=== vga_pixel_fifo ===
==> vga_pixel_fifo/power_grid.png <==
(3 px per um) Pins as bars on the die edge.
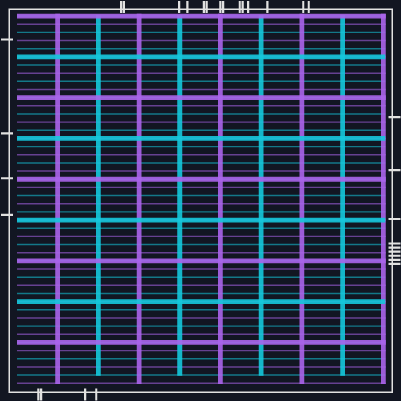

[src/rtl/vga_pixel_fifo.sv]
// Pixel FIFO in front of the VGA colour stage: buffers RGB332 pixels, locks the
// producer's start-of-frame to the display frame_start, flags underflow/misalignment.
module vga_pixel_fifo #(
    parameter int ADDR_W = 4,
    parameter int DEPTH  = 16
) (
    input  logic              app_clk,
    input  logic              app_arst_n,
    input  logic              s_valid,
    output logic              s_ready,
    input  logic [7:0]        s_data,
    input  logic              s_sof,
    input  logic              frame_start,
    input  logic              de,
    input  logic              clr_flags,
    output logic [2:0]        red,
    output logic [2:0]        green,
    output logic [1:0]        blue,
    output logic              underflow,
    output logic              misalign,
    output logic [ADDR_W:0]   level
);

    typedef enum logic [1:0] {HUNT, ARMED, STREAM} state_t;

    localparam logic [ADDR_W:0]   FULL_LVL = (ADDR_W+1)'(DEPTH);
    localparam logic [ADDR_W:0]   ONE_LVL  = (ADDR_W+1)'(1);
    localparam logic [ADDR_W-1:0] ONE_PTR  = ADDR_W'(1);

    logic [8:0]        mem_q [DEPTH];
    logic [ADDR_W-1:0] wr_ptr_q, rd_ptr_q;
    logic [ADDR_W:0]   level_q, level_d;
    state_t            state_q, state_d;
    logic              first_pix_q, first_pix_d;
    logic [7:0]        pix_q, pix_d;
    logic              underflow_q, underflow_d;
    logic              misalign_q, misalign_d;

    logic       push, pop, empty, head_sof, behind, set_uf, set_ma;
    logic [7:0] head_data;

    assign s_ready   = (level_q < FULL_LVL);
    assign push      = s_valid & s_ready;
    assign empty     = (level_q == '0);
    assign head_sof  = mem_q[rd_ptr_q][8];
    assign head_data = mem_q[rd_ptr_q][7:0];
    // Producer still mid-frame when the display starts a new one.
    assign behind    = !first_pix_q && !empty && !head_sof;

    always_ff @(posedge app_clk) begin
        if (push) begin
            mem_q[wr_ptr_q] <= {s_sof, s_data};
        end
    end

    always_comb begin
        level_d = level_q;
        case ({push, pop})
            2'b10:   level_d = level_q + ONE_LVL;
            2'b01:   level_d = level_q - ONE_LVL;
            default: level_d = level_q;
        endcase
    end

    assign underflow_d = set_uf ? 1'b1 : (clr_flags ? 1'b0 : underflow_q);
    assign misalign_d  = set_ma ? 1'b1 : (clr_flags ? 1'b0 : misalign_q);

    always_ff @(posedge app_clk or negedge app_arst_n) begin
        if (!app_arst_n) begin
            state_q     <= HUNT;
            first_pix_q <= 1'b0;
            wr_ptr_q    <= '0;
            rd_ptr_q    <= '0;
            level_q     <= '0;
            pix_q       <= '0;
            underflow_q <= 1'b0;
            misalign_q  <= 1'b0;
        end else begin
            state_q     <= state_d;
            first_pix_q <= first_pix_d;
            if (push) wr_ptr_q <= wr_ptr_q + ONE_PTR;
            if (pop)  rd_ptr_q <= rd_ptr_q + ONE_PTR;
            level_q     <= level_d;
            pix_q       <= pix_d;
            underflow_q <= underflow_d;
            misalign_q  <= misalign_d;
        end
    end

    always_comb begin
        state_d = state_q;
        case (state_q)
            HUNT:  if (!empty && head_sof) state_d = ARMED;
            ARMED: if (frame_start) state_d = STREAM;
            STREAM: begin
                if (frame_start) begin
                    if (behind) state_d = HUNT;
                end else if (de) begin
                    if (empty)                          state_d = HUNT;
                    else if (head_sof && !first_pix_q)  state_d = ARMED;
                    else if (!head_sof && first_pix_q)  state_d = HUNT;
                end
            end
            default: state_d = HUNT;
        endcase
    end

    always_comb begin
        pop         = 1'b0;
        pix_d       = '0;
        set_uf      = 1'b0;
        set_ma      = 1'b0;
        first_pix_d = first_pix_q;
        case (state_q)
            HUNT:  pop = !empty && !head_sof;
            ARMED: if (frame_start) first_pix_d = 1'b1;
            STREAM: begin
                // frame_start outranks de; the two never coincide in normal timing.
                if (frame_start) begin
                    if (behind) set_ma = 1'b1;
                    else        first_pix_d = 1'b1;
                end else if (de) begin
                    if (empty) begin
                        set_uf = 1'b1;
                    end else if (head_sof == first_pix_q) begin
                        pop         = 1'b1;
                        pix_d       = head_data;
                        first_pix_d = 1'b0;
                    end else begin
                        set_ma = 1'b1;
                    end
                end
            end
            default: pop = 1'b0;
        endcase
    end

    assign red       = pix_q[7:5];
    assign green     = pix_q[4:2];
    assign blue      = pix_q[1:0];
    assign underflow = underflow_q;
    assign misalign  = misalign_q;
    assign level     = level_q;

endmodule

[config.mk]
export PLATFORM = sky130hd
export DESIGN_NAME = vga_pixel_fifo
export DESIGN_NICKNAME = d
export VERILOG_FILES = /design/src/rtl/vga_pixel_fifo.sv
export SDC_FILE = /design/constraint.sdc
export NUM_CORES = 1
export LEC_CHECK = 0
export ABC_CLOCK_PERIOD_IN_PS = 3500
export CAP_MARGIN = 10
export CORE_MARGIN = 2
export CORE_UTILIZATION = 45
export CTS_CLUSTER_DIAMETER = 100
export CTS_CLUSTER_SIZE = 30
export DETAILED_ROUTE_END_ITERATION = 10
export DONT_BUFFER_PORTS = 1
export PLACE_DENSITY = 0.62
export SYNTH_ARGS = -nofsm -noshare
export SYNTH_HDL_FRONTEND = slang
export SYNTH_SLANG_ARGS = --single-unit
[constraint.sdc]
create_clock -name app_clk -period 3.5 [get_ports app_clk]
set_input_delay 0.7 -clock app_clk [delete_from_list [all_inputs] [get_ports app_clk]]
set_output_delay 0.7 -clock app_clk [all_outputs]
set_load 0.005 [all_outputs]
=== sdram_burst_arbiter ===
File: src/rtl/sdram_burst_arbiter.sv
// Round-robin arbiter that shares one SDRAM port between two block-transfer
// requesters and sequences one fixed-length burst per grant.
module sdram_burst_arbiter #(
    parameter int ADDR_W   = 16,
    parameter int DATA_W   = 8,
    parameter int OFFSET_W = 4
) (
    input  logic                clk,
    input  logic                rst,
    input  logic                req0,
    input  logic                wr_rd0,
    input  logic [ADDR_W-1:0]   base_addr0,
    input  logic [DATA_W-1:0]   wdata0,
    input  logic                req1,
    input  logic                wr_rd1,
    input  logic [ADDR_W-1:0]   base_addr1,
    input  logic [DATA_W-1:0]   wdata1,
    output logic                gnt0,
    output logic                gnt1,
    output logic                done0,
    output logic                done1,
    output logic [OFFSET_W-1:0] xfer_offset,
    output logic [DATA_W-1:0]   rdata,
    output logic                rdata_valid,
    output logic [ADDR_W-1:0]   sdram_addr,
    output logic                sdram_wr_rd,
    output logic [DATA_W-1:0]   sdram_din,
    input  logic [DATA_W-1:0]   sdram_dout,
    output logic                memstrb
);

    typedef enum logic [2:0] {IDLE, GRANT, SETUP, STRB, DONE} state_t;

    localparam logic [OFFSET_W-1:0] LAST_OFF = '1;

    state_t                     state;
    logic                       owner;
    logic                       last_grant;
    logic                       dir;
    logic [ADDR_W-OFFSET_W-1:0] base;
    logic                       pick;
    logic [OFFSET_W-1:0]        next_off;
    logic                       unused_low;

    // Under contention the requester that did not win last time goes next.
    assign pick       = (req0 & req1) ? ~last_grant : req1;
    assign next_off   = xfer_offset + 1'b1;
    assign unused_low = ^{base_addr0[OFFSET_W-1:0], base_addr1[OFFSET_W-1:0]};

    always_comb begin
        sdram_din = '0;
        if (state != IDLE)
            sdram_din = owner ? wdata1 : wdata0;
    end

    always_ff @(posedge clk or posedge rst) begin
        if (rst) begin
            state       <= IDLE;
            owner       <= 1'b0;
            last_grant  <= 1'b1;
            dir         <= 1'b0;
            base        <= '0;
            gnt0        <= 1'b0;
            gnt1        <= 1'b0;
            done0       <= 1'b0;
            done1       <= 1'b0;
            xfer_offset <= '0;
            rdata       <= '0;
            rdata_valid <= 1'b0;
            sdram_addr  <= '0;
            sdram_wr_rd <= 1'b0;
            memstrb     <= 1'b0;
        end else begin
            done0       <= 1'b0;
            done1       <= 1'b0;
            rdata_valid <= 1'b0;
            case (state)
                IDLE: begin
                    if (req0 | req1) begin
                        state       <= GRANT;
                        owner       <= pick;
                        last_grant  <= pick;
                        gnt0        <= ~pick;
                        gnt1        <= pick;
                        dir         <= pick ? wr_rd1 : wr_rd0;
                        base        <= pick ? base_addr1[ADDR_W-1:OFFSET_W]
                                            : base_addr0[ADDR_W-1:OFFSET_W];
                        xfer_offset <= '0;
                    end
                end
                GRANT: begin
                    state       <= SETUP;
                    sdram_addr  <= {base, xfer_offset};
                    sdram_wr_rd <= dir;
                    memstrb     <= 1'b0;
                end
                SETUP: begin
                    state   <= STRB;
                    memstrb <= 1'b1;
                end
                STRB: begin
                    memstrb <= 1'b0;
                    if (!dir) begin
                        rdata       <= sdram_dout;
                        rdata_valid <= 1'b1;
                    end
                    if (xfer_offset == LAST_OFF) begin
                        state       <= DONE;
                        gnt0        <= 1'b0;
                        gnt1        <= 1'b0;
                        done0       <= ~owner;
                        done1       <= owner;
                        sdram_wr_rd <= 1'b0;
                        xfer_offset <= '0;
                    end else begin
                        state       <= SETUP;
                        xfer_offset <= next_off;
                        sdram_addr  <= {base, next_off};
                    end
                end
                DONE:    state <= IDLE;
                default: state <= IDLE;
            endcase
        end
    end

endmodule

File: config.mk
export PLATFORM = sky130hd
export DESIGN_NAME = sdram_burst_arbiter
export DESIGN_NICKNAME = d
export VERILOG_FILES = /design/src/rtl/sdram_burst_arbiter.sv
export SDC_FILE = /design/constraint.sdc
export NUM_CORES = 1
export LEC_CHECK = 0
export CAP_MARGIN = 0
export CORE_AREA = 5 5 85 87
export CTS_BUF_LIST = sky130_fd_sc_hd__clkbuf_8
export CTS_CLUSTER_SIZE = 14
export DETAILED_ROUTE_END_ITERATION = 10
export DIE_AREA = 0 0 90 92
export PLACE_DENSITY = 0.78
export SYNTH_ARGS = -nofsm -noshare
export SYNTH_HDL_FRONTEND = slang
export SYNTH_SLANG_ARGS = --single-unit
export TNS_END_PERCENT = 5
File: constraint.sdc
create_clock -name clk -period 1.7 [get_ports clk]
set_clock_uncertainty 0.2 [all_clocks]
set_input_delay 0.34 -clock clk [delete_from_list [all_inputs] [get_ports clk]]
set_output_delay 0.34 -clock clk [all_outputs]
set_load 0.005 [all_outputs]
==> vga_pixel_fifo/clocks.png <==
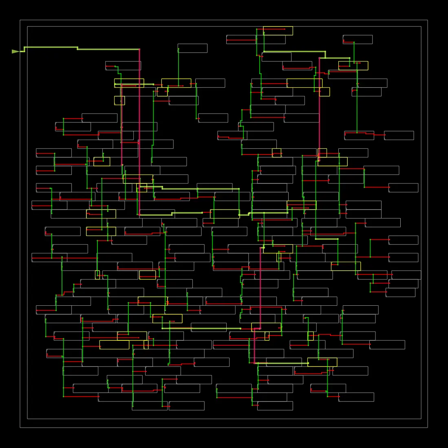
power in the clock group: 1.83 mW
clock sink total: 170
Clock Buffer Count: 24
Flop Count: 170
latest clock arrival within the worst-skew pair: 0.43 ns

About vga_pixel_fifo/power_grid.png:
[VSS] purple
[VDD] cyan
met4 straps: 9
rows: 45

==> flow_results.org, vga_pixel_fifo <==
#+TITLE: Implementation results

** Final layout
- The area taken by multi-input combinational cells is reported as between 1500 and 2000 um2.
- Share of layout cells above drive strength 1 :: between 20% and 30%
- Largest register FFs :: roughly 140
- Number of antenna repair diodes :: 0

** Placed design
- In the placement report, post-DP HPWL is listed as 8060 um.

** Pwr
- Internal power summed over all cells :: 4.43 mW

** Status
- Status :: complete, no violations

** Logic synthesis
- Adders+Majority by Area :: 2.13%
- The synthesis report lists the Yosys warning total as 0.

** Worst setup path
- The worst register-to-register path begins at rd_ptr_q[0]$_DFFE_PN0P_.
- The capture point of the worst register-to-register path is recorded as level[4]$_DFFE_PN0P_.

** Routing
- Per the detail_route report, DRC violations left total 0.
- Detail-routed net length per standard cell :: between 20 and 25 um
- Summing over every cut layer, the via total after detailed routing is 3225.

** Global route
- The number of global-route vias before repair is 3345.
- Global-route wire length before repair :: approximately 20000 um
==> vga_pixel_fifo: how the worst max path moves through the flow <==
| stage | start | endpoint |
|---|---|---|
| floorplan | rd_ptr_q[2]$_DFFE_PN0P_ | level[4]$_DFFE_PN0P_ |
| global placement | rd_ptr_q[0]$_DFFE_PN0P_ | level[4]$_DFFE_PN0P_ |
| detailed placement | rd_ptr_q[0]$_DFFE_PN0P_ | level[4]$_DFFE_PN0P_ |
| CTS | rd_ptr_q[0]$_DFFE_PN0P_ | level[4]$_DFFE_PN0P_ |
| global route | rd_ptr_q[0]$_DFFE_PN0P_ | level[4]$_DFFE_PN0P_ |
| finish | rd_ptr_q[0]$_DFFE_PN0P_ | level[4]$_DFFE_PN0P_ |
==> vga_pixel_fifo: power groups by stage <==
stage	logic, mW	registers, mW	clock network (mW)
after floorplan	1.40	2.55	0
after global placement	1.79	2.61	0
after detailed placement	1.83	2.62	0
after CTS	1.85	2.58	1.85
after global routing	2.10	2.60	1.95
final	1.90	2.58	1.83
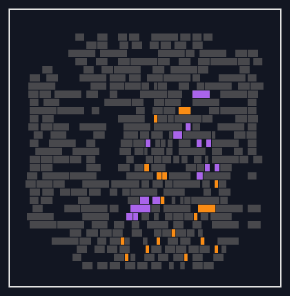
(sdram_burst_arbiter/logic_types.png)
(3 px per um)
[aoi and oai cells] purple | cells: 14
[nor cells] orange | cells: 17 | most used: nor2_1

==> flow_results.org, sdram_burst_arbiter <==
#+TITLE: Implementation results

** Status
- The run finished, with violations left.
- Failing checks :: negative setup slack

** Logic synthesis
- After synthesis the netlist holds a flip-flop and latch count of 53.

** CTS
- Clock-pin slew was measured on the worst setup and hold paths at 0.11 ns.
- Root buffer cell :: sky130_fd_sc_hd__clkbuf_8
- Once the clock tree was built, the setup fixing pass inserted 7 buffers.
- Maximum buffer depth of the clock tree :: 2

** Final timing
- Per the final report, max-transition violations number 0.
- Endpoints failing setup :: 39
- Across all setup checks in the final design, the least slack found is -0.229 ns.
- Slew HR :: 80.3%

** Worst setup path
- Delay-heaviest family, CP :: buffers and inverters
- Highest-delay cell along the critical path :: sky130_fd_sc_hd__dfrtp_1

** Final layout
- Non-clock inverters in the final layout number 6.
- The final layout contains 370 nets.
- The post-route netlist has between 30 and 40% of its cells at a drive strength greater than 1.

** Global route
- Fraction of met3 tracks used by global routing :: 3.93%
## sdram_burst_arbiter: cell usage after synthesis, types with 2 or more instances
library cell / number
sky130_fd_sc_hd__a21oi_1: 3
sky130_fd_sc_hd__a31oi_1: 2
sky130_fd_sc_hd__a32o_1: 2
sky130_fd_sc_hd__and3_1: 2
sky130_fd_sc_hd__buf_4: 2
sky130_fd_sc_hd__buf_6: 3
sky130_fd_sc_hd__clkbuf_1: 2
sky130_fd_sc_hd__dfrtp_1: 52
sky130_fd_sc_hd__inv_1: 6
sky130_fd_sc_hd__mux2_2: 43
sky130_fd_sc_hd__mux2_4: 7
sky130_fd_sc_hd__mux2i_1: 9
sky130_fd_sc_hd__nand2_1: 2
sky130_fd_sc_hd__nand3_1: 3
sky130_fd_sc_hd__nand4_1: 2
sky130_fd_sc_hd__nor2_1: 12
sky130_fd_sc_hd__nor3_1: 3
sky130_fd_sc_hd__o21ai_0: 5
## sdram_burst_arbiter: sequential cells by signal, summed over array words and instances (netlist names), 3 cells and up
register,count
xfer_offset,4
rdata,8
base,12
sdram_addr,16
state,3
## sdram_burst_arbiter: where the power goes
part / switching, mW / internal [mW]
clock network: 0.437 / 0.298
logic: 1.08 / 1.79
registers: 0.347 / 1.86

==> layout pictures side by side <==
Clock distribution.
panel A
(3 px per um)
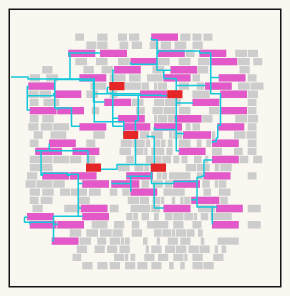
panel B
(2 px per um)
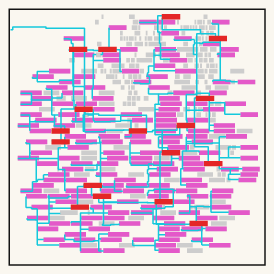
| picture | from |
|---|---|
| panel A | sdram_burst_arbiter |
| panel B | vga_pixel_fifo |
- largest die: panel B
- most sequential cells: panel B


=== vtg_mux_sel_ctrl ===
[config.mk]
export PLATFORM = sky130hd
export DESIGN_NAME = vtg_mux_sel_ctrl
export DESIGN_NICKNAME = d
export VERILOG_FILES = /design/src/rtl/vtg_mux_pkg.sv /design/src/rtl/vtg_down_counter.sv /design/src/rtl/vtg_mux_sel_ctrl.sv
export SDC_FILE = /design/constraint.sdc
export NUM_CORES = 1
export LEC_CHECK = 0
export CELL_PAD_IN_SITES_DETAIL_PLACEMENT = 0
export CELL_PAD_IN_SITES_GLOBAL_PLACEMENT = 1
export CORE_ASPECT_RATIO = 1.4
export CORE_MARGIN = 3
export CORE_UTILIZATION = 41
export DETAILED_ROUTE_END_ITERATION = 8
export HOLD_SLACK_MARGIN = 0.12
export PLACE_DENSITY = 0.86
export SLEW_MARGIN = 20
export SYNTH_ARGS = -nofsm -noshare
export SYNTH_HDL_FRONTEND = slang
export SYNTH_HIERARCHICAL = 1
export SYNTH_SLANG_ARGS = --single-unit
[constraint.sdc]
create_clock -name clk -period 2.5 [get_ports clk]
set_clock_uncertainty 0.05 [all_clocks]
set_input_delay 0.75 -clock clk [delete_from_list [all_inputs] [get_ports clk]]
set_output_delay 0.75 -clock clk [all_outputs]
set_load 0.02 [all_outputs]
[src/rtl/vtg_mux_pkg.sv]
// rtl/vtg_mux_pkg.sv - shared types, defaults and width helper for the vtg_mux select sequencer
package vtg_mux_pkg;

    // Default timing in clock cycles
    localparam int DEF_SETTLE_CYC = 2;
    localparam int DEF_DWELL_CYC  = 4;
    localparam int DEF_PERIOD_CYC = 16;

    // Sequencer phase: waiting for a request, letting the mux output settle,
    // then holding the new select for a minimum dwell
    typedef enum logic [1:0] {
        ST_IDLE   = 2'd0,
        ST_SETTLE = 2'd1,
        ST_HOLD   = 2'd2
    } state_e;

    // Width that can hold the largest of the three cycle counts
    function automatic int cnt_width(input int settle_cyc, input int dwell_cyc, input int period_cyc);
        int m;
        m = settle_cyc;
        if (dwell_cyc > m) begin
            m = dwell_cyc;
        end
        if (period_cyc > m) begin
            m = period_cyc;
        end
        return $clog2(m + 1);
    endfunction

endpackage

[src/rtl/vtg_down_counter.sv]
// rtl/vtg_down_counter.sv - loadable down counter that stops at zero
module vtg_down_counter #(
    parameter int W = 3
) (
    input  logic         clk,
    input  logic         rst,
    input  logic         load,
    input  logic [W-1:0] load_val,
    input  logic         en,
    output logic         zero
);

    logic [W-1:0] cnt_q;
    logic [W-1:0] cnt_d;

    // Load wins over decrement; the count parks at zero instead of wrapping
    always_comb begin
        cnt_d = cnt_q;
        if (load) begin
            cnt_d = load_val;
        end else if (en && (cnt_q != '0)) begin
            cnt_d = cnt_q - W'(1);
        end
    end

    // Count register with synchronous reset
    always_ff @(posedge clk) begin
        if (rst) begin
            cnt_q <= '0;
        end else begin
            cnt_q <= cnt_d;
        end
    end

    assign zero = (cnt_q == '0);

endmodule

[src/rtl/vtg_mux_sel_ctrl.sv]
// rtl/vtg_mux_sel_ctrl.sv - select-line sequencer with settle/dwell guard and periodic auto-toggle
module vtg_mux_sel_ctrl
    import vtg_mux_pkg::*;
#(
    parameter int SETTLE_CYC = DEF_SETTLE_CYC,
    parameter int DWELL_CYC  = DEF_DWELL_CYC,
    parameter int PERIOD_CYC = DEF_PERIOD_CYC
) (
    input  logic clk,
    input  logic rst,
    input  logic req,
    input  logic target,
    input  logic auto_en,
    output logic sel,
    output logic busy,
    output logic done
);

    localparam int CW = cnt_width(SETTLE_CYC, DWELL_CYC, PERIOD_CYC);

    localparam logic [CW-1:0] SETTLE_LD = CW'(SETTLE_CYC - 1);
    localparam logic [CW-1:0] DWELL_LD  = CW'(DWELL_CYC - 1);
    localparam logic [CW-1:0] PERIOD_LD = CW'(PERIOD_CYC - 1);

    state_e        state_q, state_d;
    logic          sel_q, sel_d;
    logic          busy_q, busy_d;
    logic          done_q, done_d;
    logic [CW-1:0] idle_q, idle_d;

    logic          ph_load;
    logic [CW-1:0] ph_load_val;
    logic          ph_en;
    logic          ph_zero;

    // One counter serves both settle and dwell: reloaded at each phase entry
    vtg_down_counter #(
        .W (CW)
    ) u_phase_cnt (
        .clk      (clk),
        .rst      (rst),
        .load     (ph_load),
        .load_val (ph_load_val),
        .en       (ph_en),
        .zero     (ph_zero)
    );

    assign ph_en = (state_q != ST_IDLE);

    // Next-state logic; an explicit request always pre-empts an auto expiry
    always_comb begin
        state_d     = state_q;
        sel_d       = sel_q;
        busy_d      = busy_q;
        done_d      = 1'b0;
        idle_d      = '0;
        ph_load     = 1'b0;
        ph_load_val = SETTLE_LD;
        unique case (state_q)
            ST_IDLE: begin
                if (req) begin
                    if (target != sel_q) begin
                        sel_d   = target;
                        busy_d  = 1'b1;
                        state_d = ST_SETTLE;
                        ph_load = 1'b1;
                    end else begin
                        done_d = 1'b1;
                    end
                end else if (auto_en) begin
                    if (idle_q == PERIOD_LD) begin
                        sel_d   = ~sel_q;
                        busy_d  = 1'b1;
                        state_d = ST_SETTLE;
                        ph_load = 1'b1;
                    end else begin
                        idle_d = idle_q + CW'(1);
                    end
                end
            end
            ST_SETTLE: begin
                if (ph_zero) begin
                    state_d     = ST_HOLD;
                    done_d      = 1'b1;
                    ph_load     = 1'b1;
                    ph_load_val = DWELL_LD;
                end
            end
            ST_HOLD: begin
                if (ph_zero) begin
                    state_d = ST_IDLE;
                    busy_d  = 1'b0;
                end
            end
            default: begin
                state_d = ST_IDLE;
                busy_d  = 1'b0;
            end
        endcase
    end

    // State and registered outputs; reset aborts any request without a done pulse
    always_ff @(posedge clk) begin
        if (rst) begin
            state_q <= ST_IDLE;
            sel_q   <= 1'b0;
            busy_q  <= 1'b0;
            done_q  <= 1'b0;
            idle_q  <= '0;
        end else begin
            state_q <= state_d;
            sel_q   <= sel_d;
            busy_q  <= busy_d;
            done_q  <= done_d;
            idle_q  <= idle_d;
        end
    end

    assign sel  = sel_q;
    assign busy = busy_q;
    assign done = done_q;

endmodule

=== counter_mod ===
$ cat src/rtl/counter_mod.sv
// counter_mod
//
// Parametrised synchronous modulo counter covering 0..MAX. It supports up/down
// counting, count enable, parallel load (clamped to MAX), synchronous clear,
// and either wrap or saturate behaviour at the boundaries. It also provides a
// combinational terminal-count flag and a sticky overflow flag.
//
// Parameters
//   WIDTH    : counter width in bits (2..32)
//   MAX      : terminal (largest) count value, 1 <= MAX <= 2^WIDTH-1
//   SATURATE : 0 = wrap at the boundary, 1 = hold at the boundary
//
// Ports
//   clk      : rising-edge clock
//   rst      : synchronous active-low reset
//   clr      : synchronous clear of count, wrap and ovf
//   load     : parallel load of load_val (clamped to MAX)
//   load_val : value to load
//   en       : count enable
//   up       : direction, 1 = increment, 0 = decrement
//   count    : current count (registered)
//   tc       : next enabled edge hits the boundary (combinational)
//   wrap     : one-cycle pulse while count shows a wrapped value (registered)
//   ovf      : sticky overflow/underflow flag (registered)
//
// Priority per edge: rst low > clr > load > en.

module counter_mod #(
    parameter int unsigned WIDTH    = 6,
    parameter int unsigned MAX      = 63,
    parameter bit          SATURATE = 1'b0
) (
    input  logic             clk,
    input  logic             rst,
    input  logic             clr,
    input  logic             load,
    input  logic [WIDTH-1:0] load_val,
    input  logic             en,
    input  logic             up,
    output logic [WIDTH-1:0] count,
    output logic             tc,
    output logic             wrap,
    output logic             ovf
);

    localparam logic [WIDTH-1:0] MAX_V = MAX[WIDTH-1:0];

    logic at_max;
    logic at_zero;

    // Boundaries are judged against MAX, never against the all-ones value.
    assign at_max  = (count == MAX_V);
    assign at_zero = (count == '0);

    // tc is usable as a carry-enable into a cascaded stage, so it must be
    // suppressed whenever this edge will not actually count.
    always_comb begin
        tc = rst & en & ~clr & ~load & ((up & at_max) | (~up & at_zero));
    end

    always_ff @(posedge clk) begin
        if (!rst) begin
            count <= '0;
            wrap  <= 1'b0;
            ovf   <= 1'b0;
        end else if (clr) begin
            count <= '0;
            wrap  <= 1'b0;
            ovf   <= 1'b0;
        end else if (load) begin
            count <= (load_val > MAX_V) ? MAX_V : load_val;
            wrap  <= 1'b0;
        end else if (en) begin
            if (up) begin
                if (!at_max) begin
                    count <= count + WIDTH'(1);
                    wrap  <= 1'b0;
                end else begin
                    ovf <= 1'b1;
                    if (SATURATE) begin
                        wrap <= 1'b0;
                    end else begin
                        count <= '0;
                        wrap  <= 1'b1;
                    end
                end
            end else begin
                if (!at_zero) begin
                    count <= count - WIDTH'(1);
                    wrap  <= 1'b0;
                end else begin
                    ovf <= 1'b1;
                    if (SATURATE) begin
                        wrap <= 1'b0;
                    end else begin
                        count <= MAX_V;
                        wrap  <= 1'b1;
                    end
                end
            end
        end else begin
            wrap <= 1'b0;
        end
    end

endmodule

$ cat config.mk
export PLATFORM = sky130hd
export DESIGN_NAME = counter_mod
export DESIGN_NICKNAME = d
export VERILOG_FILES = /design/src/rtl/counter_mod.sv
export SDC_FILE = /design/constraint.sdc
export NUM_CORES = 1
export LEC_CHECK = 0
export ABC_AREA = 1
export CORE_MARGIN = 2
export CORE_UTILIZATION = 40
export CTS_CLUSTER_SIZE = 20
export DETAILED_ROUTE_END_ITERATION = 12
export PLACE_DENSITY = 0.83
export SLEW_MARGIN = 20
export SYNTH_ARGS = -nofsm -noshare
export SYNTH_HDL_FRONTEND = slang
export SYNTH_SLANG_ARGS = --single-unit
$ cat constraint.sdc
create_clock -name clk -period 1.38 [get_ports clk]
set_input_delay 0.414 -clock clk [delete_from_list [all_inputs] [get_ports clk]]
set_output_delay 0.414 -clock clk [all_outputs]
set_load 0.1 [all_outputs]
=== sliced_seq_adder ===
**src/rtl/sliced_adder_pkg.sv**
```systemverilog
// Shared types and helpers for the sliced sequential adder.
package sliced_adder_pkg;

  typedef enum logic [1:0] {
    MODE_ADD_WRAP = 2'b00,
    MODE_ADD_SAT  = 2'b01,
    MODE_SUB_WRAP = 2'b10,
    MODE_ACC      = 2'b11
  } mode_e;

  typedef enum logic [1:0] {
    ST_IDLE,
    ST_RUN,
    ST_DONE
  } state_e;

  // Two's-complement overflow from the sign bits of the addends and the result.
  function automatic logic signed_ovf(input logic a_msb, input logic b_msb, input logic r_msb);
    return (a_msb == b_msb) && (r_msb != a_msb);
  endfunction

endpackage

```
**src/rtl/slice_add.sv**
```systemverilog
// Combinational CHUNK-bit adder slice with carry in/out.
module slice_add #(
  parameter int unsigned CHUNK = 4
) (
  input  logic [CHUNK-1:0] a,
  input  logic [CHUNK-1:0] b,
  input  logic             cin,
  output logic [CHUNK-1:0] s,
  output logic             cout
);

  // Plain ripple sum of one slice.
  always_comb begin
    {cout, s} = {1'b0, a} + {1'b0, b} + {{CHUNK{1'b0}}, cin};
  end

endmodule

```
**src/rtl/sliced_seq_adder.sv**
```systemverilog
// Multi-cycle adder/subtractor/accumulator processing CHUNK bits per clock
// with a registered carry and valid/ready handshakes on both sides.
module sliced_seq_adder
  import sliced_adder_pkg::*;
#(
  parameter int unsigned WIDTH = 8,
  parameter int unsigned CHUNK = 4
) (
  input  logic             clk,
  input  logic             rst,
  input  logic             in_valid,
  output logic             in_ready,
  input  logic [WIDTH-1:0] a,
  input  logic [WIDTH-1:0] b,
  input  logic [1:0]       mode,
  input  logic             sat_sub,
  input  logic             acc_clr,
  output logic             out_valid,
  input  logic             out_ready,
  output logic [WIDTH-1:0] sum,
  output logic             carry,
  output logic             ovf
);

  localparam int unsigned NSLICE = WIDTH / CHUNK;
  localparam int unsigned CNT_W  = $clog2(NSLICE + 1);

  state_e           state;
  mode_e            mode_q;
  mode_e            mode_in;
  logic             sat_q;
  logic [WIDTH-1:0] a_sh;
  logic [WIDTH-1:0] b_sh;
  logic [WIDTH-1:0] res_sh;
  logic             c_reg;
  logic [CNT_W-1:0] idx;
  logic [WIDTH-1:0] acc;

  logic             accept;
  logic [WIDTH-1:0] acc_src;
  logic [WIDTH-1:0] a_ld;
  logic [WIDTH-1:0] b_ld;
  logic             cin_ld;
  logic [CHUNK-1:0] s_slice;
  logic             c_slice;
  logic             last_slice;
  logic [WIDTH-1:0] res_next;
  logic [WIDTH-1:0] sum_fin;
  logic             carry_fin;
  logic             ovf_fin;

  assign mode_in  = mode_e'(mode);
  assign in_ready = (state == ST_IDLE) || ((state == ST_DONE) && out_ready);
  assign accept   = in_valid && in_ready;

  slice_add #(.CHUNK(CHUNK)) u_slice (
    .a    (a_sh[CHUNK-1:0]),
    .b    (b_sh[CHUNK-1:0]),
    .cin  (c_reg),
    .s    (s_slice),
    .cout (c_slice)
  );

  // Operand selection at the accept edge; a clear requested on the same IDLE
  // edge as an ACC accept makes that operation start from zero.
  always_comb begin
    acc_src = ((state == ST_IDLE) && acc_clr) ? '0 : acc;
    a_ld    = a;
    b_ld    = b;
    cin_ld  = 1'b0;
    case (mode_in)
      MODE_ACC: begin
        a_ld = acc_src;
        b_ld = a;
      end
      MODE_SUB_WRAP: begin
        b_ld   = ~b;
        cin_ld = 1'b1;
      end
      default: ;
    endcase
  end

  // Result assembly, final-slice flags and saturation.
  always_comb begin
    last_slice = (idx == CNT_W'(NSLICE - 1));
    res_next   = (res_sh >> CHUNK) | (WIDTH'(s_slice) << (WIDTH - CHUNK));
    carry_fin  = (mode_q == MODE_SUB_WRAP) ? ~c_slice : c_slice;
    ovf_fin    = signed_ovf(a_sh[CHUNK-1], b_sh[CHUNK-1], s_slice[CHUNK-1]);
    sum_fin    = res_next;
    if ((mode_q == MODE_ADD_SAT) && c_slice) begin
      sum_fin = '1;
    end else if ((mode_q == MODE_SUB_WRAP) && sat_q && !c_slice) begin
      sum_fin = '0;
    end
  end

  // Control FSM with operand shift registers and registered outputs.
  always_ff @(posedge clk or posedge rst) begin
    if (rst) begin
      state     <= ST_IDLE;
      mode_q    <= MODE_ADD_WRAP;
      sat_q     <= 1'b0;
      a_sh      <= '0;
      b_sh      <= '0;
      res_sh    <= '0;
      c_reg     <= 1'b0;
      idx       <= '0;
      acc       <= '0;
      out_valid <= 1'b0;
      sum       <= '0;
      carry     <= 1'b0;
      ovf       <= 1'b0;
    end else begin
      case (state)
        ST_IDLE: begin
          if (acc_clr) begin
            acc <= '0;
          end
          if (accept) begin
            a_sh   <= a_ld;
            b_sh   <= b_ld;
            c_reg  <= cin_ld;
            mode_q <= mode_in;
            sat_q  <= sat_sub;
            idx    <= '0;
            state  <= ST_RUN;
          end
        end
        ST_RUN: begin
          a_sh   <= a_sh >> CHUNK;
          b_sh   <= b_sh >> CHUNK;
          res_sh <= res_next;
          c_reg  <= c_slice;
          idx    <= idx + 1'b1;
          if (last_slice) begin
            idx       <= '0;
            state     <= ST_DONE;
            out_valid <= 1'b1;
            sum       <= sum_fin;
            carry     <= carry_fin;
            ovf       <= ovf_fin;
            if (mode_q == MODE_ACC) begin
              acc <= res_next;
            end
          end
        end
        ST_DONE: begin
          if (out_ready) begin
            out_valid <= 1'b0;
            if (in_valid) begin
              a_sh   <= a_ld;
              b_sh   <= b_ld;
              c_reg  <= cin_ld;
              mode_q <= mode_in;
              sat_q  <= sat_sub;
              idx    <= '0;
              state  <= ST_RUN;
            end else begin
              state <= ST_IDLE;
            end
          end
        end
        default: state <= ST_IDLE;
      endcase
    end
  end

endmodule
```
**config.mk**
```make
export PLATFORM = sky130hd
export DESIGN_NAME = sliced_seq_adder
export DESIGN_NICKNAME = d
export VERILOG_FILES = /design/src/rtl/sliced_adder_pkg.sv /design/src/rtl/slice_add.sv /design/src/rtl/sliced_seq_adder.sv
export SDC_FILE = /design/constraint.sdc
export NUM_CORES = 1
export LEC_CHECK = 0
export CORE_ASPECT_RATIO = 1.4
export CORE_MARGIN = 4
export CORE_UTILIZATION = 23
export DETAILED_ROUTE_END_ITERATION = 8
export PLACE_DENSITY = 0.39
export SKIP_LAST_GASP = 1
export SYNTH_ARGS = -nofsm -noshare
export SYNTH_HDL_FRONTEND = slang
export SYNTH_SLANG_ARGS = --single-unit
export TNS_END_PERCENT = 30
```
**constraint.sdc**
```tcl
create_clock -name clk -period 2.6 [get_ports clk]
set_clock_uncertainty 0.05 [all_clocks]
set_input_delay 0.78 -clock clk [delete_from_list [all_inputs] [get_ports clk]]
set_output_delay 0.78 -clock clk [all_outputs]
set_load 0.02 [all_outputs]
```

## Gallery

Supply network.
shot_01.png
(6 px per um) Pins as bars on the die edge.
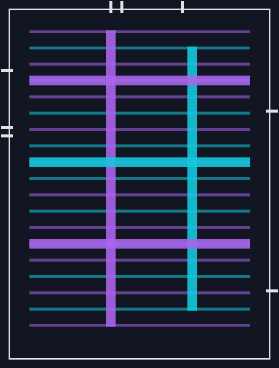
shot_02.png
(3 px per um) Pins as bars on the die edge.
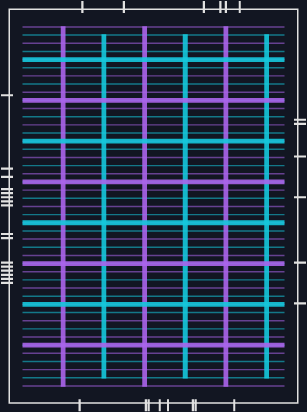
shot_03.png
(8 px per um) Pins as bars on the die edge.
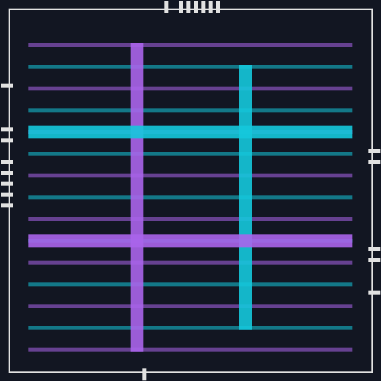
shot_02.png: sliced_seq_adder
shot_03.png: counter_mod
shot_01.png: vtg_mux_sel_ctrl

==> counter_mod/clk_routes.png <==
(6 px per um)
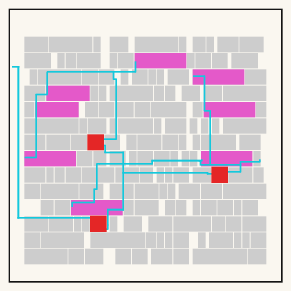
[clock drivers] red | count: 3
[clock wires] cyan | length: 192 um
[flip-flops] magenta | count: 8
routed clock nets: 4

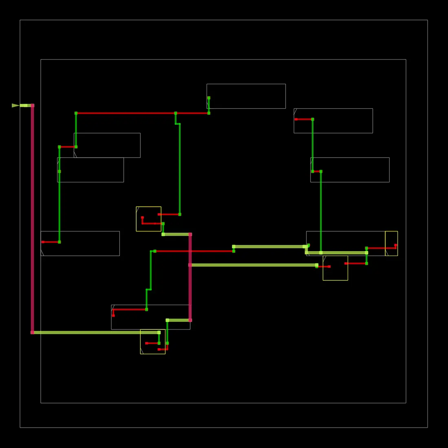
(counter_mod/clocks.png)
Clock Buffer Count: 4
power in the clock group: 0.232 mW
Max Clock Skew: 0.0120 ns
Flop Count: 8
clock buffers created by TritonCTS: 3

==> flow_results.org, counter_mod <==
#+TITLE: Implementation results

** Final timing
- The critical path in the final layout is reported with a setup slack of -0.562 ns.
- Setup total negative slack :: -1.30 ns
- Maximum clock rate :: 515 MHz
- Setup repair after global routing could not meet its margin everywhere.
- The end-of-flow timing check tallies setup violations at 11.

** Pwr
- Total power normalized to cell area comes to 669 nW/um2.
- Total chip power :: 0.970 mW
- The power report shows net switching accounting for 42.7% of the total.

** Worst setup path
- Worst endpoint data arrival time :: 1.53 ns
- Highest-delay cell along the critical path :: sky130_fd_sc_hd__clkdlybuf4s50_1
- The largest single stage delay on the critical path is 0.50 ns.

** CTS
- The clock passes through at most 2 buffers.
- The report puts the hold buffer count at CTS at 0.

** Placed design
- The number of placed instances, taps included, is 162.
- At the placement stage, the worst setup path has a slack of -0.769 ns.

** Global route
- Total Routing Usage GR :: 30.5%

** Logic synthesis
- Synth async-reset ratio :: 0%
- Top cell type by instance count after synthesis :: sky130_fd_sc_hd__nand2_1

** Hold path
- Along the worst hold path, the cell count comes to 2.
- The worst hold path terminates at ovf$_SDFFE_PP0P_.

** Routing
- The first routing iteration left 86 violations.

** Final layout
- Per the final layout report, the fraction of cells sized above drive strength 1 comes to a little over half.

** Status
- The flow ran to the end, but the final reports show violations.
- Failing checks :: negative setup slack
-- counter_mod: layout make-up --
cell class | instances | area, um2 | share of cell area (%)
Multi-Input combinational cell | 79 | 603 | 41.6
Timing Repair Buffer | 54 | 569 | 39.2
Sequential cell | 8 | 183 | 12.6
Inverter | 12 | 50.0 | 3.45
Clock buffer | 4 | 26.3 | 1.81
Tap cell | 16 | 20.0 | 1.38
-- counter_mod: layer usage --
layer | part of all wire, % | track usage (%) | routed length, um | vias to the layer above
met5 | 0 | 0 | 0 | -
met3 | 13 | 10.0 | 537 | 45
li1 | - | - | - | 444
met2 | 45 | 53.7 | 1870 | 120
met4 | 9.7 | 14.7 | 401 | 0
met1 | 32 | 32.3 | 1320 | 515
-- counter_mod: kinds of logic (layout without fill, tap and decap cells) --
| kind of cell | after synthesis | after routing | synth area share, % |
|---|---|---|---|
| xor gates and xnor gates | 3 | 3 | 3.88 |
| and+or+nand+nor | 55 | 55 | 40.6 |
| adders and majority gates | 3 | 3 | 5.54 |
| DFF | 8 | 8 | 23.6 |
| buffers and inverters | 14 | 70 | 8.86 |
| AOI/OAI and AO/OA | 18 | 18 | 17.5 |
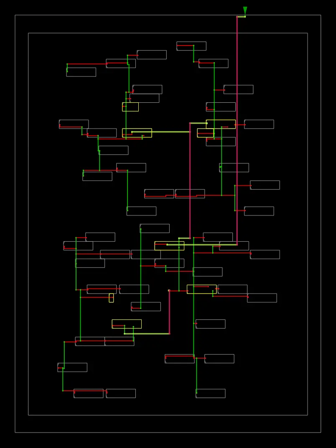
(sliced_seq_adder/clocks.png)
latest clock arrival within the worst-skew pair: 0.29 ns
Flop Count: 47
clock sink total: 47

==> flow_results.org, sliced_seq_adder <==
#+TITLE: Implementation results

** Global route
- Grt met2 use :: ~20%
- For this run, global-route usage on met3 was measured as 2.00%.
- Highest-utilization routing layer at the global route stage :: met2

** Status
- The run finished with clean final reports.

** Logic synthesis
- Yosys shows that the main logic family after synthesis is AND-OR/OR-AND gates.
- Number of instances in the synthesized netlist :: 256
- Number of nets produced by synthesis :: 285

** Routing
- For this block, the initial DRC count from the detailed router was 70.

** Final layout
- Comb_multi_in :: 184
- Share of layout cells above drive strength 1 :: 9.87%
- After filler insertion, the fill cell instance count of the layout stands at 1158.
- In the final layout, flip-flops and latches occupy 1180 um2.
- Count of plain and timing-repair buffers in the layout :: 50
- Most frequent cells in the layout :: 47 x sky130_fd_sc_hd__dfrtp_1, 44 x sky130_fd_sc_hd__nand2_1, 34 x sky130_fd_sc_hd__clkdlybuf4s50_1, 32 x sky130_fd_sc_hd__o21ai_0, 16 x sky130_fd_sc_hd__mux2i_1
- Utilization after layout :: between 30% and 40%

** Pwr
- Part of the power in the clock network :: a little under a fifth
- Summing internal, switching and leakage power gives between 3 and 4 mW.
- The analysis reports a worst IR drop on VDD of 291 uV.
- The flow reports that combinational logic draws 45.7% of the design power.

** Worst setup path
- Looking at the critical path, the single cell with the biggest stage delay is sky130_fd_sc_hd__clkdlybuf4s50_1.
- For this run, the slowest stage of the critical path takes 0.47 ns.
- The report lists the cells along the critical path as clkdlybuf4s50_1 -> o21a_1 -> dlygate4sd2_1.

** Die
- Vertical die dimension :: 131 um

** CTS
- After clock tree synthesis, the setup repair step added 0 buffers.
## sliced_seq_adder: final timing paths
path | start | endpoint | depth (start not counted)
max in group asynchronous | rst | b_sh[6]$_DFFE_PP0P_ | 3
setup reg to reg | c_reg$_DFFE_PP0P_ | sum[7]$_DFFE_PP0P_ | 8
hold reg to reg | sum[7]$_DFFE_PP0P_ | sum[7]$_DFFE_PP0P_ | 2
hold / removal | sum[7]$_DFFE_PP0P_ | sum[7]$_DFFE_PP0P_ | 2
setup / recovery | out_ready | in_ready | 3
min in group asynchronous | rst | out_valid$_DFFE_PP0P_ | 2
## sliced_seq_adder: per-stage QoR
| stage | hold WS (ns) | setup TNS [ns] | cell area (um2) |
|---|---|---|---|
| 6_report | 0.430 | 0 | 3220 |
| 3_5_place_dp | 0.420 | -0.185 | 3060 |
| 2_1_floorplan | 0.399 | 0 | 2480 |
| 4_1_cts | 0.435 | 0 | 3220 |
| 5_1_grt | 0.450 | 0 | 3220 |
| 3_3_place_gp | 0.410 | -0.191 | 3060 |
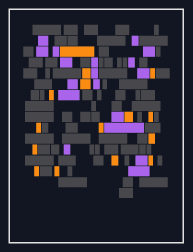
(vtg_mux_sel_ctrl/logic_types.png)
(4 px per um)
[aoi and oai cells] purple | cells: 18 | most used: a21oi_1
[nor cells] orange | cells: 15 | most used: nor2_1

==> flow_results.org, vtg_mux_sel_ctrl <==
#+TITLE: Implementation results

** Worst setup path
- Max FO, Critical Path :: 7

** Die
- Init Core Util :: 44.0%

** Pwr
- The script extracted a total leakage power of 0.382 nW.
- Pwr dens :: 817 nW/um2
- Combinational cell power :: 0.333 mW
- Sequential power share :: 40.4%

** Status
- The run finished with clean final reports.

** Final timing
- Final clock period utilization by the worst path :: 92.9%
- Final hold analysis gives a worst-case slack of between 0.4 and 0.5 ns.

** Routing
- Post-Route WL :: between 1500 and 2000 um
- The iteration count recorded for the first detailed-route pass is 4.

** Run
- The logs give a warning total of 26.
- The run reported a max-capacitance violation count of 0.

** Logic synthesis
- Chip area from the yosys synthesis statistics :: 792 um2

** CTS
- Clock slew at reported path FFs :: 0.08 ns
- CTS saw 15 sinks.

** Placed design
- Placed cells :: 120

** Final layout
- Register fraction of the total cell area :: 31.3%
- Clock cells make up 2.74% of the layout cell area.
-- vtg_mux_sel_ctrl: layout by cell type (no fill, tap or decap), types with 2 or more instances in the layout --
cell type                          n
sky130_fd_sc_hd__a221oi_1          2
sky130_fd_sc_hd__nor2b_1           2
sky130_fd_sc_hd__clkbuf_4          3
sky130_fd_sc_hd__nor3_1            2
sky130_fd_sc_hd__a311oi_1          3
sky130_fd_sc_hd__inv_1             8
sky130_fd_sc_hd__nand3_1           2
sky130_fd_sc_hd__dfxtp_1          15
sky130_fd_sc_hd__conb_1            4
sky130_fd_sc_hd__buf_4             7
sky130_fd_sc_hd__xor2_1            2
sky130_fd_sc_hd__a21oi_1           5
sky130_fd_sc_hd__nor2_1            9
sky130_fd_sc_hd__a2111oi_2         2
sky130_fd_sc_hd__and3_1            2
sky130_fd_sc_hd__nand2_1           6
sky130_fd_sc_hd__clkdlybuf4s50_1   7
sky130_fd_sc_hd__ha_1              3
-- vtg_mux_sel_ctrl: per-layer routing --
layer	vias to the layer above	routed length, um	global-route usage (%)
met2	14	797	26.4
met4	0	28	6.90
met1	308	658	15.7
met3	4	50	4.66
met5	-	0	0
li1	346	-	-

=== ma_mem_seq_flat ===
==> ma_mem_seq_flat/clocks.png <==
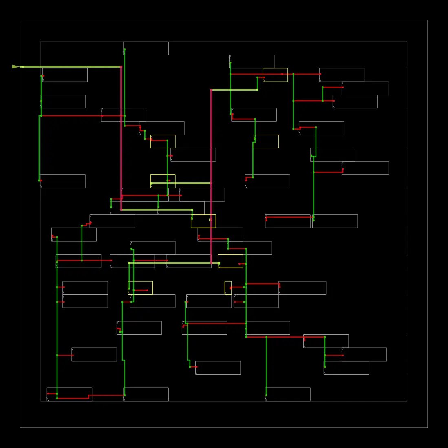

===== config.mk =====
export PLATFORM = sky130hd
export DESIGN_NAME = ma_mem_seq_flat
export DESIGN_NICKNAME = d
export VERILOG_FILES = /design/src/rtl/ma_mem_seq_if.sv /design/src/rtl/ma_mem_seq.sv /design/src/flat_wrapper.sv
export SDC_FILE = /design/constraint.sdc
export NUM_CORES = 1
export LEC_CHECK = 0
export CORE_MARGIN = 4
export CORE_UTILIZATION = 43
export DETAILED_ROUTE_END_ITERATION = 7
export GPL_ROUTABILITY_DRIVEN = 0
export PLACE_DENSITY_LB_ADDON = 0.1
export SETUP_SLACK_MARGIN = 0.2
export SLEW_MARGIN = 10
export SYNTH_ARGS = -nofsm -noshare
export SYNTH_HDL_FRONTEND = slang
export SYNTH_SLANG_ARGS = --single-unit

===== constraint.sdc =====
create_clock -name clk -period 2.04 [get_ports clk]
set_input_delay 0.204 -clock clk [delete_from_list [all_inputs] [get_ports clk]]
set_output_delay 0.204 -clock clk [all_outputs]
set_load 0.02 [all_outputs]

===== src/rtl/ma_mem_seq_if.sv =====
// ma_mem_seq_if -- bundle of the signals between the memory-cycle sequencer,
// the major-state controller (command/response side) and main memory.
//
// Signals:
//   cmd_valid/cmd_ready   command handshake from the controller
//   cmd_op/field/addr/wdata  command payload
//   rsp_valid/data/skip   one-cycle completion pulse with result
//   instruction           last fetched instruction word
//   mem_req/we/addr/wdata memory cycle request, held until mem_ack
//   mem_ack/mem_rdata     memory completion, read data valid with ack
//
// Modports: slave = sequencer, master = controller plus memory side.
`timescale 1ns/1ps
interface ma_mem_seq_if #(
    parameter int FIELD_W = 3
);
    logic                 cmd_valid;
    logic                 cmd_ready;
    logic [2:0]           cmd_op;
    logic [FIELD_W-1:0]   cmd_field;
    logic [11:0]          cmd_addr;
    logic [11:0]          cmd_wdata;
    logic                 rsp_valid;
    logic [11:0]          rsp_data;
    logic                 rsp_skip;
    logic [11:0]          instruction;
    logic                 mem_req;
    logic                 mem_we;
    logic [FIELD_W+11:0]  mem_addr;
    logic [11:0]          mem_wdata;
    logic                 mem_ack;
    logic [11:0]          mem_rdata;

    modport slave (
        input  cmd_valid, cmd_op, cmd_field, cmd_addr, cmd_wdata,
        input  mem_ack, mem_rdata,
        output cmd_ready, rsp_valid, rsp_data, rsp_skip, instruction,
        output mem_req, mem_we, mem_addr, mem_wdata
    );

    modport master (
        output cmd_valid, cmd_op, cmd_field, cmd_addr, cmd_wdata,
        output mem_ack, mem_rdata,
        input  cmd_ready, rsp_valid, rsp_data, rsp_skip, instruction,
        input  mem_req, mem_we, mem_addr, mem_wdata
    );
endinterface


===== src/rtl/ma_mem_seq.sv =====
// ma_mem_seq -- PDP-8/e memory-cycle sequencer. Accepts one command at a
// time (FETCH, READ, WRITE, DEFER, ISZ) and runs the needed read and/or
// write cycles against a variable-latency memory port, then pulses a
// response. Fields above MAX_FIELD do not exist: they read as 0000, ignore
// writes and never raise mem_req, but keep the zero-wait cycle timing.
//
// Ports:
//   clk    system clock, rising edge
//   reset  asynchronous, active-low
//   bus    ma_mem_seq_if.slave (command, response and memory signals)
`timescale 1ns/1ps
module ma_mem_seq #(
    parameter int FIELD_W   = 3,
    parameter int MAX_FIELD = 1
) (
    input  logic            clk,
    input  logic            reset,
    ma_mem_seq_if.slave     bus
);
    localparam logic [2:0] S_IDLE = 3'd0;
    localparam logic [2:0] S_RD   = 3'd1;
    localparam logic [2:0] S_MOD  = 3'd2;
    localparam logic [2:0] S_WR   = 3'd3;
    localparam logic [2:0] S_RSP  = 3'd4;

    localparam logic [2:0] OP_FETCH = 3'd0;
    localparam logic [2:0] OP_READ  = 3'd1;
    localparam logic [2:0] OP_WRITE = 3'd2;
    localparam logic [2:0] OP_DEFER = 3'd3;
    localparam logic [2:0] OP_ISZ   = 3'd4;

    localparam logic [FIELD_W-1:0] MAX_F = FIELD_W'(MAX_FIELD);

    logic [2:0]         state;
    logic [2:0]         op;
    logic [FIELD_W-1:0] field;
    logic [11:0]        addr;
    logic               nx;
    logic [11:0]        data;
    logic               skip;
    logic [11:0]        instr;

    // 12-bit modulo increment: 7777 + 1 wraps to 0000.
    function automatic logic [11:0] inc12(input logic [11:0] v);
        return v + 12'd1;
    endfunction

    always_ff @(posedge clk or negedge reset) begin
        if (!reset) begin
            state <= S_IDLE;
            op    <= OP_FETCH;
            field <= '0;
            addr  <= '0;
            nx    <= 1'b0;
            data  <= 12'o0000;
            skip  <= 1'b0;
            instr <= 12'o7000;
        end else begin
            case (state)
                S_IDLE: begin
                    if (bus.cmd_valid) begin
                        // Unused opcodes 5-7 behave as READ.
                        op    <= (bus.cmd_op > OP_ISZ) ? OP_READ : bus.cmd_op;
                        field <= bus.cmd_field;
                        addr  <= bus.cmd_addr;
                        nx    <= (bus.cmd_field > MAX_F);
                        // Preloading wdata lets WR always drive mem_wdata
                        // from the data register; reads overwrite it in RD.
                        data  <= bus.cmd_wdata;
                        skip  <= 1'b0;
                        state <= (bus.cmd_op == OP_WRITE) ? S_WR : S_RD;
                    end
                end
                S_RD: begin
                    if (nx || bus.mem_ack) begin
                        data  <= nx ? 12'o0000 : bus.mem_rdata;
                        state <= (op == OP_FETCH || op == OP_READ) ? S_RSP : S_MOD;
                    end
                end
                S_MOD: begin
                    if (op == OP_ISZ) begin
                        skip  <= (data == 12'o7777);
                        data  <= inc12(data);
                        state <= S_WR;
                    end else if (addr[11:3] == 9'o001) begin
                        // Auto-index locations 0010-0017 are bumped before use.
                        data  <= inc12(data);
                        state <= S_WR;
                    end else begin
                        state <= S_RSP;
                    end
                end
                S_WR: begin
                    if (nx || bus.mem_ack) begin
                        state <= S_RSP;
                    end
                end
                S_RSP: begin
                    if (op == OP_FETCH) begin
                        instr <= data;
                    end
                    state <= S_IDLE;
                end
                default: state <= S_IDLE;
            endcase
        end
    end

    // Combinational from state so that reset removes the request at once.
    assign bus.cmd_ready   = reset && (state == S_IDLE);
    assign bus.mem_req     = (state == S_RD || state == S_WR) && !nx;
    assign bus.mem_we      = (state == S_WR);
    assign bus.mem_addr    = {field, addr};
    assign bus.mem_wdata   = data;
    assign bus.rsp_valid   = (state == S_RSP);
    assign bus.rsp_data    = data;
    assign bus.rsp_skip    = skip;
    assign bus.instruction = instr;
endmodule


===== src/flat_wrapper.sv =====
// flat-port wrapper written by rule: the top's interface ports become plain ports
module ma_mem_seq_flat 
#(
    parameter int FIELD_W   = 3,
    parameter int MAX_FIELD = 1
)
  (clk, reset, bus_cmd_valid, bus_cmd_op, bus_cmd_field, bus_cmd_addr, bus_cmd_wdata, bus_mem_ack, bus_mem_rdata, bus_cmd_ready, bus_rsp_valid, bus_rsp_data, bus_rsp_skip, bus_instruction, bus_mem_req, bus_mem_we, bus_mem_addr, bus_mem_wdata);
  ma_mem_seq_if #(.FIELD_W(FIELD_W)) bus_i ();
  input  logic clk;
  input  logic reset;
  input wire logic [$bits(bus_i.cmd_valid)-1:0] bus_cmd_valid;
  input wire logic [$bits(bus_i.cmd_op)-1:0] bus_cmd_op;
  input wire logic [$bits(bus_i.cmd_field)-1:0] bus_cmd_field;
  input wire logic [$bits(bus_i.cmd_addr)-1:0] bus_cmd_addr;
  input wire logic [$bits(bus_i.cmd_wdata)-1:0] bus_cmd_wdata;
  input wire logic [$bits(bus_i.mem_ack)-1:0] bus_mem_ack;
  input wire logic [$bits(bus_i.mem_rdata)-1:0] bus_mem_rdata;
  output wire logic [$bits(bus_i.cmd_ready)-1:0] bus_cmd_ready;
  output wire logic [$bits(bus_i.rsp_valid)-1:0] bus_rsp_valid;
  output wire logic [$bits(bus_i.rsp_data)-1:0] bus_rsp_data;
  output wire logic [$bits(bus_i.rsp_skip)-1:0] bus_rsp_skip;
  output wire logic [$bits(bus_i.instruction)-1:0] bus_instruction;
  output wire logic [$bits(bus_i.mem_req)-1:0] bus_mem_req;
  output wire logic [$bits(bus_i.mem_we)-1:0] bus_mem_we;
  output wire logic [$bits(bus_i.mem_addr)-1:0] bus_mem_addr;
  output wire logic [$bits(bus_i.mem_wdata)-1:0] bus_mem_wdata;
  assign bus_i.cmd_valid = bus_cmd_valid;
  assign bus_i.cmd_op = bus_cmd_op;
  assign bus_i.cmd_field = bus_cmd_field;
  assign bus_i.cmd_addr = bus_cmd_addr;
  assign bus_i.cmd_wdata = bus_cmd_wdata;
  assign bus_i.mem_ack = bus_mem_ack;
  assign bus_i.mem_rdata = bus_mem_rdata;
  assign bus_cmd_ready = bus_i.cmd_ready;
  assign bus_rsp_valid = bus_i.rsp_valid;
  assign bus_rsp_data = bus_i.rsp_data;
  assign bus_rsp_skip = bus_i.rsp_skip;
  assign bus_instruction = bus_i.instruction;
  assign bus_mem_req = bus_i.mem_req;
  assign bus_mem_we = bus_i.mem_we;
  assign bus_mem_addr = bus_i.mem_addr;
  assign bus_mem_wdata = bus_i.mem_wdata;
  ma_mem_seq #(.FIELD_W(FIELD_W), .MAX_FIELD(MAX_FIELD)) u_core (.clk(clk), .reset(reset), .bus(bus_i));
endmodule

=== bnn_sequencer_flat ===
File: src/rtl/bnn_pkg.sv
// ---------------------------------------------------------------------------
// bnn_pkg
// Purpose : Shared constants for the binary-neural-network sequencer. Holds
//           the neuron counts, the power-on weight table and the FSM states.
// Ports   : none (package)
// ---------------------------------------------------------------------------
package bnn_pkg;

  localparam int NUM_L1 = 8;
  localparam int NUM_L2 = 4;
  localparam int NUM_N  = NUM_L1 + NUM_L2;

  typedef enum logic [1:0] {
    S_IDLE = 2'd0,
    S_L1   = 2'd1,
    S_L2   = 2'd2,
    S_DONE = 2'd3
  } state_t;

  // Weight byte per neuron, bit 7..0; entries 0..7 are layer 1, 8..11 layer 2.
  localparam logic [7:0] DEFAULT_W [NUM_N] = '{
    8'b10100000, 8'b01000001, 8'b01111010, 8'b00011000,
    8'b11101101, 8'b10110111, 8'b01100111, 8'b00111010,
    8'b11111001, 8'b01100010, 8'b11110111, 8'b00001111
  };

endpackage

File: src/rtl/bnn_sequencer_if.sv
// ---------------------------------------------------------------------------
// bnn_sequencer_if
// Purpose : Bundles the weight-load, inference-request and result signals of
//           the BNN sequencer.
// Signals : load_en/load_nibble  weight nibble strobe and data (low nibble first)
//           start/in_vec         inference request and input vector
//           busy/done            inference in progress / one-cycle result pulse
//           l1_out/l2_out        layer-1 and layer-2 neuron results
//           load_done            pulse after the last neuron's byte is written
// Modports: master drives requests, slave (the sequencer) drives results.
// ---------------------------------------------------------------------------
interface bnn_sequencer_if #(
  parameter int L1_W = bnn_pkg::NUM_L1,
  parameter int L2_W = bnn_pkg::NUM_L2
);

  logic            load_en;
  logic [3:0]      load_nibble;
  logic            start;
  logic [L1_W-1:0] in_vec;
  logic            busy;
  logic            done;
  logic [L1_W-1:0] l1_out;
  logic [L2_W-1:0] l2_out;
  logic            load_done;

  modport master (
    output load_en, load_nibble, start, in_vec,
    input  busy, done, l1_out, l2_out, load_done
  );

  modport slave (
    input  load_en, load_nibble, start, in_vec,
    output busy, done, l1_out, l2_out, load_done
  );

endinterface

File: src/rtl/bnn_xnor_pop8.sv
// ---------------------------------------------------------------------------
// bnn_xnor_pop8
// Purpose : Combinational XNOR-popcount: counts the bit positions where the
//           input vector agrees with the weight byte (0..8).
// Ports   : i_x   8-bit binary input vector
//           i_w   8-bit weight byte
//           o_sum 4-bit agreement count
// ---------------------------------------------------------------------------
module bnn_xnor_pop8 (
  input  logic [7:0] i_x,
  input  logic [7:0] i_w,
  output logic [3:0] o_sum
);

  logic [7:0] w_match;

  assign w_match = ~(i_x ^ i_w);

  always_comb begin
    o_sum = '0;
    for (int b = 0; b < 8; b++) begin
      o_sum = o_sum + 4'(w_match[b]);
    end
  end

endmodule

File: src/rtl/bnn_sequencer.sv
// ---------------------------------------------------------------------------
// bnn_sequencer
// Purpose : Two-layer binary neural network (8 + 4 neurons) evaluated with a
//           single shared XNOR-popcount unit, one neuron per clock. Weights
//           are reloadable a nibble at a time while idle.
// Ports   : clk    rising-edge clock
//           reset  asynchronous, active-high
//           bus    bnn_sequencer_if.slave (load, start, results, status)
// Timing  : start accepted at edge 0 -> neurons evaluated on edges 1..12,
//           results and done presented after edge 13.
// ---------------------------------------------------------------------------
module bnn_sequencer #(
  parameter int THRESHOLD = 6,
  parameter int NUM_L1    = 8,
  parameter int NUM_L2    = 4
) (
  input logic             clk,
  input logic             reset,
  bnn_sequencer_if.slave  bus
);

  import bnn_pkg::*;

  localparam logic [3:0] THR      = 4'(THRESHOLD);
  localparam logic [3:0] LAST_L1  = 4'(NUM_L1 - 1);
  localparam logic [3:0] LAST_ALL = 4'(NUM_L1 + NUM_L2 - 1);

  state_t                  r_state;
  logic [3:0]              r_idx;
  logic [NUM_L1-1:0]       r_in_vec;
  logic [NUM_N-1:0]        r_scratch;
  logic [7:0]              r_weights [NUM_N];
  logic                    r_half;
  logic [3:0]              r_temp;
  logic [3:0]              r_load_ptr;
  logic                    r_busy;
  logic                    r_done;
  logic                    r_load_done;
  logic [NUM_L1-1:0]       r_l1_out;
  logic [NUM_L2-1:0]       r_l2_out;

  logic [7:0]              w_x;
  logic [3:0]              w_sum;
  logic                    w_fire;

  // Layer 2 consumes the freshly computed layer-1 bits instead of in_vec.
  assign w_x    = (r_state == S_L2) ? r_scratch[NUM_L1-1:0] : r_in_vec;
  assign w_fire = (w_sum >= THR);

  bnn_xnor_pop8 u_pop (
    .i_x   (w_x),
    .i_w   (r_weights[r_idx]),
    .o_sum (w_sum)
  );

  always_ff @(posedge clk or posedge reset) begin
    if (reset) begin
      r_state     <= S_IDLE;
      r_idx       <= '0;
      r_in_vec    <= '0;
      r_scratch   <= '0;
      r_half      <= 1'b0;
      r_temp      <= '0;
      r_load_ptr  <= '0;
      r_busy      <= 1'b0;
      r_done      <= 1'b0;
      r_load_done <= 1'b0;
      r_l1_out    <= '0;
      r_l2_out    <= '0;
      for (int n = 0; n < NUM_N; n++) begin
        r_weights[n] <= DEFAULT_W[n];
      end
    end else begin
      r_done      <= 1'b0;
      r_load_done <= 1'b0;
      case (r_state)
        S_IDLE: begin
          // start has priority; a nibble offered in the same cycle is dropped.
          if (bus.start) begin
            r_in_vec <= bus.in_vec;
            r_idx    <= '0;
            r_busy   <= 1'b1;
            r_state  <= S_L1;
          end else if (bus.load_en) begin
            if (!r_half) begin
              r_temp <= bus.load_nibble;
              r_half <= 1'b1;
            end else begin
              r_weights[r_load_ptr] <= {bus.load_nibble, r_temp};
              r_half                <= 1'b0;
              if (r_load_ptr == LAST_ALL) begin
                r_load_ptr  <= '0;
                r_load_done <= 1'b1;
              end else begin
                r_load_ptr <= r_load_ptr + 4'd1;
              end
            end
          end
        end
        S_L1: begin
          r_scratch[r_idx] <= w_fire;
          r_idx            <= r_idx + 4'd1;
          if (r_idx == LAST_L1) r_state <= S_L2;
        end
        S_L2: begin
          r_scratch[r_idx] <= w_fire;
          r_idx            <= r_idx + 4'd1;
          if (r_idx == LAST_ALL) r_state <= S_DONE;
        end
        S_DONE: begin
          // Results are published only here so they stay stable while busy.
          r_done   <= 1'b1;
          r_l1_out <= r_scratch[NUM_L1-1:0];
          r_l2_out <= r_scratch[NUM_N-1:NUM_L1];
          r_busy   <= 1'b0;
          r_state  <= S_IDLE;
        end
        default: r_state <= S_IDLE;
      endcase
    end
  end

  assign bus.busy      = r_busy;
  assign bus.done      = r_done;
  assign bus.l1_out    = r_l1_out;
  assign bus.l2_out    = r_l2_out;
  assign bus.load_done = r_load_done;

endmodule
File: src/flat_wrapper.sv
// flat-port wrapper written by rule: the top's interface ports become plain ports
module bnn_sequencer_flat import bnn_pkg::*;
#(
  parameter int THRESHOLD = 6,
  parameter int NUM_L1    = 8,
  parameter int NUM_L2    = 4
)
  (clk, reset, bus_load_en, bus_load_nibble, bus_start, bus_in_vec, bus_busy, bus_done, bus_l1_out, bus_l2_out, bus_load_done);
  bnn_sequencer_if bus_i ();
  input logic clk;
  input logic reset;
  input wire logic [$bits(bus_i.load_en)-1:0] bus_load_en;
  input wire logic [$bits(bus_i.load_nibble)-1:0] bus_load_nibble;
  input wire logic [$bits(bus_i.start)-1:0] bus_start;
  input wire logic [$bits(bus_i.in_vec)-1:0] bus_in_vec;
  output wire logic [$bits(bus_i.busy)-1:0] bus_busy;
  output wire logic [$bits(bus_i.done)-1:0] bus_done;
  output wire logic [$bits(bus_i.l1_out)-1:0] bus_l1_out;
  output wire logic [$bits(bus_i.l2_out)-1:0] bus_l2_out;
  output wire logic [$bits(bus_i.load_done)-1:0] bus_load_done;
  assign bus_i.load_en = bus_load_en;
  assign bus_i.load_nibble = bus_load_nibble;
  assign bus_i.start = bus_start;
  assign bus_i.in_vec = bus_in_vec;
  assign bus_busy = bus_i.busy;
  assign bus_done = bus_i.done;
  assign bus_l1_out = bus_i.l1_out;
  assign bus_l2_out = bus_i.l2_out;
  assign bus_load_done = bus_i.load_done;
  bnn_sequencer #(.THRESHOLD(THRESHOLD), .NUM_L1(NUM_L1), .NUM_L2(NUM_L2)) u_core (.clk(clk), .reset(reset), .bus(bus_i));
endmodule
File: config.mk
export PLATFORM = sky130hd
export DESIGN_NAME = bnn_sequencer_flat
export DESIGN_NICKNAME = d
export VERILOG_FILES = /design/src/rtl/bnn_pkg.sv /design/src/rtl/bnn_sequencer_if.sv /design/src/rtl/bnn_xnor_pop8.sv /design/src/rtl/bnn_sequencer.sv /design/src/flat_wrapper.sv
export SDC_FILE = /design/constraint.sdc
export NUM_CORES = 1
export LEC_CHECK = 0
export CAP_MARGIN = 20
export CORE_MARGIN = 3
export CORE_UTILIZATION = 30
export DETAILED_ROUTE_END_ITERATION = 8
export PLACE_DENSITY_LB_ADDON = 0.25
export SLEW_MARGIN = 10
export SYNTH_ARGS = -nofsm -noshare
export SYNTH_HDL_FRONTEND = slang
export SYNTH_HIERARCHICAL = 1
export SYNTH_SLANG_ARGS = --single-unit
export TNS_END_PERCENT = 5
File: constraint.sdc
create_clock -name clk -period 5.9 [get_ports clk]
set_input_delay 0.885 -clock clk [delete_from_list [all_inputs] [get_ports clk]]
set_output_delay 0.885 -clock clk [all_outputs]
set_load 0.03 [all_outputs]

==> gallery <==
Gate-type map.
(a)
(1.5 px per um)
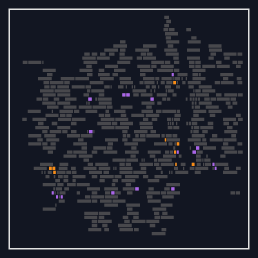
(b)
(3 px per um)
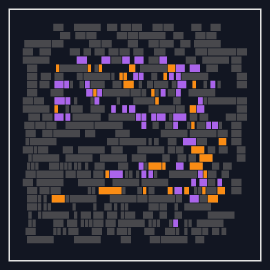
(b): ma_mem_seq_flat
(a): bnn_sequencer_flat

==> bnn_sequencer_flat/wires.png <==
(3 px per um)
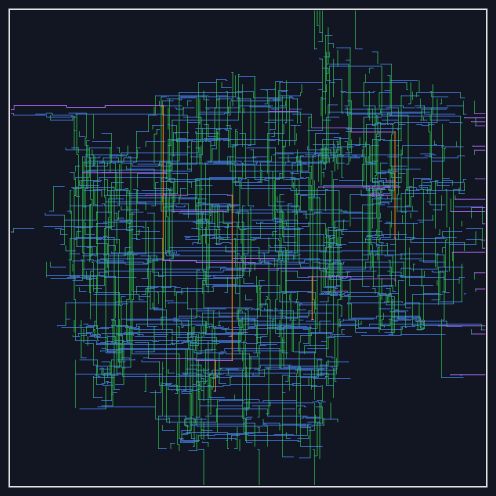
[metal 1] blue | wire length: 7380 um
[metal 4] orange | wire length: 167 um
[metal 2] green | wire length: 7220 um
[metal 3] purple | wire length: 445 um

==> flow_results.org, bnn_sequencer_flat <==
#+TITLE: Implementation results

** Run
- The number of warnings reported in the stage logs is 37.

** Global route
- After global routing, the most crowded layer is met2.
- The first global-routing pass estimated 24700 um of wire.

** Final layout
- In the final design, more cell area goes to sequential cells than to any other class.
- The registers reported with the highest flop counts are u_core/r_weights: 96 flops, u_core/r_scratch: 12 flops.
- Most used logic cell in the final layout :: sky130_fd_sc_hd__mux2_2
- More flip-flops sit in one register than any other, and that register is u_core/r_weights.
- According to the cell report, flip-flops and latches in the layout number 146.
- Largest register FFs :: 96

** Status
- Status :: complete, no violations

** Routing
- The detail route stage leaves a number of antenna-violating nets equal to 0.
- Met1 wire length :: between 7000 and 8000 um

** CTS
- Post-cts gate resize count :: 0
- Buffer count from post-CTS setup fixing :: 0
- Number of H-tree levels :: 4
- Maximum buffer depth of the clock tree :: 2

** Worst setup path
- The worst setup path is captured at a register.
- Per STA, the worst path accumulates the most delay in the family adder cells.

** Logic synthesis
- Simple-gate portion of the synthesized area :: 5.78%
- Xor/xnor share of the synthesized area :: 1.38%
- Synth async-reset ratio :: 100%
- Top cells by area :: sky130_fd_sc_hd__dfrtp_1 34%, sky130_fd_sc_hd__mux2_2 23%, sky130_fd_sc_hd__dfstp_2 20%
- In this run, synthesis inferred 0 flip-flops with an integrated enable.

** Placed design
- Estimated wirelength of the detail-placed design :: 10100 um
- The placement summary gives the final routability congestion estimate as 0.716.
- Tally of buffers added on design ports :: 30

** Pwr
- NetSw :: about 1.9 mW
- Cell internal power was estimated by the tool at 3.00 mW.
- Looking at the VDD voltage map, the peak drop is 523 uV.

** Final timing
- Setup repair after global routing missed its margin :: false
- For reference, the final report shows the max-slew violation count at 0.
- Max Clock Skew :: approximately 0.013 ns

** Die
- Vertical die dimension :: 159 um
[bnn_sequencer_flat: stage by stage]
step                setup WS [ns]  cells  power, mW
floorplan                    1.18    474       3.32
global placement             1.02    798       3.75
detailed placement          0.958    798       3.85
CTS                         0.924    830       4.93
global route                0.658    831       5.23
finish                      0.981    831       4.86
[bnn_sequencer_flat: final timing paths]
| path | start | to | slack [ns] | cells past startpoint |
|---|---|---|---|---|
| hold reg to reg | u_core/r_half$_DFFE_PP0P_ | u_core/r_half$_DFFE_PP0P_ | 0.49 | 1 |
| max in group asynchronous | reset | u_core/r_weights[0]$_DFFE_PP1P_ | 4.23 | 3 |
| min in group asynchronous | reset | u_core/bus.l2_out[2]$_DFFE_PP0P_ | 0.84 | 2 |
| hold / removal | u_core/r_half$_DFFE_PP0P_ | u_core/r_half$_DFFE_PP0P_ | 0.49 | 1 |
| setup / recovery | u_core/r_idx[1]$_DFFE_PP0P_ | u_core/r_scratch[8]$_DFFE_PP0P_ | 0.98 | 15 |
| setup reg to reg | u_core/r_idx[1]$_DFFE_PP0P_ | u_core/r_scratch[8]$_DFFE_PP0P_ | 0.98 | 15 |
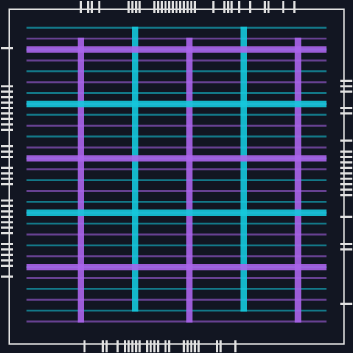
(ma_mem_seq_flat/power_grid.png)
(4 px per um) Pins as bars on the die edge.
[VSS] purple
[VDD] cyan
rows: 27
met5 straps: 5
met1 rails: 28
met4 straps: 5

About ma_mem_seq_flat/clocks.png:
Clock Buffer Count: 8
clock sink total: 47
Max Clock Skew: 0.00816 ns
Flop Count: 47

==> flow_results.org, ma_mem_seq_flat <==
#+TITLE: Implementation results

** CTS
- Gates resized during post-CTS repair numbered 8.
- CTS placed an instance of sky130_fd_sc_hd__clkbuf_8 at the clock tree root.
- The registers of the reported paths see a clock transition of 0.09 ns.

** Final timing
- Final Hold Violating Endpoints :: 2
- The transition time recorded at the tightest slew-check pin is about 0.6 ns.
- The tightest hold path in the finished design has a slack of -0.00231 ns.
- Maximum clock rate :: 568 MHz
- In the finished design, the share of the clock period the worst path needs comes to a little under nine tenths.

** Pwr
- Largest power group :: combinational logic
- Static leakage :: around 1.6 nW
- For the combinational group, total power comes out at 3.37 mW.

** Run
- Maximum capacitance violations :: 0

** Logic synthesis
- Seq share, synth :: 48.4%
- Top cell type by instance count after synthesis :: sky130_fd_sc_hd__nand2_1
- Synth async-reset ratio :: 100%
- Yosys warning count :: 0
- Leading cell types by count after synthesis :: 65 x sky130_fd_sc_hd__nand2_1, 44 x sky130_fd_sc_hd__dfrtp_1, 18 x sky130_fd_sc_hd__o21ai_0, 17 x sky130_fd_sc_hd__nor2_1, 13 x sky130_fd_sc_hd__buf_4
- Counting every net in the synthesized netlist gives around 310.

** Worst setup path
- Capturing element type of the critical path :: register

** Die
- According to the floorplan report, the placeable core area is 5510 um2.
- Horiz. Die Dim :: 83.3 um
- The floorplan report gives the top-level pin count as 102.

** Status
- Status :: finished, violations left
- The checks that failed: negative hold slack.

** Final layout
- Multi-input gate area in the final layout :: 1110 um2

** Hold path
- The tightest min-delay check is of the in2async type.

** Global route
- Antenna violations before repair :: 0

** Placed design
- In this run the cell area measured after placement is 3480 um2.
ma_mem_seq_flat: logic make-up after synthesis:
family          Yosys count
fa+ha+maj                 1
mux                      11
buf+inv                  33
simple gates            112
xor+xnor                  2
flops                    47
compound gates           59
ma_mem_seq_flat: sequential cells by signal, indices dropped and copies added, names as in the netlist:
| signal | flops |
|---|---|
| u_core.bus.mem_wdata | 12 |
| u_core.state | 3 |
| u_core.bus.rsp_skip | 1 |
| u_core.field | 3 |
| u_core.addr | 12 |
| u_core.nx | 1 |
| u_core.bus.instruction | 12 |
| u_core.op | 3 |
ma_mem_seq_flat: final cells by class:
| cell class | instances | area share, % |
|---|---|---|
| clock buffer | 8 | 2.74 |
| inverter | 5 | 0.513 |
| multi-input combinational | 185 | 30.4 |
| sequential | 47 | 32.3 |
| tap | 72 | 2.46 |
| timing repair buffer | 120 | 31.6 |
ma_mem_seq_flat: stage by stage:
stage                     setup slack, ns  power [mW]
after floorplan                     0.244        3.75
after global placement              0.132        5.06
after detailed placement            0.110        5.11
after CTS                           0.204        5.78
after global routing                0.154        6.25
final                               0.278        5.83

=== sensor_scanner_flat ===
<file path="src/rtl/train_pkg.sv">
// Shared constants and types for the train-track sensor scanner.
// Selector codes map scan channel 0..5 to mux inputs S1..S6.
package train_pkg;

  localparam int unsigned NUM_SENSORS = 6;

  localparam logic [7:0] SEL_IDLE = 8'd0;
  localparam logic [7:0] SEL_CODE [NUM_SENSORS] = '{8'd1, 8'd2, 8'd3, 8'd4, 8'd5, 8'd6};

  typedef enum logic [1:0] {
    StIdle,
    StSelect,
    StSample
  } scan_state_e;

endpackage

</file>
<file path="src/rtl/sensor_scanner_if.sv">
// Bundle between the scanner, the sensor mux and the train control FSM.
// master = scanner side; slave = the mux/controller environment.
interface sensor_scanner_if #(
  parameter int unsigned SEL_W       = 5,
  parameter int unsigned NUM_SENSORS = 6
);

  logic                   scan_en;
  logic [SEL_W-1:0]       sel;
  logic                   sel_enable;
  logic                   y;
  logic [NUM_SENSORS-1:0] sensors;
  logic                   change_valid;
  logic [2:0]             change_idx;
  logic                   change_level;
  logic                   scan_done;

  modport master (
    input  scan_en,
    input  y,
    output sel,
    output sel_enable,
    output sensors,
    output change_valid,
    output change_idx,
    output change_level,
    output scan_done
  );

  modport slave (
    output scan_en,
    output y,
    input  sel,
    input  sel_enable,
    input  sensors,
    input  change_valid,
    input  change_idx,
    input  change_level,
    input  scan_done
  );

endinterface

</file>
<file path="src/rtl/sensor_debounce.sv">
// Single-channel debouncer: the stable level flips after DEBOUNCE_COUNT
// consecutive enabled samples that disagree with it.
module sensor_debounce #(
  parameter int unsigned DEBOUNCE_COUNT = 4
) (
  input  logic clk,
  input  logic rst_n,
  input  logic sample_en_i,
  input  logic sample_i,
  output logic stable_o,
  output logic flip_o
);

  localparam int unsigned CntW = $clog2(DEBOUNCE_COUNT + 1);

  logic [CntW-1:0] cnt_q, cnt_d;
  logic            stable_q, stable_d;

  always_comb begin
    cnt_d    = cnt_q;
    stable_d = stable_q;
    flip_o   = 1'b0;
    if (sample_en_i) begin
      if (sample_i == stable_q) begin
        cnt_d = '0;
      end else if (cnt_q == CntW'(DEBOUNCE_COUNT - 1)) begin
        // This disagreeing sample is the one that reaches the threshold.
        cnt_d    = '0;
        stable_d = ~stable_q;
        flip_o   = 1'b1;
      end else begin
        cnt_d = cnt_q + 1'b1;
      end
    end
  end

  always_ff @(posedge clk) begin
    if (!rst_n) begin
      cnt_q    <= '0;
      stable_q <= 1'b0;
    end else begin
      cnt_q    <= cnt_d;
      stable_q <= stable_d;
    end
  end

  assign stable_o = stable_q;

endmodule

</file>
<file path="src/rtl/sensor_scanner.sv">
// Round-robin scan controller for the sensor mux: selects each channel, waits
// a settle window, samples y, debounces, and reports level changes.
module sensor_scanner #(
  parameter int unsigned NUM_SENSORS    = 6,
  parameter int unsigned SEL_W          = 5,
  parameter int unsigned SETTLE_CYCLES  = 2,
  parameter int unsigned DEBOUNCE_COUNT = 4
) (
  input  logic               clk,
  input  logic               rst_n,
  sensor_scanner_if.master   bus
);

  import train_pkg::*;

  localparam int unsigned SettleW = (SETTLE_CYCLES > 1) ? $clog2(SETTLE_CYCLES) : 1;
  localparam logic [2:0]  LastCh  = 3'(NUM_SENSORS - 1);

  scan_state_e        state_q, state_d;
  logic [2:0]         ch_q, ch_d;
  logic [SettleW-1:0] settle_q, settle_d;
  logic               sample_en;

  logic [NUM_SENSORS-1:0] stable;
  logic [NUM_SENSORS-1:0] flip;

  logic       change_valid_q, change_valid_d;
  logic [2:0] change_idx_q, change_idx_d;
  logic       change_level_q, change_level_d;
  logic       scan_done_q, scan_done_d;

  always_comb begin
    state_d   = state_q;
    ch_d      = ch_q;
    settle_d  = settle_q;
    sample_en = 1'b0;
    unique case (state_q)
      StIdle: begin
        if (bus.scan_en) begin
          state_d  = StSelect;
          ch_d     = '0;
          settle_d = '0;
        end
      end
      StSelect: begin
        if (settle_q == SettleW'(SETTLE_CYCLES - 1)) begin
          state_d = StSample;
        end else begin
          settle_d = settle_q + 1'b1;
        end
      end
      StSample: begin
        sample_en = 1'b1;
        settle_d  = '0;
        // scan_en is only honoured at channel boundaries.
        if (!bus.scan_en) begin
          state_d = StIdle;
          ch_d    = '0;
        end else begin
          state_d = StSelect;
          ch_d    = (ch_q == LastCh) ? 3'd0 : ch_q + 3'd1;
        end
      end
      default: state_d = StIdle;
    endcase
  end

  always_ff @(posedge clk) begin
    if (!rst_n) begin
      state_q  <= StIdle;
      ch_q     <= '0;
      settle_q <= '0;
    end else begin
      state_q  <= state_d;
      ch_q     <= ch_d;
      settle_q <= settle_d;
    end
  end

  for (genvar i = 0; i < NUM_SENSORS; i++) begin : g_chan
    sensor_debounce #(
      .DEBOUNCE_COUNT(DEBOUNCE_COUNT)
    ) u_debounce (
      .clk        (clk),
      .rst_n      (rst_n),
      .sample_en_i(sample_en && (ch_q == 3'(i))),
      .sample_i   (bus.y),
      .stable_o   (stable[i]),
      .flip_o     (flip[i])
    );
  end

  always_comb begin
    change_valid_d = 1'b0;
    change_idx_d   = change_idx_q;
    change_level_d = change_level_q;
    for (int i = 0; i < NUM_SENSORS; i++) begin
      if (flip[i]) begin
        change_valid_d = 1'b1;
        change_idx_d   = 3'(i);
        change_level_d = ~stable[i];
      end
    end
    scan_done_d = sample_en && (ch_q == LastCh);
  end

  always_ff @(posedge clk) begin
    if (!rst_n) begin
      change_valid_q <= 1'b0;
      change_idx_q   <= '0;
      change_level_q <= 1'b0;
      scan_done_q    <= 1'b0;
    end else begin
      change_valid_q <= change_valid_d;
      change_idx_q   <= change_idx_d;
      change_level_q <= change_level_d;
      scan_done_q    <= scan_done_d;
    end
  end

  always_comb begin
    bus.sel        = SEL_W'(SEL_IDLE);
    bus.sel_enable = 1'b0;
    if (state_q != StIdle) begin
      bus.sel        = SEL_W'(SEL_CODE[ch_q]);
      bus.sel_enable = 1'b1;
    end
  end

  assign bus.sensors      = stable;
  assign bus.change_valid = change_valid_q;
  assign bus.change_idx   = change_idx_q;
  assign bus.change_level = change_level_q;
  assign bus.scan_done    = scan_done_q;

endmodule

</file>
<file path="src/flat_wrapper.sv">
// flat-port wrapper written by rule: the top's interface ports become plain ports
module sensor_scanner_flat import train_pkg::*;
#(
  parameter int unsigned NUM_SENSORS    = 6,
  parameter int unsigned SEL_W          = 5,
  parameter int unsigned SETTLE_CYCLES  = 2,
  parameter int unsigned DEBOUNCE_COUNT = 4
)
  (clk, rst_n, bus_scan_en, bus_y, bus_sel, bus_sel_enable, bus_sensors, bus_change_valid, bus_change_idx, bus_change_level, bus_scan_done);
  sensor_scanner_if #(.SEL_W(SEL_W), .NUM_SENSORS(NUM_SENSORS)) bus_i ();
  input  logic clk;
  input  logic rst_n;
  input wire logic [$bits(bus_i.scan_en)-1:0] bus_scan_en;
  input wire logic [$bits(bus_i.y)-1:0] bus_y;
  output wire logic [$bits(bus_i.sel)-1:0] bus_sel;
  output wire logic [$bits(bus_i.sel_enable)-1:0] bus_sel_enable;
  output wire logic [$bits(bus_i.sensors)-1:0] bus_sensors;
  output wire logic [$bits(bus_i.change_valid)-1:0] bus_change_valid;
  output wire logic [$bits(bus_i.change_idx)-1:0] bus_change_idx;
  output wire logic [$bits(bus_i.change_level)-1:0] bus_change_level;
  output wire logic [$bits(bus_i.scan_done)-1:0] bus_scan_done;
  assign bus_i.scan_en = bus_scan_en;
  assign bus_i.y = bus_y;
  assign bus_sel = bus_i.sel;
  assign bus_sel_enable = bus_i.sel_enable;
  assign bus_sensors = bus_i.sensors;
  assign bus_change_valid = bus_i.change_valid;
  assign bus_change_idx = bus_i.change_idx;
  assign bus_change_level = bus_i.change_level;
  assign bus_scan_done = bus_i.scan_done;
  sensor_scanner #(.NUM_SENSORS(NUM_SENSORS), .SEL_W(SEL_W), .SETTLE_CYCLES(SETTLE_CYCLES), .DEBOUNCE_COUNT(DEBOUNCE_COUNT)) u_core (.clk(clk), .rst_n(rst_n), .bus(bus_i));
endmodule
</file>
<file path="config.mk">
export PLATFORM = sky130hd
export DESIGN_NAME = sensor_scanner_flat
export DESIGN_NICKNAME = d
export VERILOG_FILES = /design/src/rtl/train_pkg.sv /design/src/rtl/sensor_scanner_if.sv /design/src/rtl/sensor_debounce.sv /design/src/rtl/sensor_scanner.sv /design/src/flat_wrapper.sv
export SDC_FILE = /design/constraint.sdc
export NUM_CORES = 1
export LEC_CHECK = 0
export CORE_UTILIZATION = 57
export CTS_CLUSTER_DIAMETER = 80
export DETAILED_ROUTE_END_ITERATION = 10
export DONT_BUFFER_PORTS = 1
export GPL_TIMING_DRIVEN = 0
export PLACE_DENSITY = 0.72
export SETUP_SLACK_MARGIN = 0.15
export SLEW_MARGIN = 20
export SYNTH_ARGS = -nofsm -noshare
export SYNTH_HDL_FRONTEND = slang
export SYNTH_SLANG_ARGS = --single-unit
</file>
<file path="constraint.sdc">
create_clock -name clk -period 5.2 [get_ports clk]
set_input_delay 1.56 -clock clk [delete_from_list [all_inputs] [get_ports clk]]
set_output_delay 1.56 -clock clk [all_outputs]
set_load 0.01 [all_outputs]
</file>
=== hidden_neuron_mac ===
<file path="config.mk">
export PLATFORM = sky130hd
export DESIGN_NAME = hidden_neuron_mac
export DESIGN_NICKNAME = d
export VERILOG_FILES = /design/src/rtl/hidden_neuron_mac.sv
export SDC_FILE = /design/constraint.sdc
export NUM_CORES = 1
export LEC_CHECK = 0
export ABC_CLOCK_PERIOD_IN_PS = 15600
export CAP_MARGIN = 25
export CORE_MARGIN = 5
export CORE_UTILIZATION = 55
export CTS_BUF_LIST = sky130_fd_sc_hd__clkbuf_8
export DETAILED_ROUTE_END_ITERATION = 7
export PLACE_DENSITY = 0.89
export SYNTH_ARGS = -nofsm -noshare
export SYNTH_HDL_FRONTEND = slang
export SYNTH_SLANG_ARGS = --single-unit
</file>
<file path="constraint.sdc">
create_clock -name clk_i -period 15.6 [get_ports clk_i]
set_input_delay 2.34 -clock clk_i [delete_from_list [all_inputs] [get_ports clk_i]]
set_output_delay 2.34 -clock clk_i [all_outputs]
set_load 0.02 [all_outputs]
</file>
<file path="src/rtl/hidden_neuron_mac.sv">
// Serial multiply-accumulate hidden neuron: bias + sum(x*w), ReLU, rescale, saturate to OUT_W bits.
// Define HIDDEN_NEURON_SAT_FLAG_EN to add the sat_o saturation flag output.
module hidden_neuron_mac #(
    parameter int N_INPUTS  = 9,
    parameter int ACC_W     = 22,
    parameter int OUT_W     = 10,
    parameter int FRAC_BITS = 7
) (
    input  logic             clk_i,
    input  logic             rst_i,
    input  logic             start_i,
    input  logic [15:0]      bias_i,
    input  logic             in_valid_i,
    input  logic [7:0]       x_i,
    input  logic [7:0]       w_i,
    output logic             in_ready_o,
    output logic             out_valid_o,
    input  logic             out_ready_i,
    output logic [OUT_W-1:0] act_o,
`ifdef HIDDEN_NEURON_SAT_FLAG_EN
    output logic             sat_o,
`endif
    output logic             busy_o
);

    localparam int CNT_W = $clog2(N_INPUTS + 1);
    localparam logic [CNT_W-1:0] LAST_IDX = CNT_W'(N_INPUTS - 1);
    localparam logic [ACC_W-1:0] ACT_MAX = {{(ACC_W-OUT_W){1'b0}}, {OUT_W{1'b1}}};

    typedef enum logic [1:0] {IDLE, ACC, FINISH, DONE} state_t;

    state_t                   state, next_state;
    logic signed [ACC_W-1:0]  acc;
    logic [CNT_W-1:0]         count;
    logic signed [16:0]       x_ext, w_ext, prod;
    logic [ACC_W-1:0]         q;
    logic                     sat_hit;
    logic [OUT_W-1:0]         result;
    logic                     accept;

    // x is unsigned, so a zero MSB keeps it positive in the signed product.
    assign x_ext  = {9'd0, x_i};
    assign w_ext  = {{9{w_i[7]}}, w_i};
    assign prod   = x_ext * w_ext;
    assign accept = (state == ACC) && in_valid_i;

    assign q       = $unsigned(acc) >> FRAC_BITS;
    assign sat_hit = !acc[ACC_W-1] && (q > ACT_MAX);

    always_comb begin
        result = '0;
        if (acc[ACC_W-1] || acc == '0) begin
            result = '0;
        end else if (sat_hit) begin
            result = '1;
        end else begin
            result = q[OUT_W-1:0];
        end
    end

    always_ff @(posedge clk_i) begin
        if (rst_i) begin
            state <= IDLE;
        end else begin
            state <= next_state;
        end
    end

    always_comb begin
        next_state = state;
        in_ready_o = 1'b0;
        busy_o     = 1'b1;
        case (state)
            IDLE: begin
                busy_o = 1'b0;
                if (start_i) next_state = ACC;
            end
            ACC: begin
                in_ready_o = 1'b1;
                if (in_valid_i && count == LAST_IDX) next_state = FINISH;
            end
            FINISH: next_state = DONE;
            DONE: begin
                if (out_valid_o && out_ready_i) next_state = IDLE;
            end
            default: next_state = IDLE;
        endcase
    end

    always_ff @(posedge clk_i) begin
        if (rst_i) begin
            acc         <= '0;
            count       <= '0;
            act_o       <= '0;
            out_valid_o <= 1'b0;
        end else begin
            case (state)
                IDLE: begin
                    if (start_i) begin
                        acc   <= {{(ACC_W-16){bias_i[15]}}, bias_i};
                        count <= '0;
                    end
                end
                ACC: begin
                    if (accept) begin
                        acc   <= acc + {{(ACC_W-17){prod[16]}}, prod};
                        count <= count + 1'b1;
                    end
                end
                FINISH: begin
                    act_o       <= result;
                    out_valid_o <= 1'b1;
                end
                DONE: begin
                    if (out_ready_i) out_valid_o <= 1'b0;
                end
                default: ;
            endcase
        end
    end

`ifdef HIDDEN_NEURON_SAT_FLAG_EN
    // The flag outlives the handshake so it can be read until the next start.
    always_ff @(posedge clk_i) begin
        if (rst_i) begin
            sat_o <= 1'b0;
        end else if (state == IDLE && start_i) begin
            sat_o <= 1'b0;
        end else if (state == FINISH) begin
            sat_o <= sat_hit;
        end
    end
`endif

endmodule

</file>
=== rf_writeback ===
### config.mk
export PLATFORM = sky130hd
export DESIGN_NAME = rf_writeback
export DESIGN_NICKNAME = d
export VERILOG_FILES = /design/src/rtl/rf_pkg.sv /design/src/rtl/rf_scoreboard.sv /design/src/rtl/rf_writeback.sv
export SDC_FILE = /design/constraint.sdc
export NUM_CORES = 1
export LEC_CHECK = 0
export CORE_MARGIN = 2
export CORE_UTILIZATION = 46
export DETAILED_ROUTE_END_ITERATION = 12
export GPL_TIMING_DRIVEN = 0
export MAX_ROUTING_LAYER = met4
export PLACE_DENSITY = 0.87
export SKIP_LAST_GASP = 1
export SYNTH_ARGS = -nofsm -noshare
export SYNTH_HDL_FRONTEND = slang
export SYNTH_SLANG_ARGS = --single-unit
### constraint.sdc
create_clock -name clk -period 3.7 [get_ports clk]
set_input_delay 0.74 -clock clk [delete_from_list [all_inputs] [get_ports clk]]
set_output_delay 0.74 -clock clk [all_outputs]
set_load 0.1 [all_outputs]
### src/rtl/rf_pkg.sv
// ---------------------------------------------------------------------------
// rf_pkg
// Shared definitions for the register-file write side.
//   DATA_WIDTH / ADDR_WIDTH / NUM_REGS : register file geometry
//   MAX_WAIT                           : default starvation bound for loads
//   wb_src_e                           : which producer owns the write port
//   pick_source()                      : writeback arbitration rule
// ---------------------------------------------------------------------------
package rf_pkg;

    localparam int DATA_WIDTH = 32;
    localparam int ADDR_WIDTH = 5;
    localparam int NUM_REGS   = 1 << ADDR_WIDTH;
    localparam int MAX_WAIT   = 3;

    typedef enum logic [1:0] {
        WB_NONE = 2'd0,
        WB_ALU  = 2'd1,
        WB_MEM  = 2'd2
    } wb_src_e;

    // ALU wins by default; memory wins only once it has been refused long
    // enough (mem_priority). A lone valid source is always granted.
    function automatic wb_src_e pick_source(input logic alu_valid,
                                            input logic mem_valid,
                                            input logic mem_priority);
        wb_src_e src;
        src = WB_NONE;
        if (alu_valid && mem_valid) begin
            src = mem_priority ? WB_MEM : WB_ALU;
        end else if (alu_valid) begin
            src = WB_ALU;
        end else if (mem_valid) begin
            src = WB_MEM;
        end
        return src;
    endfunction

endpackage

### src/rtl/rf_scoreboard.sv
// ---------------------------------------------------------------------------
// rf_scoreboard
// Busy-bit scoreboard: one bit per architectural register, set when an
// instruction that writes the register issues, cleared when the write port
// commits to it.
//   clk, rst     : clock, asynchronous active-high reset
//   issue_valid  : an instruction with a destination issues this cycle
//   issue_rd     : its destination register
//   wr_en        : register file write enable (registered write stage)
//   w_addr       : register file write address
//   busy         : bit i set means register i has a result in flight
// ---------------------------------------------------------------------------
module rf_scoreboard
    import rf_pkg::*;
#(
    parameter int ADDR_WIDTH = rf_pkg::ADDR_WIDTH
) (
    input  logic                          clk,
    input  logic                          rst,
    input  logic                          issue_valid,
    input  logic [ADDR_WIDTH-1:0]         issue_rd,
    input  logic                          wr_en,
    input  logic [ADDR_WIDTH-1:0]         w_addr,
    output logic [(1 << ADDR_WIDTH)-1:0]  busy
);

    logic [(1 << ADDR_WIDTH)-1:0] busy_next;

    // Clear first, then set: when a writeback and a new issue hit the same
    // register in one cycle, the newer producer is still in flight, so the
    // bit must stay set. Register 0 is hardwired and never tracked.
    always_comb begin
        busy_next = busy;
        if (wr_en) begin
            busy_next[w_addr] = 1'b0;
        end
        if (issue_valid && (issue_rd != '0)) begin
            busy_next[issue_rd] = 1'b1;
        end
        busy_next[0] = 1'b0;
    end

    always_ff @(posedge clk or posedge rst) begin
        if (rst) begin
            busy <= '0;
        end else begin
            busy <= busy_next;
        end
    end

endmodule

### src/rtl/rf_writeback.sv
// ---------------------------------------------------------------------------
// rf_writeback
// Write-side front end of the 32x32 register file. Two producers (ALU and
// memory load path) offer results; one is accepted per cycle and written
// through a single registered write stage. A busy-bit scoreboard tracks
// registers with results in flight.
//
// Handshake (both sources): a transfer happens in a cycle where valid and
// ready are both 1. The source holds valid/rd/data stable until accepted;
// it may drop valid without a transfer. ready is purely combinational on
// the current valids and the starvation counter, never on the write stage.
//
// Ports:
//   clk, rst               : clock, asynchronous active-high reset
//   alu_valid/ready/rd/data: ALU writeback handshake
//   mem_valid/ready/rd/data: load writeback handshake
//   issue_valid, issue_rd  : destination of the instruction issuing now
//   wr_en, w_addr, w_data  : register file write port (registered)
//   busy                   : scoreboard, one bit per register
// ---------------------------------------------------------------------------
module rf_writeback
    import rf_pkg::*;
#(
    parameter int DATA_WIDTH = rf_pkg::DATA_WIDTH,
    parameter int ADDR_WIDTH = rf_pkg::ADDR_WIDTH,
    parameter int MAX_WAIT   = rf_pkg::MAX_WAIT
) (
    input  logic                          clk,
    input  logic                          rst,

    input  logic                          alu_valid,
    output logic                          alu_ready,
    input  logic [ADDR_WIDTH-1:0]         alu_rd,
    input  logic [DATA_WIDTH-1:0]         alu_data,

    input  logic                          mem_valid,
    output logic                          mem_ready,
    input  logic [ADDR_WIDTH-1:0]         mem_rd,
    input  logic [DATA_WIDTH-1:0]         mem_data,

    input  logic                          issue_valid,
    input  logic [ADDR_WIDTH-1:0]         issue_rd,

    output logic                          wr_en,
    output logic [ADDR_WIDTH-1:0]         w_addr,
    output logic [DATA_WIDTH-1:0]         w_data,

    output logic [(1 << ADDR_WIDTH)-1:0]  busy
);

    // Counter just wide enough to hold MAX_WAIT (at least one bit).
    localparam int WAIT_W = (MAX_WAIT < 1) ? 1 : $clog2(MAX_WAIT + 1);
    localparam logic [WAIT_W-1:0] WAIT_LIMIT = WAIT_W'(MAX_WAIT);

    logic [WAIT_W-1:0]     wait_cnt;
    logic                  mem_priority;
    wb_src_e               grant;
    logic [ADDR_WIDTH-1:0] sel_rd;
    logic [DATA_WIDTH-1:0] sel_data;

    // ------------------------------------------------------------------
    // Arbitration
    // ------------------------------------------------------------------
    assign mem_priority = (wait_cnt == WAIT_LIMIT);

    always_comb begin
        grant    = pick_source(alu_valid, mem_valid, mem_priority);
        sel_rd   = alu_rd;
        sel_data = alu_data;
        if (grant == WB_MEM) begin
            sel_rd   = mem_rd;
            sel_data = mem_data;
        end
    end

    assign alu_ready = (grant == WB_ALU);
    assign mem_ready = (grant == WB_MEM);

    // ------------------------------------------------------------------
    // Starvation counter: counts consecutive cycles in which a pending
    // load was refused. Any load acceptance, or the load path going idle,
    // restarts the count, so priority is only earned by continuous waiting.
    // ------------------------------------------------------------------
    always_ff @(posedge clk or posedge rst) begin
        if (rst) begin
            wait_cnt <= '0;
        end else if (!mem_valid || mem_ready) begin
            wait_cnt <= '0;
        end else if (wait_cnt != WAIT_LIMIT) begin
            wait_cnt <= wait_cnt + 1'b1;
        end
    end

    // ------------------------------------------------------------------
    // Write stage. Address and data follow every acceptance, including
    // writes to register 0; only the enable filters out the hardwired zero
    // register. Without an acceptance the enable drops and the address and
    // data simply hold.
    // ------------------------------------------------------------------
    always_ff @(posedge clk or posedge rst) begin
        if (rst) begin
            wr_en  <= 1'b0;
            w_addr <= '0;
            w_data <= '0;
        end else if (grant != WB_NONE) begin
            wr_en  <= (sel_rd != '0);
            w_addr <= sel_rd;
            w_data <= sel_data;
        end else begin
            wr_en  <= 1'b0;
        end
    end

    // ------------------------------------------------------------------
    // Scoreboard, cleared by the registered write port so a bit drops at
    // the same edge the register file commits the value.
    // ------------------------------------------------------------------
    rf_scoreboard #(
        .ADDR_WIDTH (ADDR_WIDTH)
    ) u_scoreboard (
        .clk         (clk),
        .rst         (rst),
        .issue_valid (issue_valid),
        .issue_rd    (issue_rd),
        .wr_en       (wr_en),
        .w_addr      (w_addr),
        .busy        (busy)
    );

endmodule

=== tawas_rcn_mt ===
$ cat config.mk
export PLATFORM = sky130hd
export DESIGN_NAME = tawas_rcn_mt
export DESIGN_NICKNAME = d
export VERILOG_FILES = /design/src/rtl/tawas_rcn_mt.sv
export SDC_FILE = /design/constraint.sdc
export NUM_CORES = 1
export LEC_CHECK = 0
export CAP_MARGIN = 15
export CORE_UTILIZATION = 44
export CTS_CLUSTER_SIZE = 24
export DETAILED_ROUTE_END_ITERATION = 8
export GPL_TIMING_DRIVEN = 0
export PLACE_DENSITY = 0.9
export SETUP_SLACK_MARGIN = 0.15
export SYNTH_ARGS = -nofsm -noshare
export SYNTH_HDL_FRONTEND = slang
export SYNTH_SLANG_ARGS = --single-unit
$ cat constraint.sdc
create_clock -name clk -period 4.4 [get_ports clk]
set_clock_uncertainty 0.15 [all_clocks]
set_input_delay 0.66 -clock clk [delete_from_list [all_inputs] [get_ports clk]]
set_output_delay 0.66 -clock clk [all_outputs]
set_load 0.005 [all_outputs]
$ cat src/rtl/tawas_rcn_mt.sv
// rtl/tawas_rcn_mt.sv - per-thread RCN load/store tracking, stall generation and load writeback
module tawas_rcn_mt #(
  parameter int TID_W        = 2,
  parameter int CNT_W        = 4,
  parameter int MAX_PEND     = 15,
  parameter int SLICE_OFFSET = 3,
  parameter int SEXT_EN      = 1,
  localparam int THREADS     = 1 << TID_W
) (
  input  logic               clk,
  input  logic               rst_n,

  input  logic [TID_W-1:0]   slice,
  output logic [THREADS-1:0] thr_stall,

  input  logic               cs,
  input  logic               xch,
  input  logic               wr,
  input  logic               sx,
  input  logic [31:0]        addr,
  input  logic [2:0]         wbreg,
  input  logic [3:0]         mask,
  input  logic [31:0]        wdata,

  output logic               mst_cs,
  output logic [TID_W-1:0]   mst_seq,
  output logic               mst_wr,
  output logic [3:0]         mst_mask,
  output logic [23:0]        mst_addr,
  output logic [31:0]        mst_wdata,

  input  logic               mst_issue,
  input  logic [TID_W-1:0]   mst_iss_seq,
  input  logic               mst_rdone,
  input  logic               mst_wdone,
  input  logic [TID_W-1:0]   mst_rsp_seq,
  input  logic [3:0]         mst_rsp_mask,
  input  logic [31:0]        mst_rsp_data,

  output logic               load_vld,
  output logic [TID_W-1:0]   load_slice,
  output logic [2:0]         load_sel,
  output logic [31:0]        load_data,

  input  logic               err_clr,
  output logic [THREADS-1:0] err_ovf,
  output logic [THREADS-1:0] err_unf
);

  localparam logic [CNT_W-1:0] PEND_MAX = CNT_W'(MAX_PEND);
  localparam logic [CNT_W-1:0] PEND_ONE = CNT_W'(1);
  localparam logic             SEXT_ON  = (SEXT_EN != 0);

  logic [TID_W-1:0]   tag;
  logic [CNT_W-1:0]   pending [THREADS];
  logic [2:0]         wbreg_t [THREADS];
  logic [THREADS-1:0] xch_t;
  logic [THREADS-1:0] sx_t;
  logic [THREADS-1:0] issue_stall;
  logic [THREADS-1:0] pending_stall;
  logic [THREADS-1:0] max_stall;
  logic [THREADS-1:0] inc;
  logic [THREADS-1:0] dec;
  logic [THREADS-1:0] ovf_new;
  logic [THREADS-1:0] unf_new;
  logic               rsp_sx;
  logic [31:0]        aligned;
  logic               unused_addr_hi;

  assign tag = slice + TID_W'(SLICE_OFFSET);

  assign mst_cs    = cs;
  assign mst_seq   = tag;
  assign mst_wr    = wr;
  assign mst_mask  = mask;
  assign mst_addr  = addr[23:0];
  assign mst_wdata = wdata;

  assign unused_addr_hi = ^addr[31:24];

  always_comb begin
    inc       = '0;
    dec       = '0;
    max_stall = '0;
    ovf_new   = '0;
    unf_new   = '0;
    for (int t = 0; t < THREADS; t++) begin
      inc[t]       = cs && (tag == TID_W'(t));
      dec[t]       = (mst_rdone || mst_wdone) && (mst_rsp_seq == TID_W'(t));
      max_stall[t] = (pending[t] == PEND_MAX);
      ovf_new[t]   = inc[t] && !dec[t] && max_stall[t];
      unf_new[t]   = dec[t] && !inc[t] && (pending[t] == '0);
    end
  end

  // Stall is built from registered state only, so cs never reaches thr_stall combinationally.
  assign thr_stall = max_stall | issue_stall | pending_stall;

  always_ff @(posedge clk or negedge rst_n) begin
    if (!rst_n) begin
      for (int t = 0; t < THREADS; t++) begin
        pending[t] <= '0;
        wbreg_t[t] <= '0;
      end
      xch_t         <= '0;
      sx_t          <= '0;
      issue_stall   <= '0;
      pending_stall <= '0;
    end else begin
      for (int t = 0; t < THREADS; t++) begin
        if (inc[t] && !dec[t] && !max_stall[t])
          pending[t] <= pending[t] + PEND_ONE;
        else if (dec[t] && !inc[t] && (pending[t] != '0))
          pending[t] <= pending[t] - PEND_ONE;

        // An acceptance in the same cycle as the request means no issue wait at all.
        if (mst_issue && (mst_iss_seq == TID_W'(t)))
          issue_stall[t] <= 1'b0;
        else if (inc[t])
          issue_stall[t] <= 1'b1;

        if (inc[t] && (!wr || xch))
          pending_stall[t] <= 1'b1;
        else if (dec[t] && (pending[t] == PEND_ONE))
          pending_stall[t] <= 1'b0;

        if (inc[t]) begin
          wbreg_t[t] <= wbreg;
          xch_t[t]   <= wr && xch;
          sx_t[t]    <= sx && SEXT_ON;
        end
      end
    end
  end

  always_ff @(posedge clk or negedge rst_n) begin
    if (!rst_n) begin
      err_ovf <= '0;
      err_unf <= '0;
    end else begin
      err_ovf <= (err_clr ? '0 : err_ovf) | ovf_new;
      err_unf <= (err_clr ? '0 : err_unf) | unf_new;
    end
  end

  assign rsp_sx = sx_t[mst_rsp_seq];

  always_comb begin
    aligned = {{24{rsp_sx & mst_rsp_data[7]}}, mst_rsp_data[7:0]};
    if (mst_rsp_mask == 4'b1111)
      aligned = mst_rsp_data;
    else if (mst_rsp_mask[3:2] == 2'b11)
      aligned = {{16{rsp_sx & mst_rsp_data[31]}}, mst_rsp_data[31:16]};
    else if (mst_rsp_mask[1:0] == 2'b11)
      aligned = {{16{rsp_sx & mst_rsp_data[15]}}, mst_rsp_data[15:0]};
    else if (mst_rsp_mask[3])
      aligned = {{24{rsp_sx & mst_rsp_data[31]}}, mst_rsp_data[31:24]};
    else if (mst_rsp_mask[2])
      aligned = {{24{rsp_sx & mst_rsp_data[23]}}, mst_rsp_data[23:16]};
    else if (mst_rsp_mask[1])
      aligned = {{24{rsp_sx & mst_rsp_data[15]}}, mst_rsp_data[15:8]};
  end

  always_ff @(posedge clk or negedge rst_n) begin
    if (!rst_n) begin
      load_vld   <= 1'b0;
      load_slice <= '0;
      load_sel   <= '0;
      load_data  <= '0;
    end else begin
      load_vld   <= mst_rdone || (mst_wdone && xch_t[mst_rsp_seq]);
      load_slice <= mst_rsp_seq;
      load_sel   <= wbreg_t[mst_rsp_seq];
      load_data  <= aligned;
    end
  end

endmodule
==> sensor_scanner_flat/logic_types.png <==
(4 px per um)
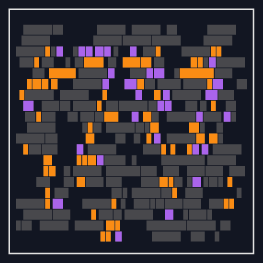
[nor cells] orange | cells: 58 | most used: nor2_1
[aoi and oai cells] purple | cells: 31 | most used: a21oi_1

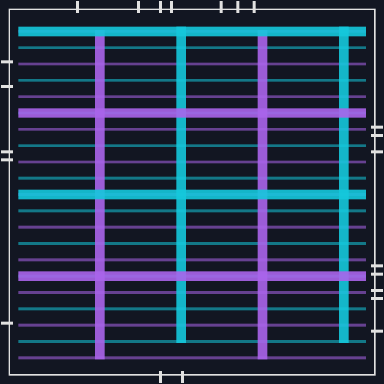
(sensor_scanner_flat/power_grid.png)
(6 px per um) Pins as bars on the die edge.
[VDD] cyan
[VSS] purple
rows: 20
signal pins: 22
met4 straps: 4
met1 rails: 21
met5 straps: 4

==> flow_results.org, sensor_scanner_flat <==
#+TITLE: Implementation results

** Status
- Status :: complete, no violations

** Final layout
- Counting the fill cells in the layout gives 286.
- The library cell used most frequently in the layout, excluding fill and tap cells, is sky130_fd_sc_hd__dfxtp_1.
- Cell area after layout :: around 2100 um2

** Routing
- Once detail routing completed, the nets flagged for antenna violations numbered 0.
- Post-Route WL :: 3580 um

** Worst setup path
- Buffers and inverters on the worst path :: 1
- For the worst reg-to-reg path, the endpoint reported by OpenROAD is u_core.bus.change_level$_SDFFE_PN0P_.

** CTS
- Clock sink total :: 36
- Number of H-tree levels :: 2
- Per the skew report, the later register of the worst-skew pair sees a clock latency of 0.34 ns.
- For reference, the clock transition at the flip-flops on the worst setup and hold paths is 0.11 ns.
- The cell sitting at the root of the clock tree is a sky130_fd_sc_hd__clkbuf_4.
- In this run, post-CTS hold repair placed 0 buffers.

** Run
- The report counts max-capacitance violations totalling 0.

** Pwr
- Max rail drop VDD :: 126 uV

** Logic synthesis
- The synthesized netlist was found by Yosys to have around 210 cells.
- Seq share, synth :: 36.7%
- For this run, the chip area from Yosys synthesis comes to 1960 um2.

** Global route
- Global route overflow :: 0

** Final timing
- Once routing completed, OpenROAD measured the worst setup slack at 2.24 ns.

** Die
- Init Core Util :: about 62%
- For this design the top-level I/O count stands at 22.
sensor_scanner_flat: cell type report:
class / instances / share of cell area, %
clock inverters: 2 / 1.67
well taps: 44 / 2.62
plain buffers: 15 / 5.37
inverters: 11 / 1.97
clock buffers: 6 / 1.97
flip-flops and latches: 36 / 34.3
multi-input cells: 151 / 52.1
sensor_scanner_flat: registers in the layout, indices dropped and copies added (netlist names):
| register | cells |
|---|---|
| u_core.g_chan.u_debounce.cnt_q | 18 |
| u_core.g_chan.u_debounce.stable_o | 6 |
| u_core.bus.change_idx | 3 |
| u_core.ch_q | 3 |
| u_core.state_q | 2 |
| u_core.bus.change_level | 1 |
| u_core.bus.change_valid | 1 |
| u_core.bus.scan_done | 1 |
| u_core.settle_q | 1 |
sensor_scanner_flat: power groups by stage:
stage / sequential [mW] / combinational, mW / clock (mW)
after detailed placement: 0.285 / 0.0282 / 0
final: 0.278 / 0.0282 / 0.195
after global routing: 0.279 / 0.0311 / 0.210
after global placement: 0.284 / 0.0278 / 0
after CTS: 0.278 / 0.0283 / 0.201
after floorplan: 0.284 / 0.0234 / 0
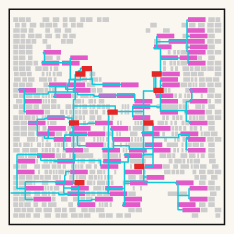
(tawas_rcn_mt/clk_routes.png)
(2 px per um)
[clock wires] cyan | length: 1080 um
[clock drivers] red | count: 9
[flip-flops] magenta | count: 90
routed clock nets: 10

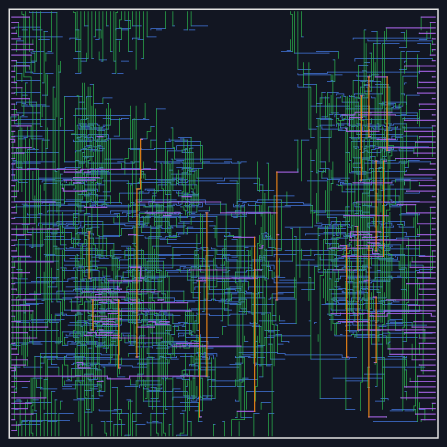
(tawas_rcn_mt/wires.png)
(4 px per um)
[metal 4] orange | wire length: 455 um
[metal 3] purple | wire length: 1220 um
[metal 2] green | wire length: 7270 um
[metal 1] blue | wire length: 5030 um

==> flow_results.org, tawas_rcn_mt <==
#+TITLE: Implementation results

** Status
- Status :: complete, no violations

** CTS
- Gates resized during post-CTS repair numbered 0.
- Clock buffers created by TritonCTS :: 9
- TritonCTS built the clock tree.
- Maximum buffer depth of the clock tree :: 2

** Hold path
- The path class of the tightest hold or removal check is in2async.

** Logic synthesis
- Xor/xnor share of the synthesized area :: approximately 1.4%
- The post-synth count of flops with an enable pin is 0.
- Among the non-sequential cells, AND-OR/OR-AND gates take the most area.
- Simple-gate portion of the synthesized area :: 13.5%
- Per the synth log, the flip-flop and latch total comes to 90.
- Ranked by total cell area, the synthesized netlist is headed by sky130_fd_sc_hd__dfrtp_1 47%, sky130_fd_sc_hd__buf_4 9.6%, sky130_fd_sc_hd__nand2_1 5.6%.
- Among all flip-flop cells after synthesis, the most frequent one is sky130_fd_sc_hd__dfrtp_1.

** Final timing
- Slew HR :: a little under three fifths
- Static timing analysis puts the maximum clock frequency at 342 MHz.
- Time the final worst path needs with I/O delays and setup :: 2.93 ns

** Global route
- Maximum number of pins on one net before global-route repair :: around 72

** Die
- During tapcell insertion the tool placed 136 well taps.
- Count of standard-cell rows :: 37
- In this run the horizontal extent of the chip is 107 um.

** Worst setup path
- Highest-delay cell along the critical path :: sky130_fd_sc_hd__clkdlybuf4s50_1

** Final layout
- Multi-input gate area in the final layout :: 1940 um2
- Final Non-Filler Cells :: between 800 and 900
- The area growth from synthesis to layout is 42.4%.
- By area, buffers come first.
- Layout net count :: 805
- Register fraction of the total cell area :: 32.7%

** Routing
- Vias per Instance :: 5.57

** Pwr
- Per report_power, the top consumer among the power groups is sequential cells.
[tawas_rcn_mt: path summary, 6_finish.rpt]
kind	from	to	slack (ns)	cells after the start
worst max-delay path	slice[0]	mst_seq[1]	1.47	5
worst min-delay path	rst_n	load_data[15]$_DFF_PN0_	0.03	1
worst max register to register	pending[8]$_DFFE_PN0P_	pending[9]$_DFFE_PN0P_	2.39	6
worst min register to register	wbreg_t[0]$_DFFE_PN0P_	wbreg_t[0]$_DFFE_PN0P_	0.34	2
max in group asynchronous	rst_n	pending[6]$_DFFE_PN0P_	3.44	2
min in group clk	wbreg_t[0]$_DFFE_PN0P_	wbreg_t[0]$_DFFE_PN0P_	0.34	2
[tawas_rcn_mt: routing by layer]
metal	track usage [%]	up-vias	share of wire, %
met5	0	-	0
met2	44.8	322	52
met1	27.6	2110	36
met3	3.89	40	8.7
met4	12.4	0	3.3
li1	-	2021	-
[tawas_rcn_mt: registers in the layout (all words and copies together) (netlist names)]
register       cells
xch_t              4
pending           16
sx_t               4
load_slice         2
pending_stall      4
err_ovf            4
issue_stall        4
err_unf            4
load_sel           3
load_data         32
load_vld           1
wbreg_t           12
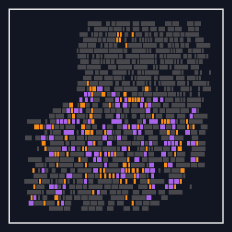
(hidden_neuron_mac/logic_types.png)
(2 px per um)
[nor cells] orange | cells: 104 | most used: nor2_1
[aoi and oai cells] purple | cells: 104

==> flow_results.org, hidden_neuron_mac <==
#+TITLE: Implementation results

** Status
- Status :: complete, no violations

** Logic synthesis
- Leading area contributor after synthesis :: sky130_fd_sc_hd__ha_1
- The post-synth count of flops with an enable pin is 0.
- The synthesized netlist devotes 17.6% of its cell area to compound gates.
- Adders+Majority by Area :: 32.5%
- The synthesized netlist occupies a cell area of 5080 um2.

** Final layout
- Area overhead of the layout relative to synthesis :: 13.8%
- The repair_antennas step left the layout with diodes totalling 0.

** Die
- Standard cell core area :: just over 9000 um2

** Routing
- Detail Route met3 WL :: 535 um
- Per the log, the first TritonRoute iteration ended with a DRC count of about 300.

** Final timing
- In the final run the clock tree shows a worst skew of approximately 0.017 ns.
- Slew HR :: between 50% and 60%

** Worst setup path
- Buffers and inverters on the worst path :: 4

** Pwr
- Per report_power, the top consumer among the power groups is combinational logic.
- Power in the clock group :: 0.0773 mW
- Power spread over the standard cell area amounts to roughly 200 nW/um2.
- Power attributed to sequential cells is 0.170 mW.

** Global route
- For this run, the total global-route usage over all layers was measured as 21.6%.

** CTS
- The number of setup buffers added after CTS is 0.
- Buffers inserted during clock tree synthesis total 5.
- Clock slew at reported path FFs :: about 0.080 ns
## hidden_neuron_mac: state kept, by name, summed over array words and instances, names as in the netlist
| register | count |
|---|---|
| acc | 22 |
| act_o | 10 |
| count | 4 |
| out_valid_o | 1 |
| state | 2 |
## hidden_neuron_mac: worst paths after layout
check | startpoint | end | slack (ns) | cells past startpoint
setup / recovery | x_i[3] | acc[21]$_SDFFE_PP0P_ | 7.08 | 23
hold reg to reg | act_o[8]$_SDFFE_PP0P_ | act_o[8]$_SDFFE_PP0P_ | 0.48 | 2
hold / removal | act_o[8]$_SDFFE_PP0P_ | act_o[8]$_SDFFE_PP0P_ | 0.48 | 2
setup reg to reg | acc[0]$_SDFFE_PP0P_ | acc[20]$_SDFFE_PP0P_ | 12.62 | 10
## hidden_neuron_mac: stage by stage
step / hold WS, ns / worst slack (ns)
floorplan: 0.449 / 7.82
global placement: 0.464 / 7.06
detailed placement: 0.472 / 6.90
CTS: 0.483 / 7.17
global route: 0.491 / 6.81
finish: 0.478 / 7.08
## hidden_neuron_mac: cell type report
cell class	instances	area (um2)
multi-input combinational	493	3960
fill	741	3330
tap	111	139
clock buffer	7	96.3
timing repair buffer	52	513
clock inverter	1	3.75
sequential	39	781
inverter	75	282
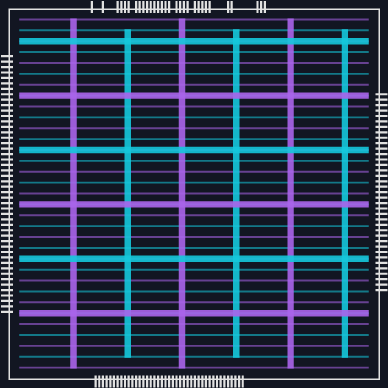
(rf_writeback/power_grid.png)
(4 px per um) Pins as bars on the die edge.
[VDD] cyan
[VSS] purple
rows: 32
signal pins: 156

==> flow_results.org, rf_writeback <==
#+TITLE: Implementation results

** Worst setup path
- At the worst endpoint, the arrival time is 2.84 ns.
- Capturing element type of the critical path :: primary output

** Routing
- Vias per Instance :: approximately 5.7
- Met1 wire length :: 4590 um
- The iteration count recorded for the first detailed-route pass is 5.
- Detail-routed net length per standard cell :: 16.9 um

** Pwr
- Total power for the finished layout comes to 3.75 mW.
- Static leakage :: ~2.1 nW

** Logic synthesis
- Xor/xnor share of the synthesized area :: 0%
- Synthesized cell area :: 3570 um2
- Compound-Gate Fraction of Synth Area :: 24.4%
- Number of nets produced by synthesis :: 481
- Share of cell area taken by muxes after synthesis :: 0%
- The synthesized netlist has a Yosys-reported chip area of 3570 um2.

** Hold path
- The report gives the cell count of the worst hold path as 2.

** Final timing
- Time the final worst path needs with I/O delays and setup :: approximately 3.6 ns
- The slew check shows that the tightest pin keeps a relative margin of 33.3%.
- Per the timing report, the achievable frequency comes out to around 280 MHz.

** Final layout
- Final Non-Filler Cells :: 665
- Area occupied by registers :: 1780 um2
- Share of layout cells above drive strength 1 :: 5.86%

** Status
- Status :: complete, no violations

** Die
- The floorplan step defined a core boundary enclosing ~7600 um2.
- Area of the die :: 8490 um2

** CTS
- Latest clock arrival within the worst-skew pair :: between 0.3 and 0.4 ns
- Buffers inserted during clock tree synthesis total 9.
- Clock slew at reported path FFs :: approximately 0.070 ns
- The tree is rooted in a sky130_fd_sc_hd__clkbuf_8.

** Placed design
- At the end of routability-driven placement, the weighted congestion stood at between 0.8 and 0.9.

** Global route
- Via count of the first global-routing pass :: slightly below 4k
- Maximum number of pins on one net before global-route repair :: just over 70

** Run
- Count of tool warnings :: 27
rf_writeback: synth_stat cells (all sizes together):
cell type and instances:
nand3 5, o211ai 2, a21boi 1, nor2 5, a211oi 37, a31oi 37, conb 1, a21oi 2
nand2b 1, nor2b 38, ha 2, nand3b 11, or4 2, o21ai 64, buf 13, nand2 78
a21bo 1, dfrtp 71, and2 2, or3b 5, inv 1, and2b 1, or3 2, clkbuf 13
rf_writeback: stage by stage:
stage	util (%)	cell area (um2)	worst slack [ns]
after floorplan	-	3570	0.989
after global placement	68.8	5230	-0.157
after detailed placement	68.8	5230	-0.167
after CTS	71.1	5410	0.0993
after global routing	71.1	5410	0.0182
final	71.1	5410	0.119
rf_writeback: report_power, final:
part	total (mW)	switching, mW	leakage [nW]	internal, mW
Clock	0.595	0.289	0.0892	0.306
Combinational	2.10	1.61	1.20	0.486
Sequential	1.06	0.106	0.807	0.951
Total	3.75	2.01	2.09	1.74
rf_writeback: repair_timing:
item                                    CTS  global route
endpoints found under the hold margin     0             0
gates resized                             2             1
endpoints found under the setup margin    2             1
rf_writeback: flip-flops by register name (all words and copies together), names as in the netlist:
signal and flops:
wr_en 1, u_scoreboard.busy 31, w_addr 5, w_data 32, wait_cnt 2


==> notes/layouts.md <==
Pictures saved along the way, in no particular order.

Gate-type map.
picture 1
(2 px per um)
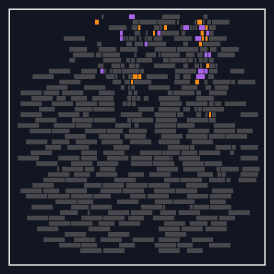
picture 2
(2 px per um)
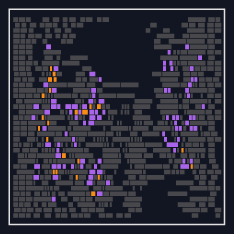
picture 3
(6 px per um)
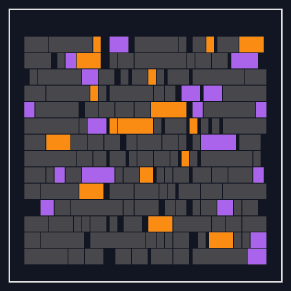
picture 4
(2 px per um)
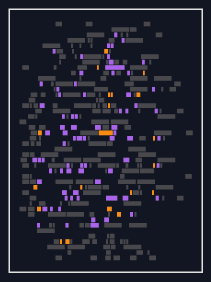
picture 5
(3 px per um)
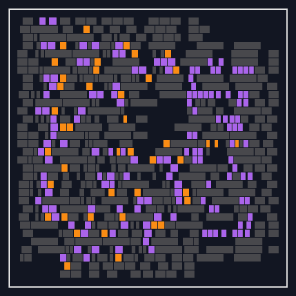
picture 1: vga_pixel_fifo
picture 4: sliced_seq_adder
picture 2: tawas_rcn_mt
picture 5: rf_writeback
picture 3: counter_mod
Of these, largest die: picture 1
Of these, most cells: picture 2

Key to picture 2:
[aoi and oai cells] purple | cells: 90 | most used: a21oi_1
[nor cells] orange | cells: 23 | most used: nor2_1


==> layout pictures side by side <==
Supply network.
image #1
(4 px per um) Pins as bars on the die edge.
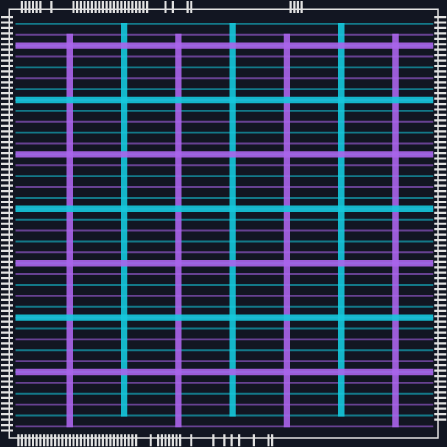
image #2
(2 px per um) Pins as bars on the die edge.
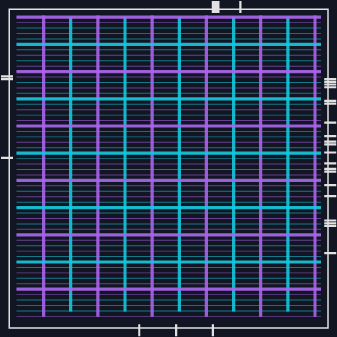
image #3
(4 px per um) Pins as bars on the die edge.
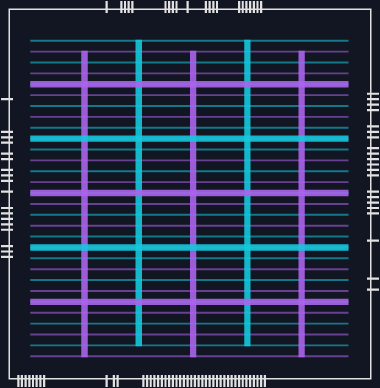
image #4
(4 px per um) Pins as bars on the die edge.
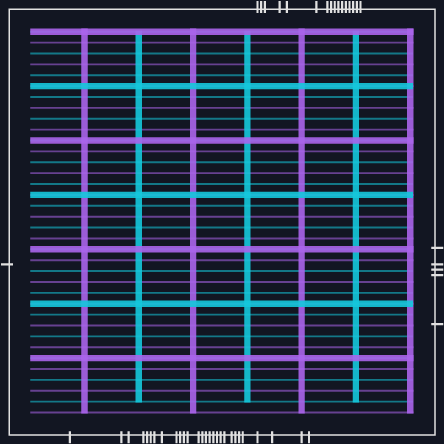
Of these, most pins: image #1
Of these, fewest pins: image #2
| picture | from |
|---|---|
| image #2 | bnn_sequencer_flat |
| image #3 | sdram_burst_arbiter |
| image #4 | hidden_neuron_mac |
| image #1 | tawas_rcn_mt |

Power and IR drop assume default switching activity.
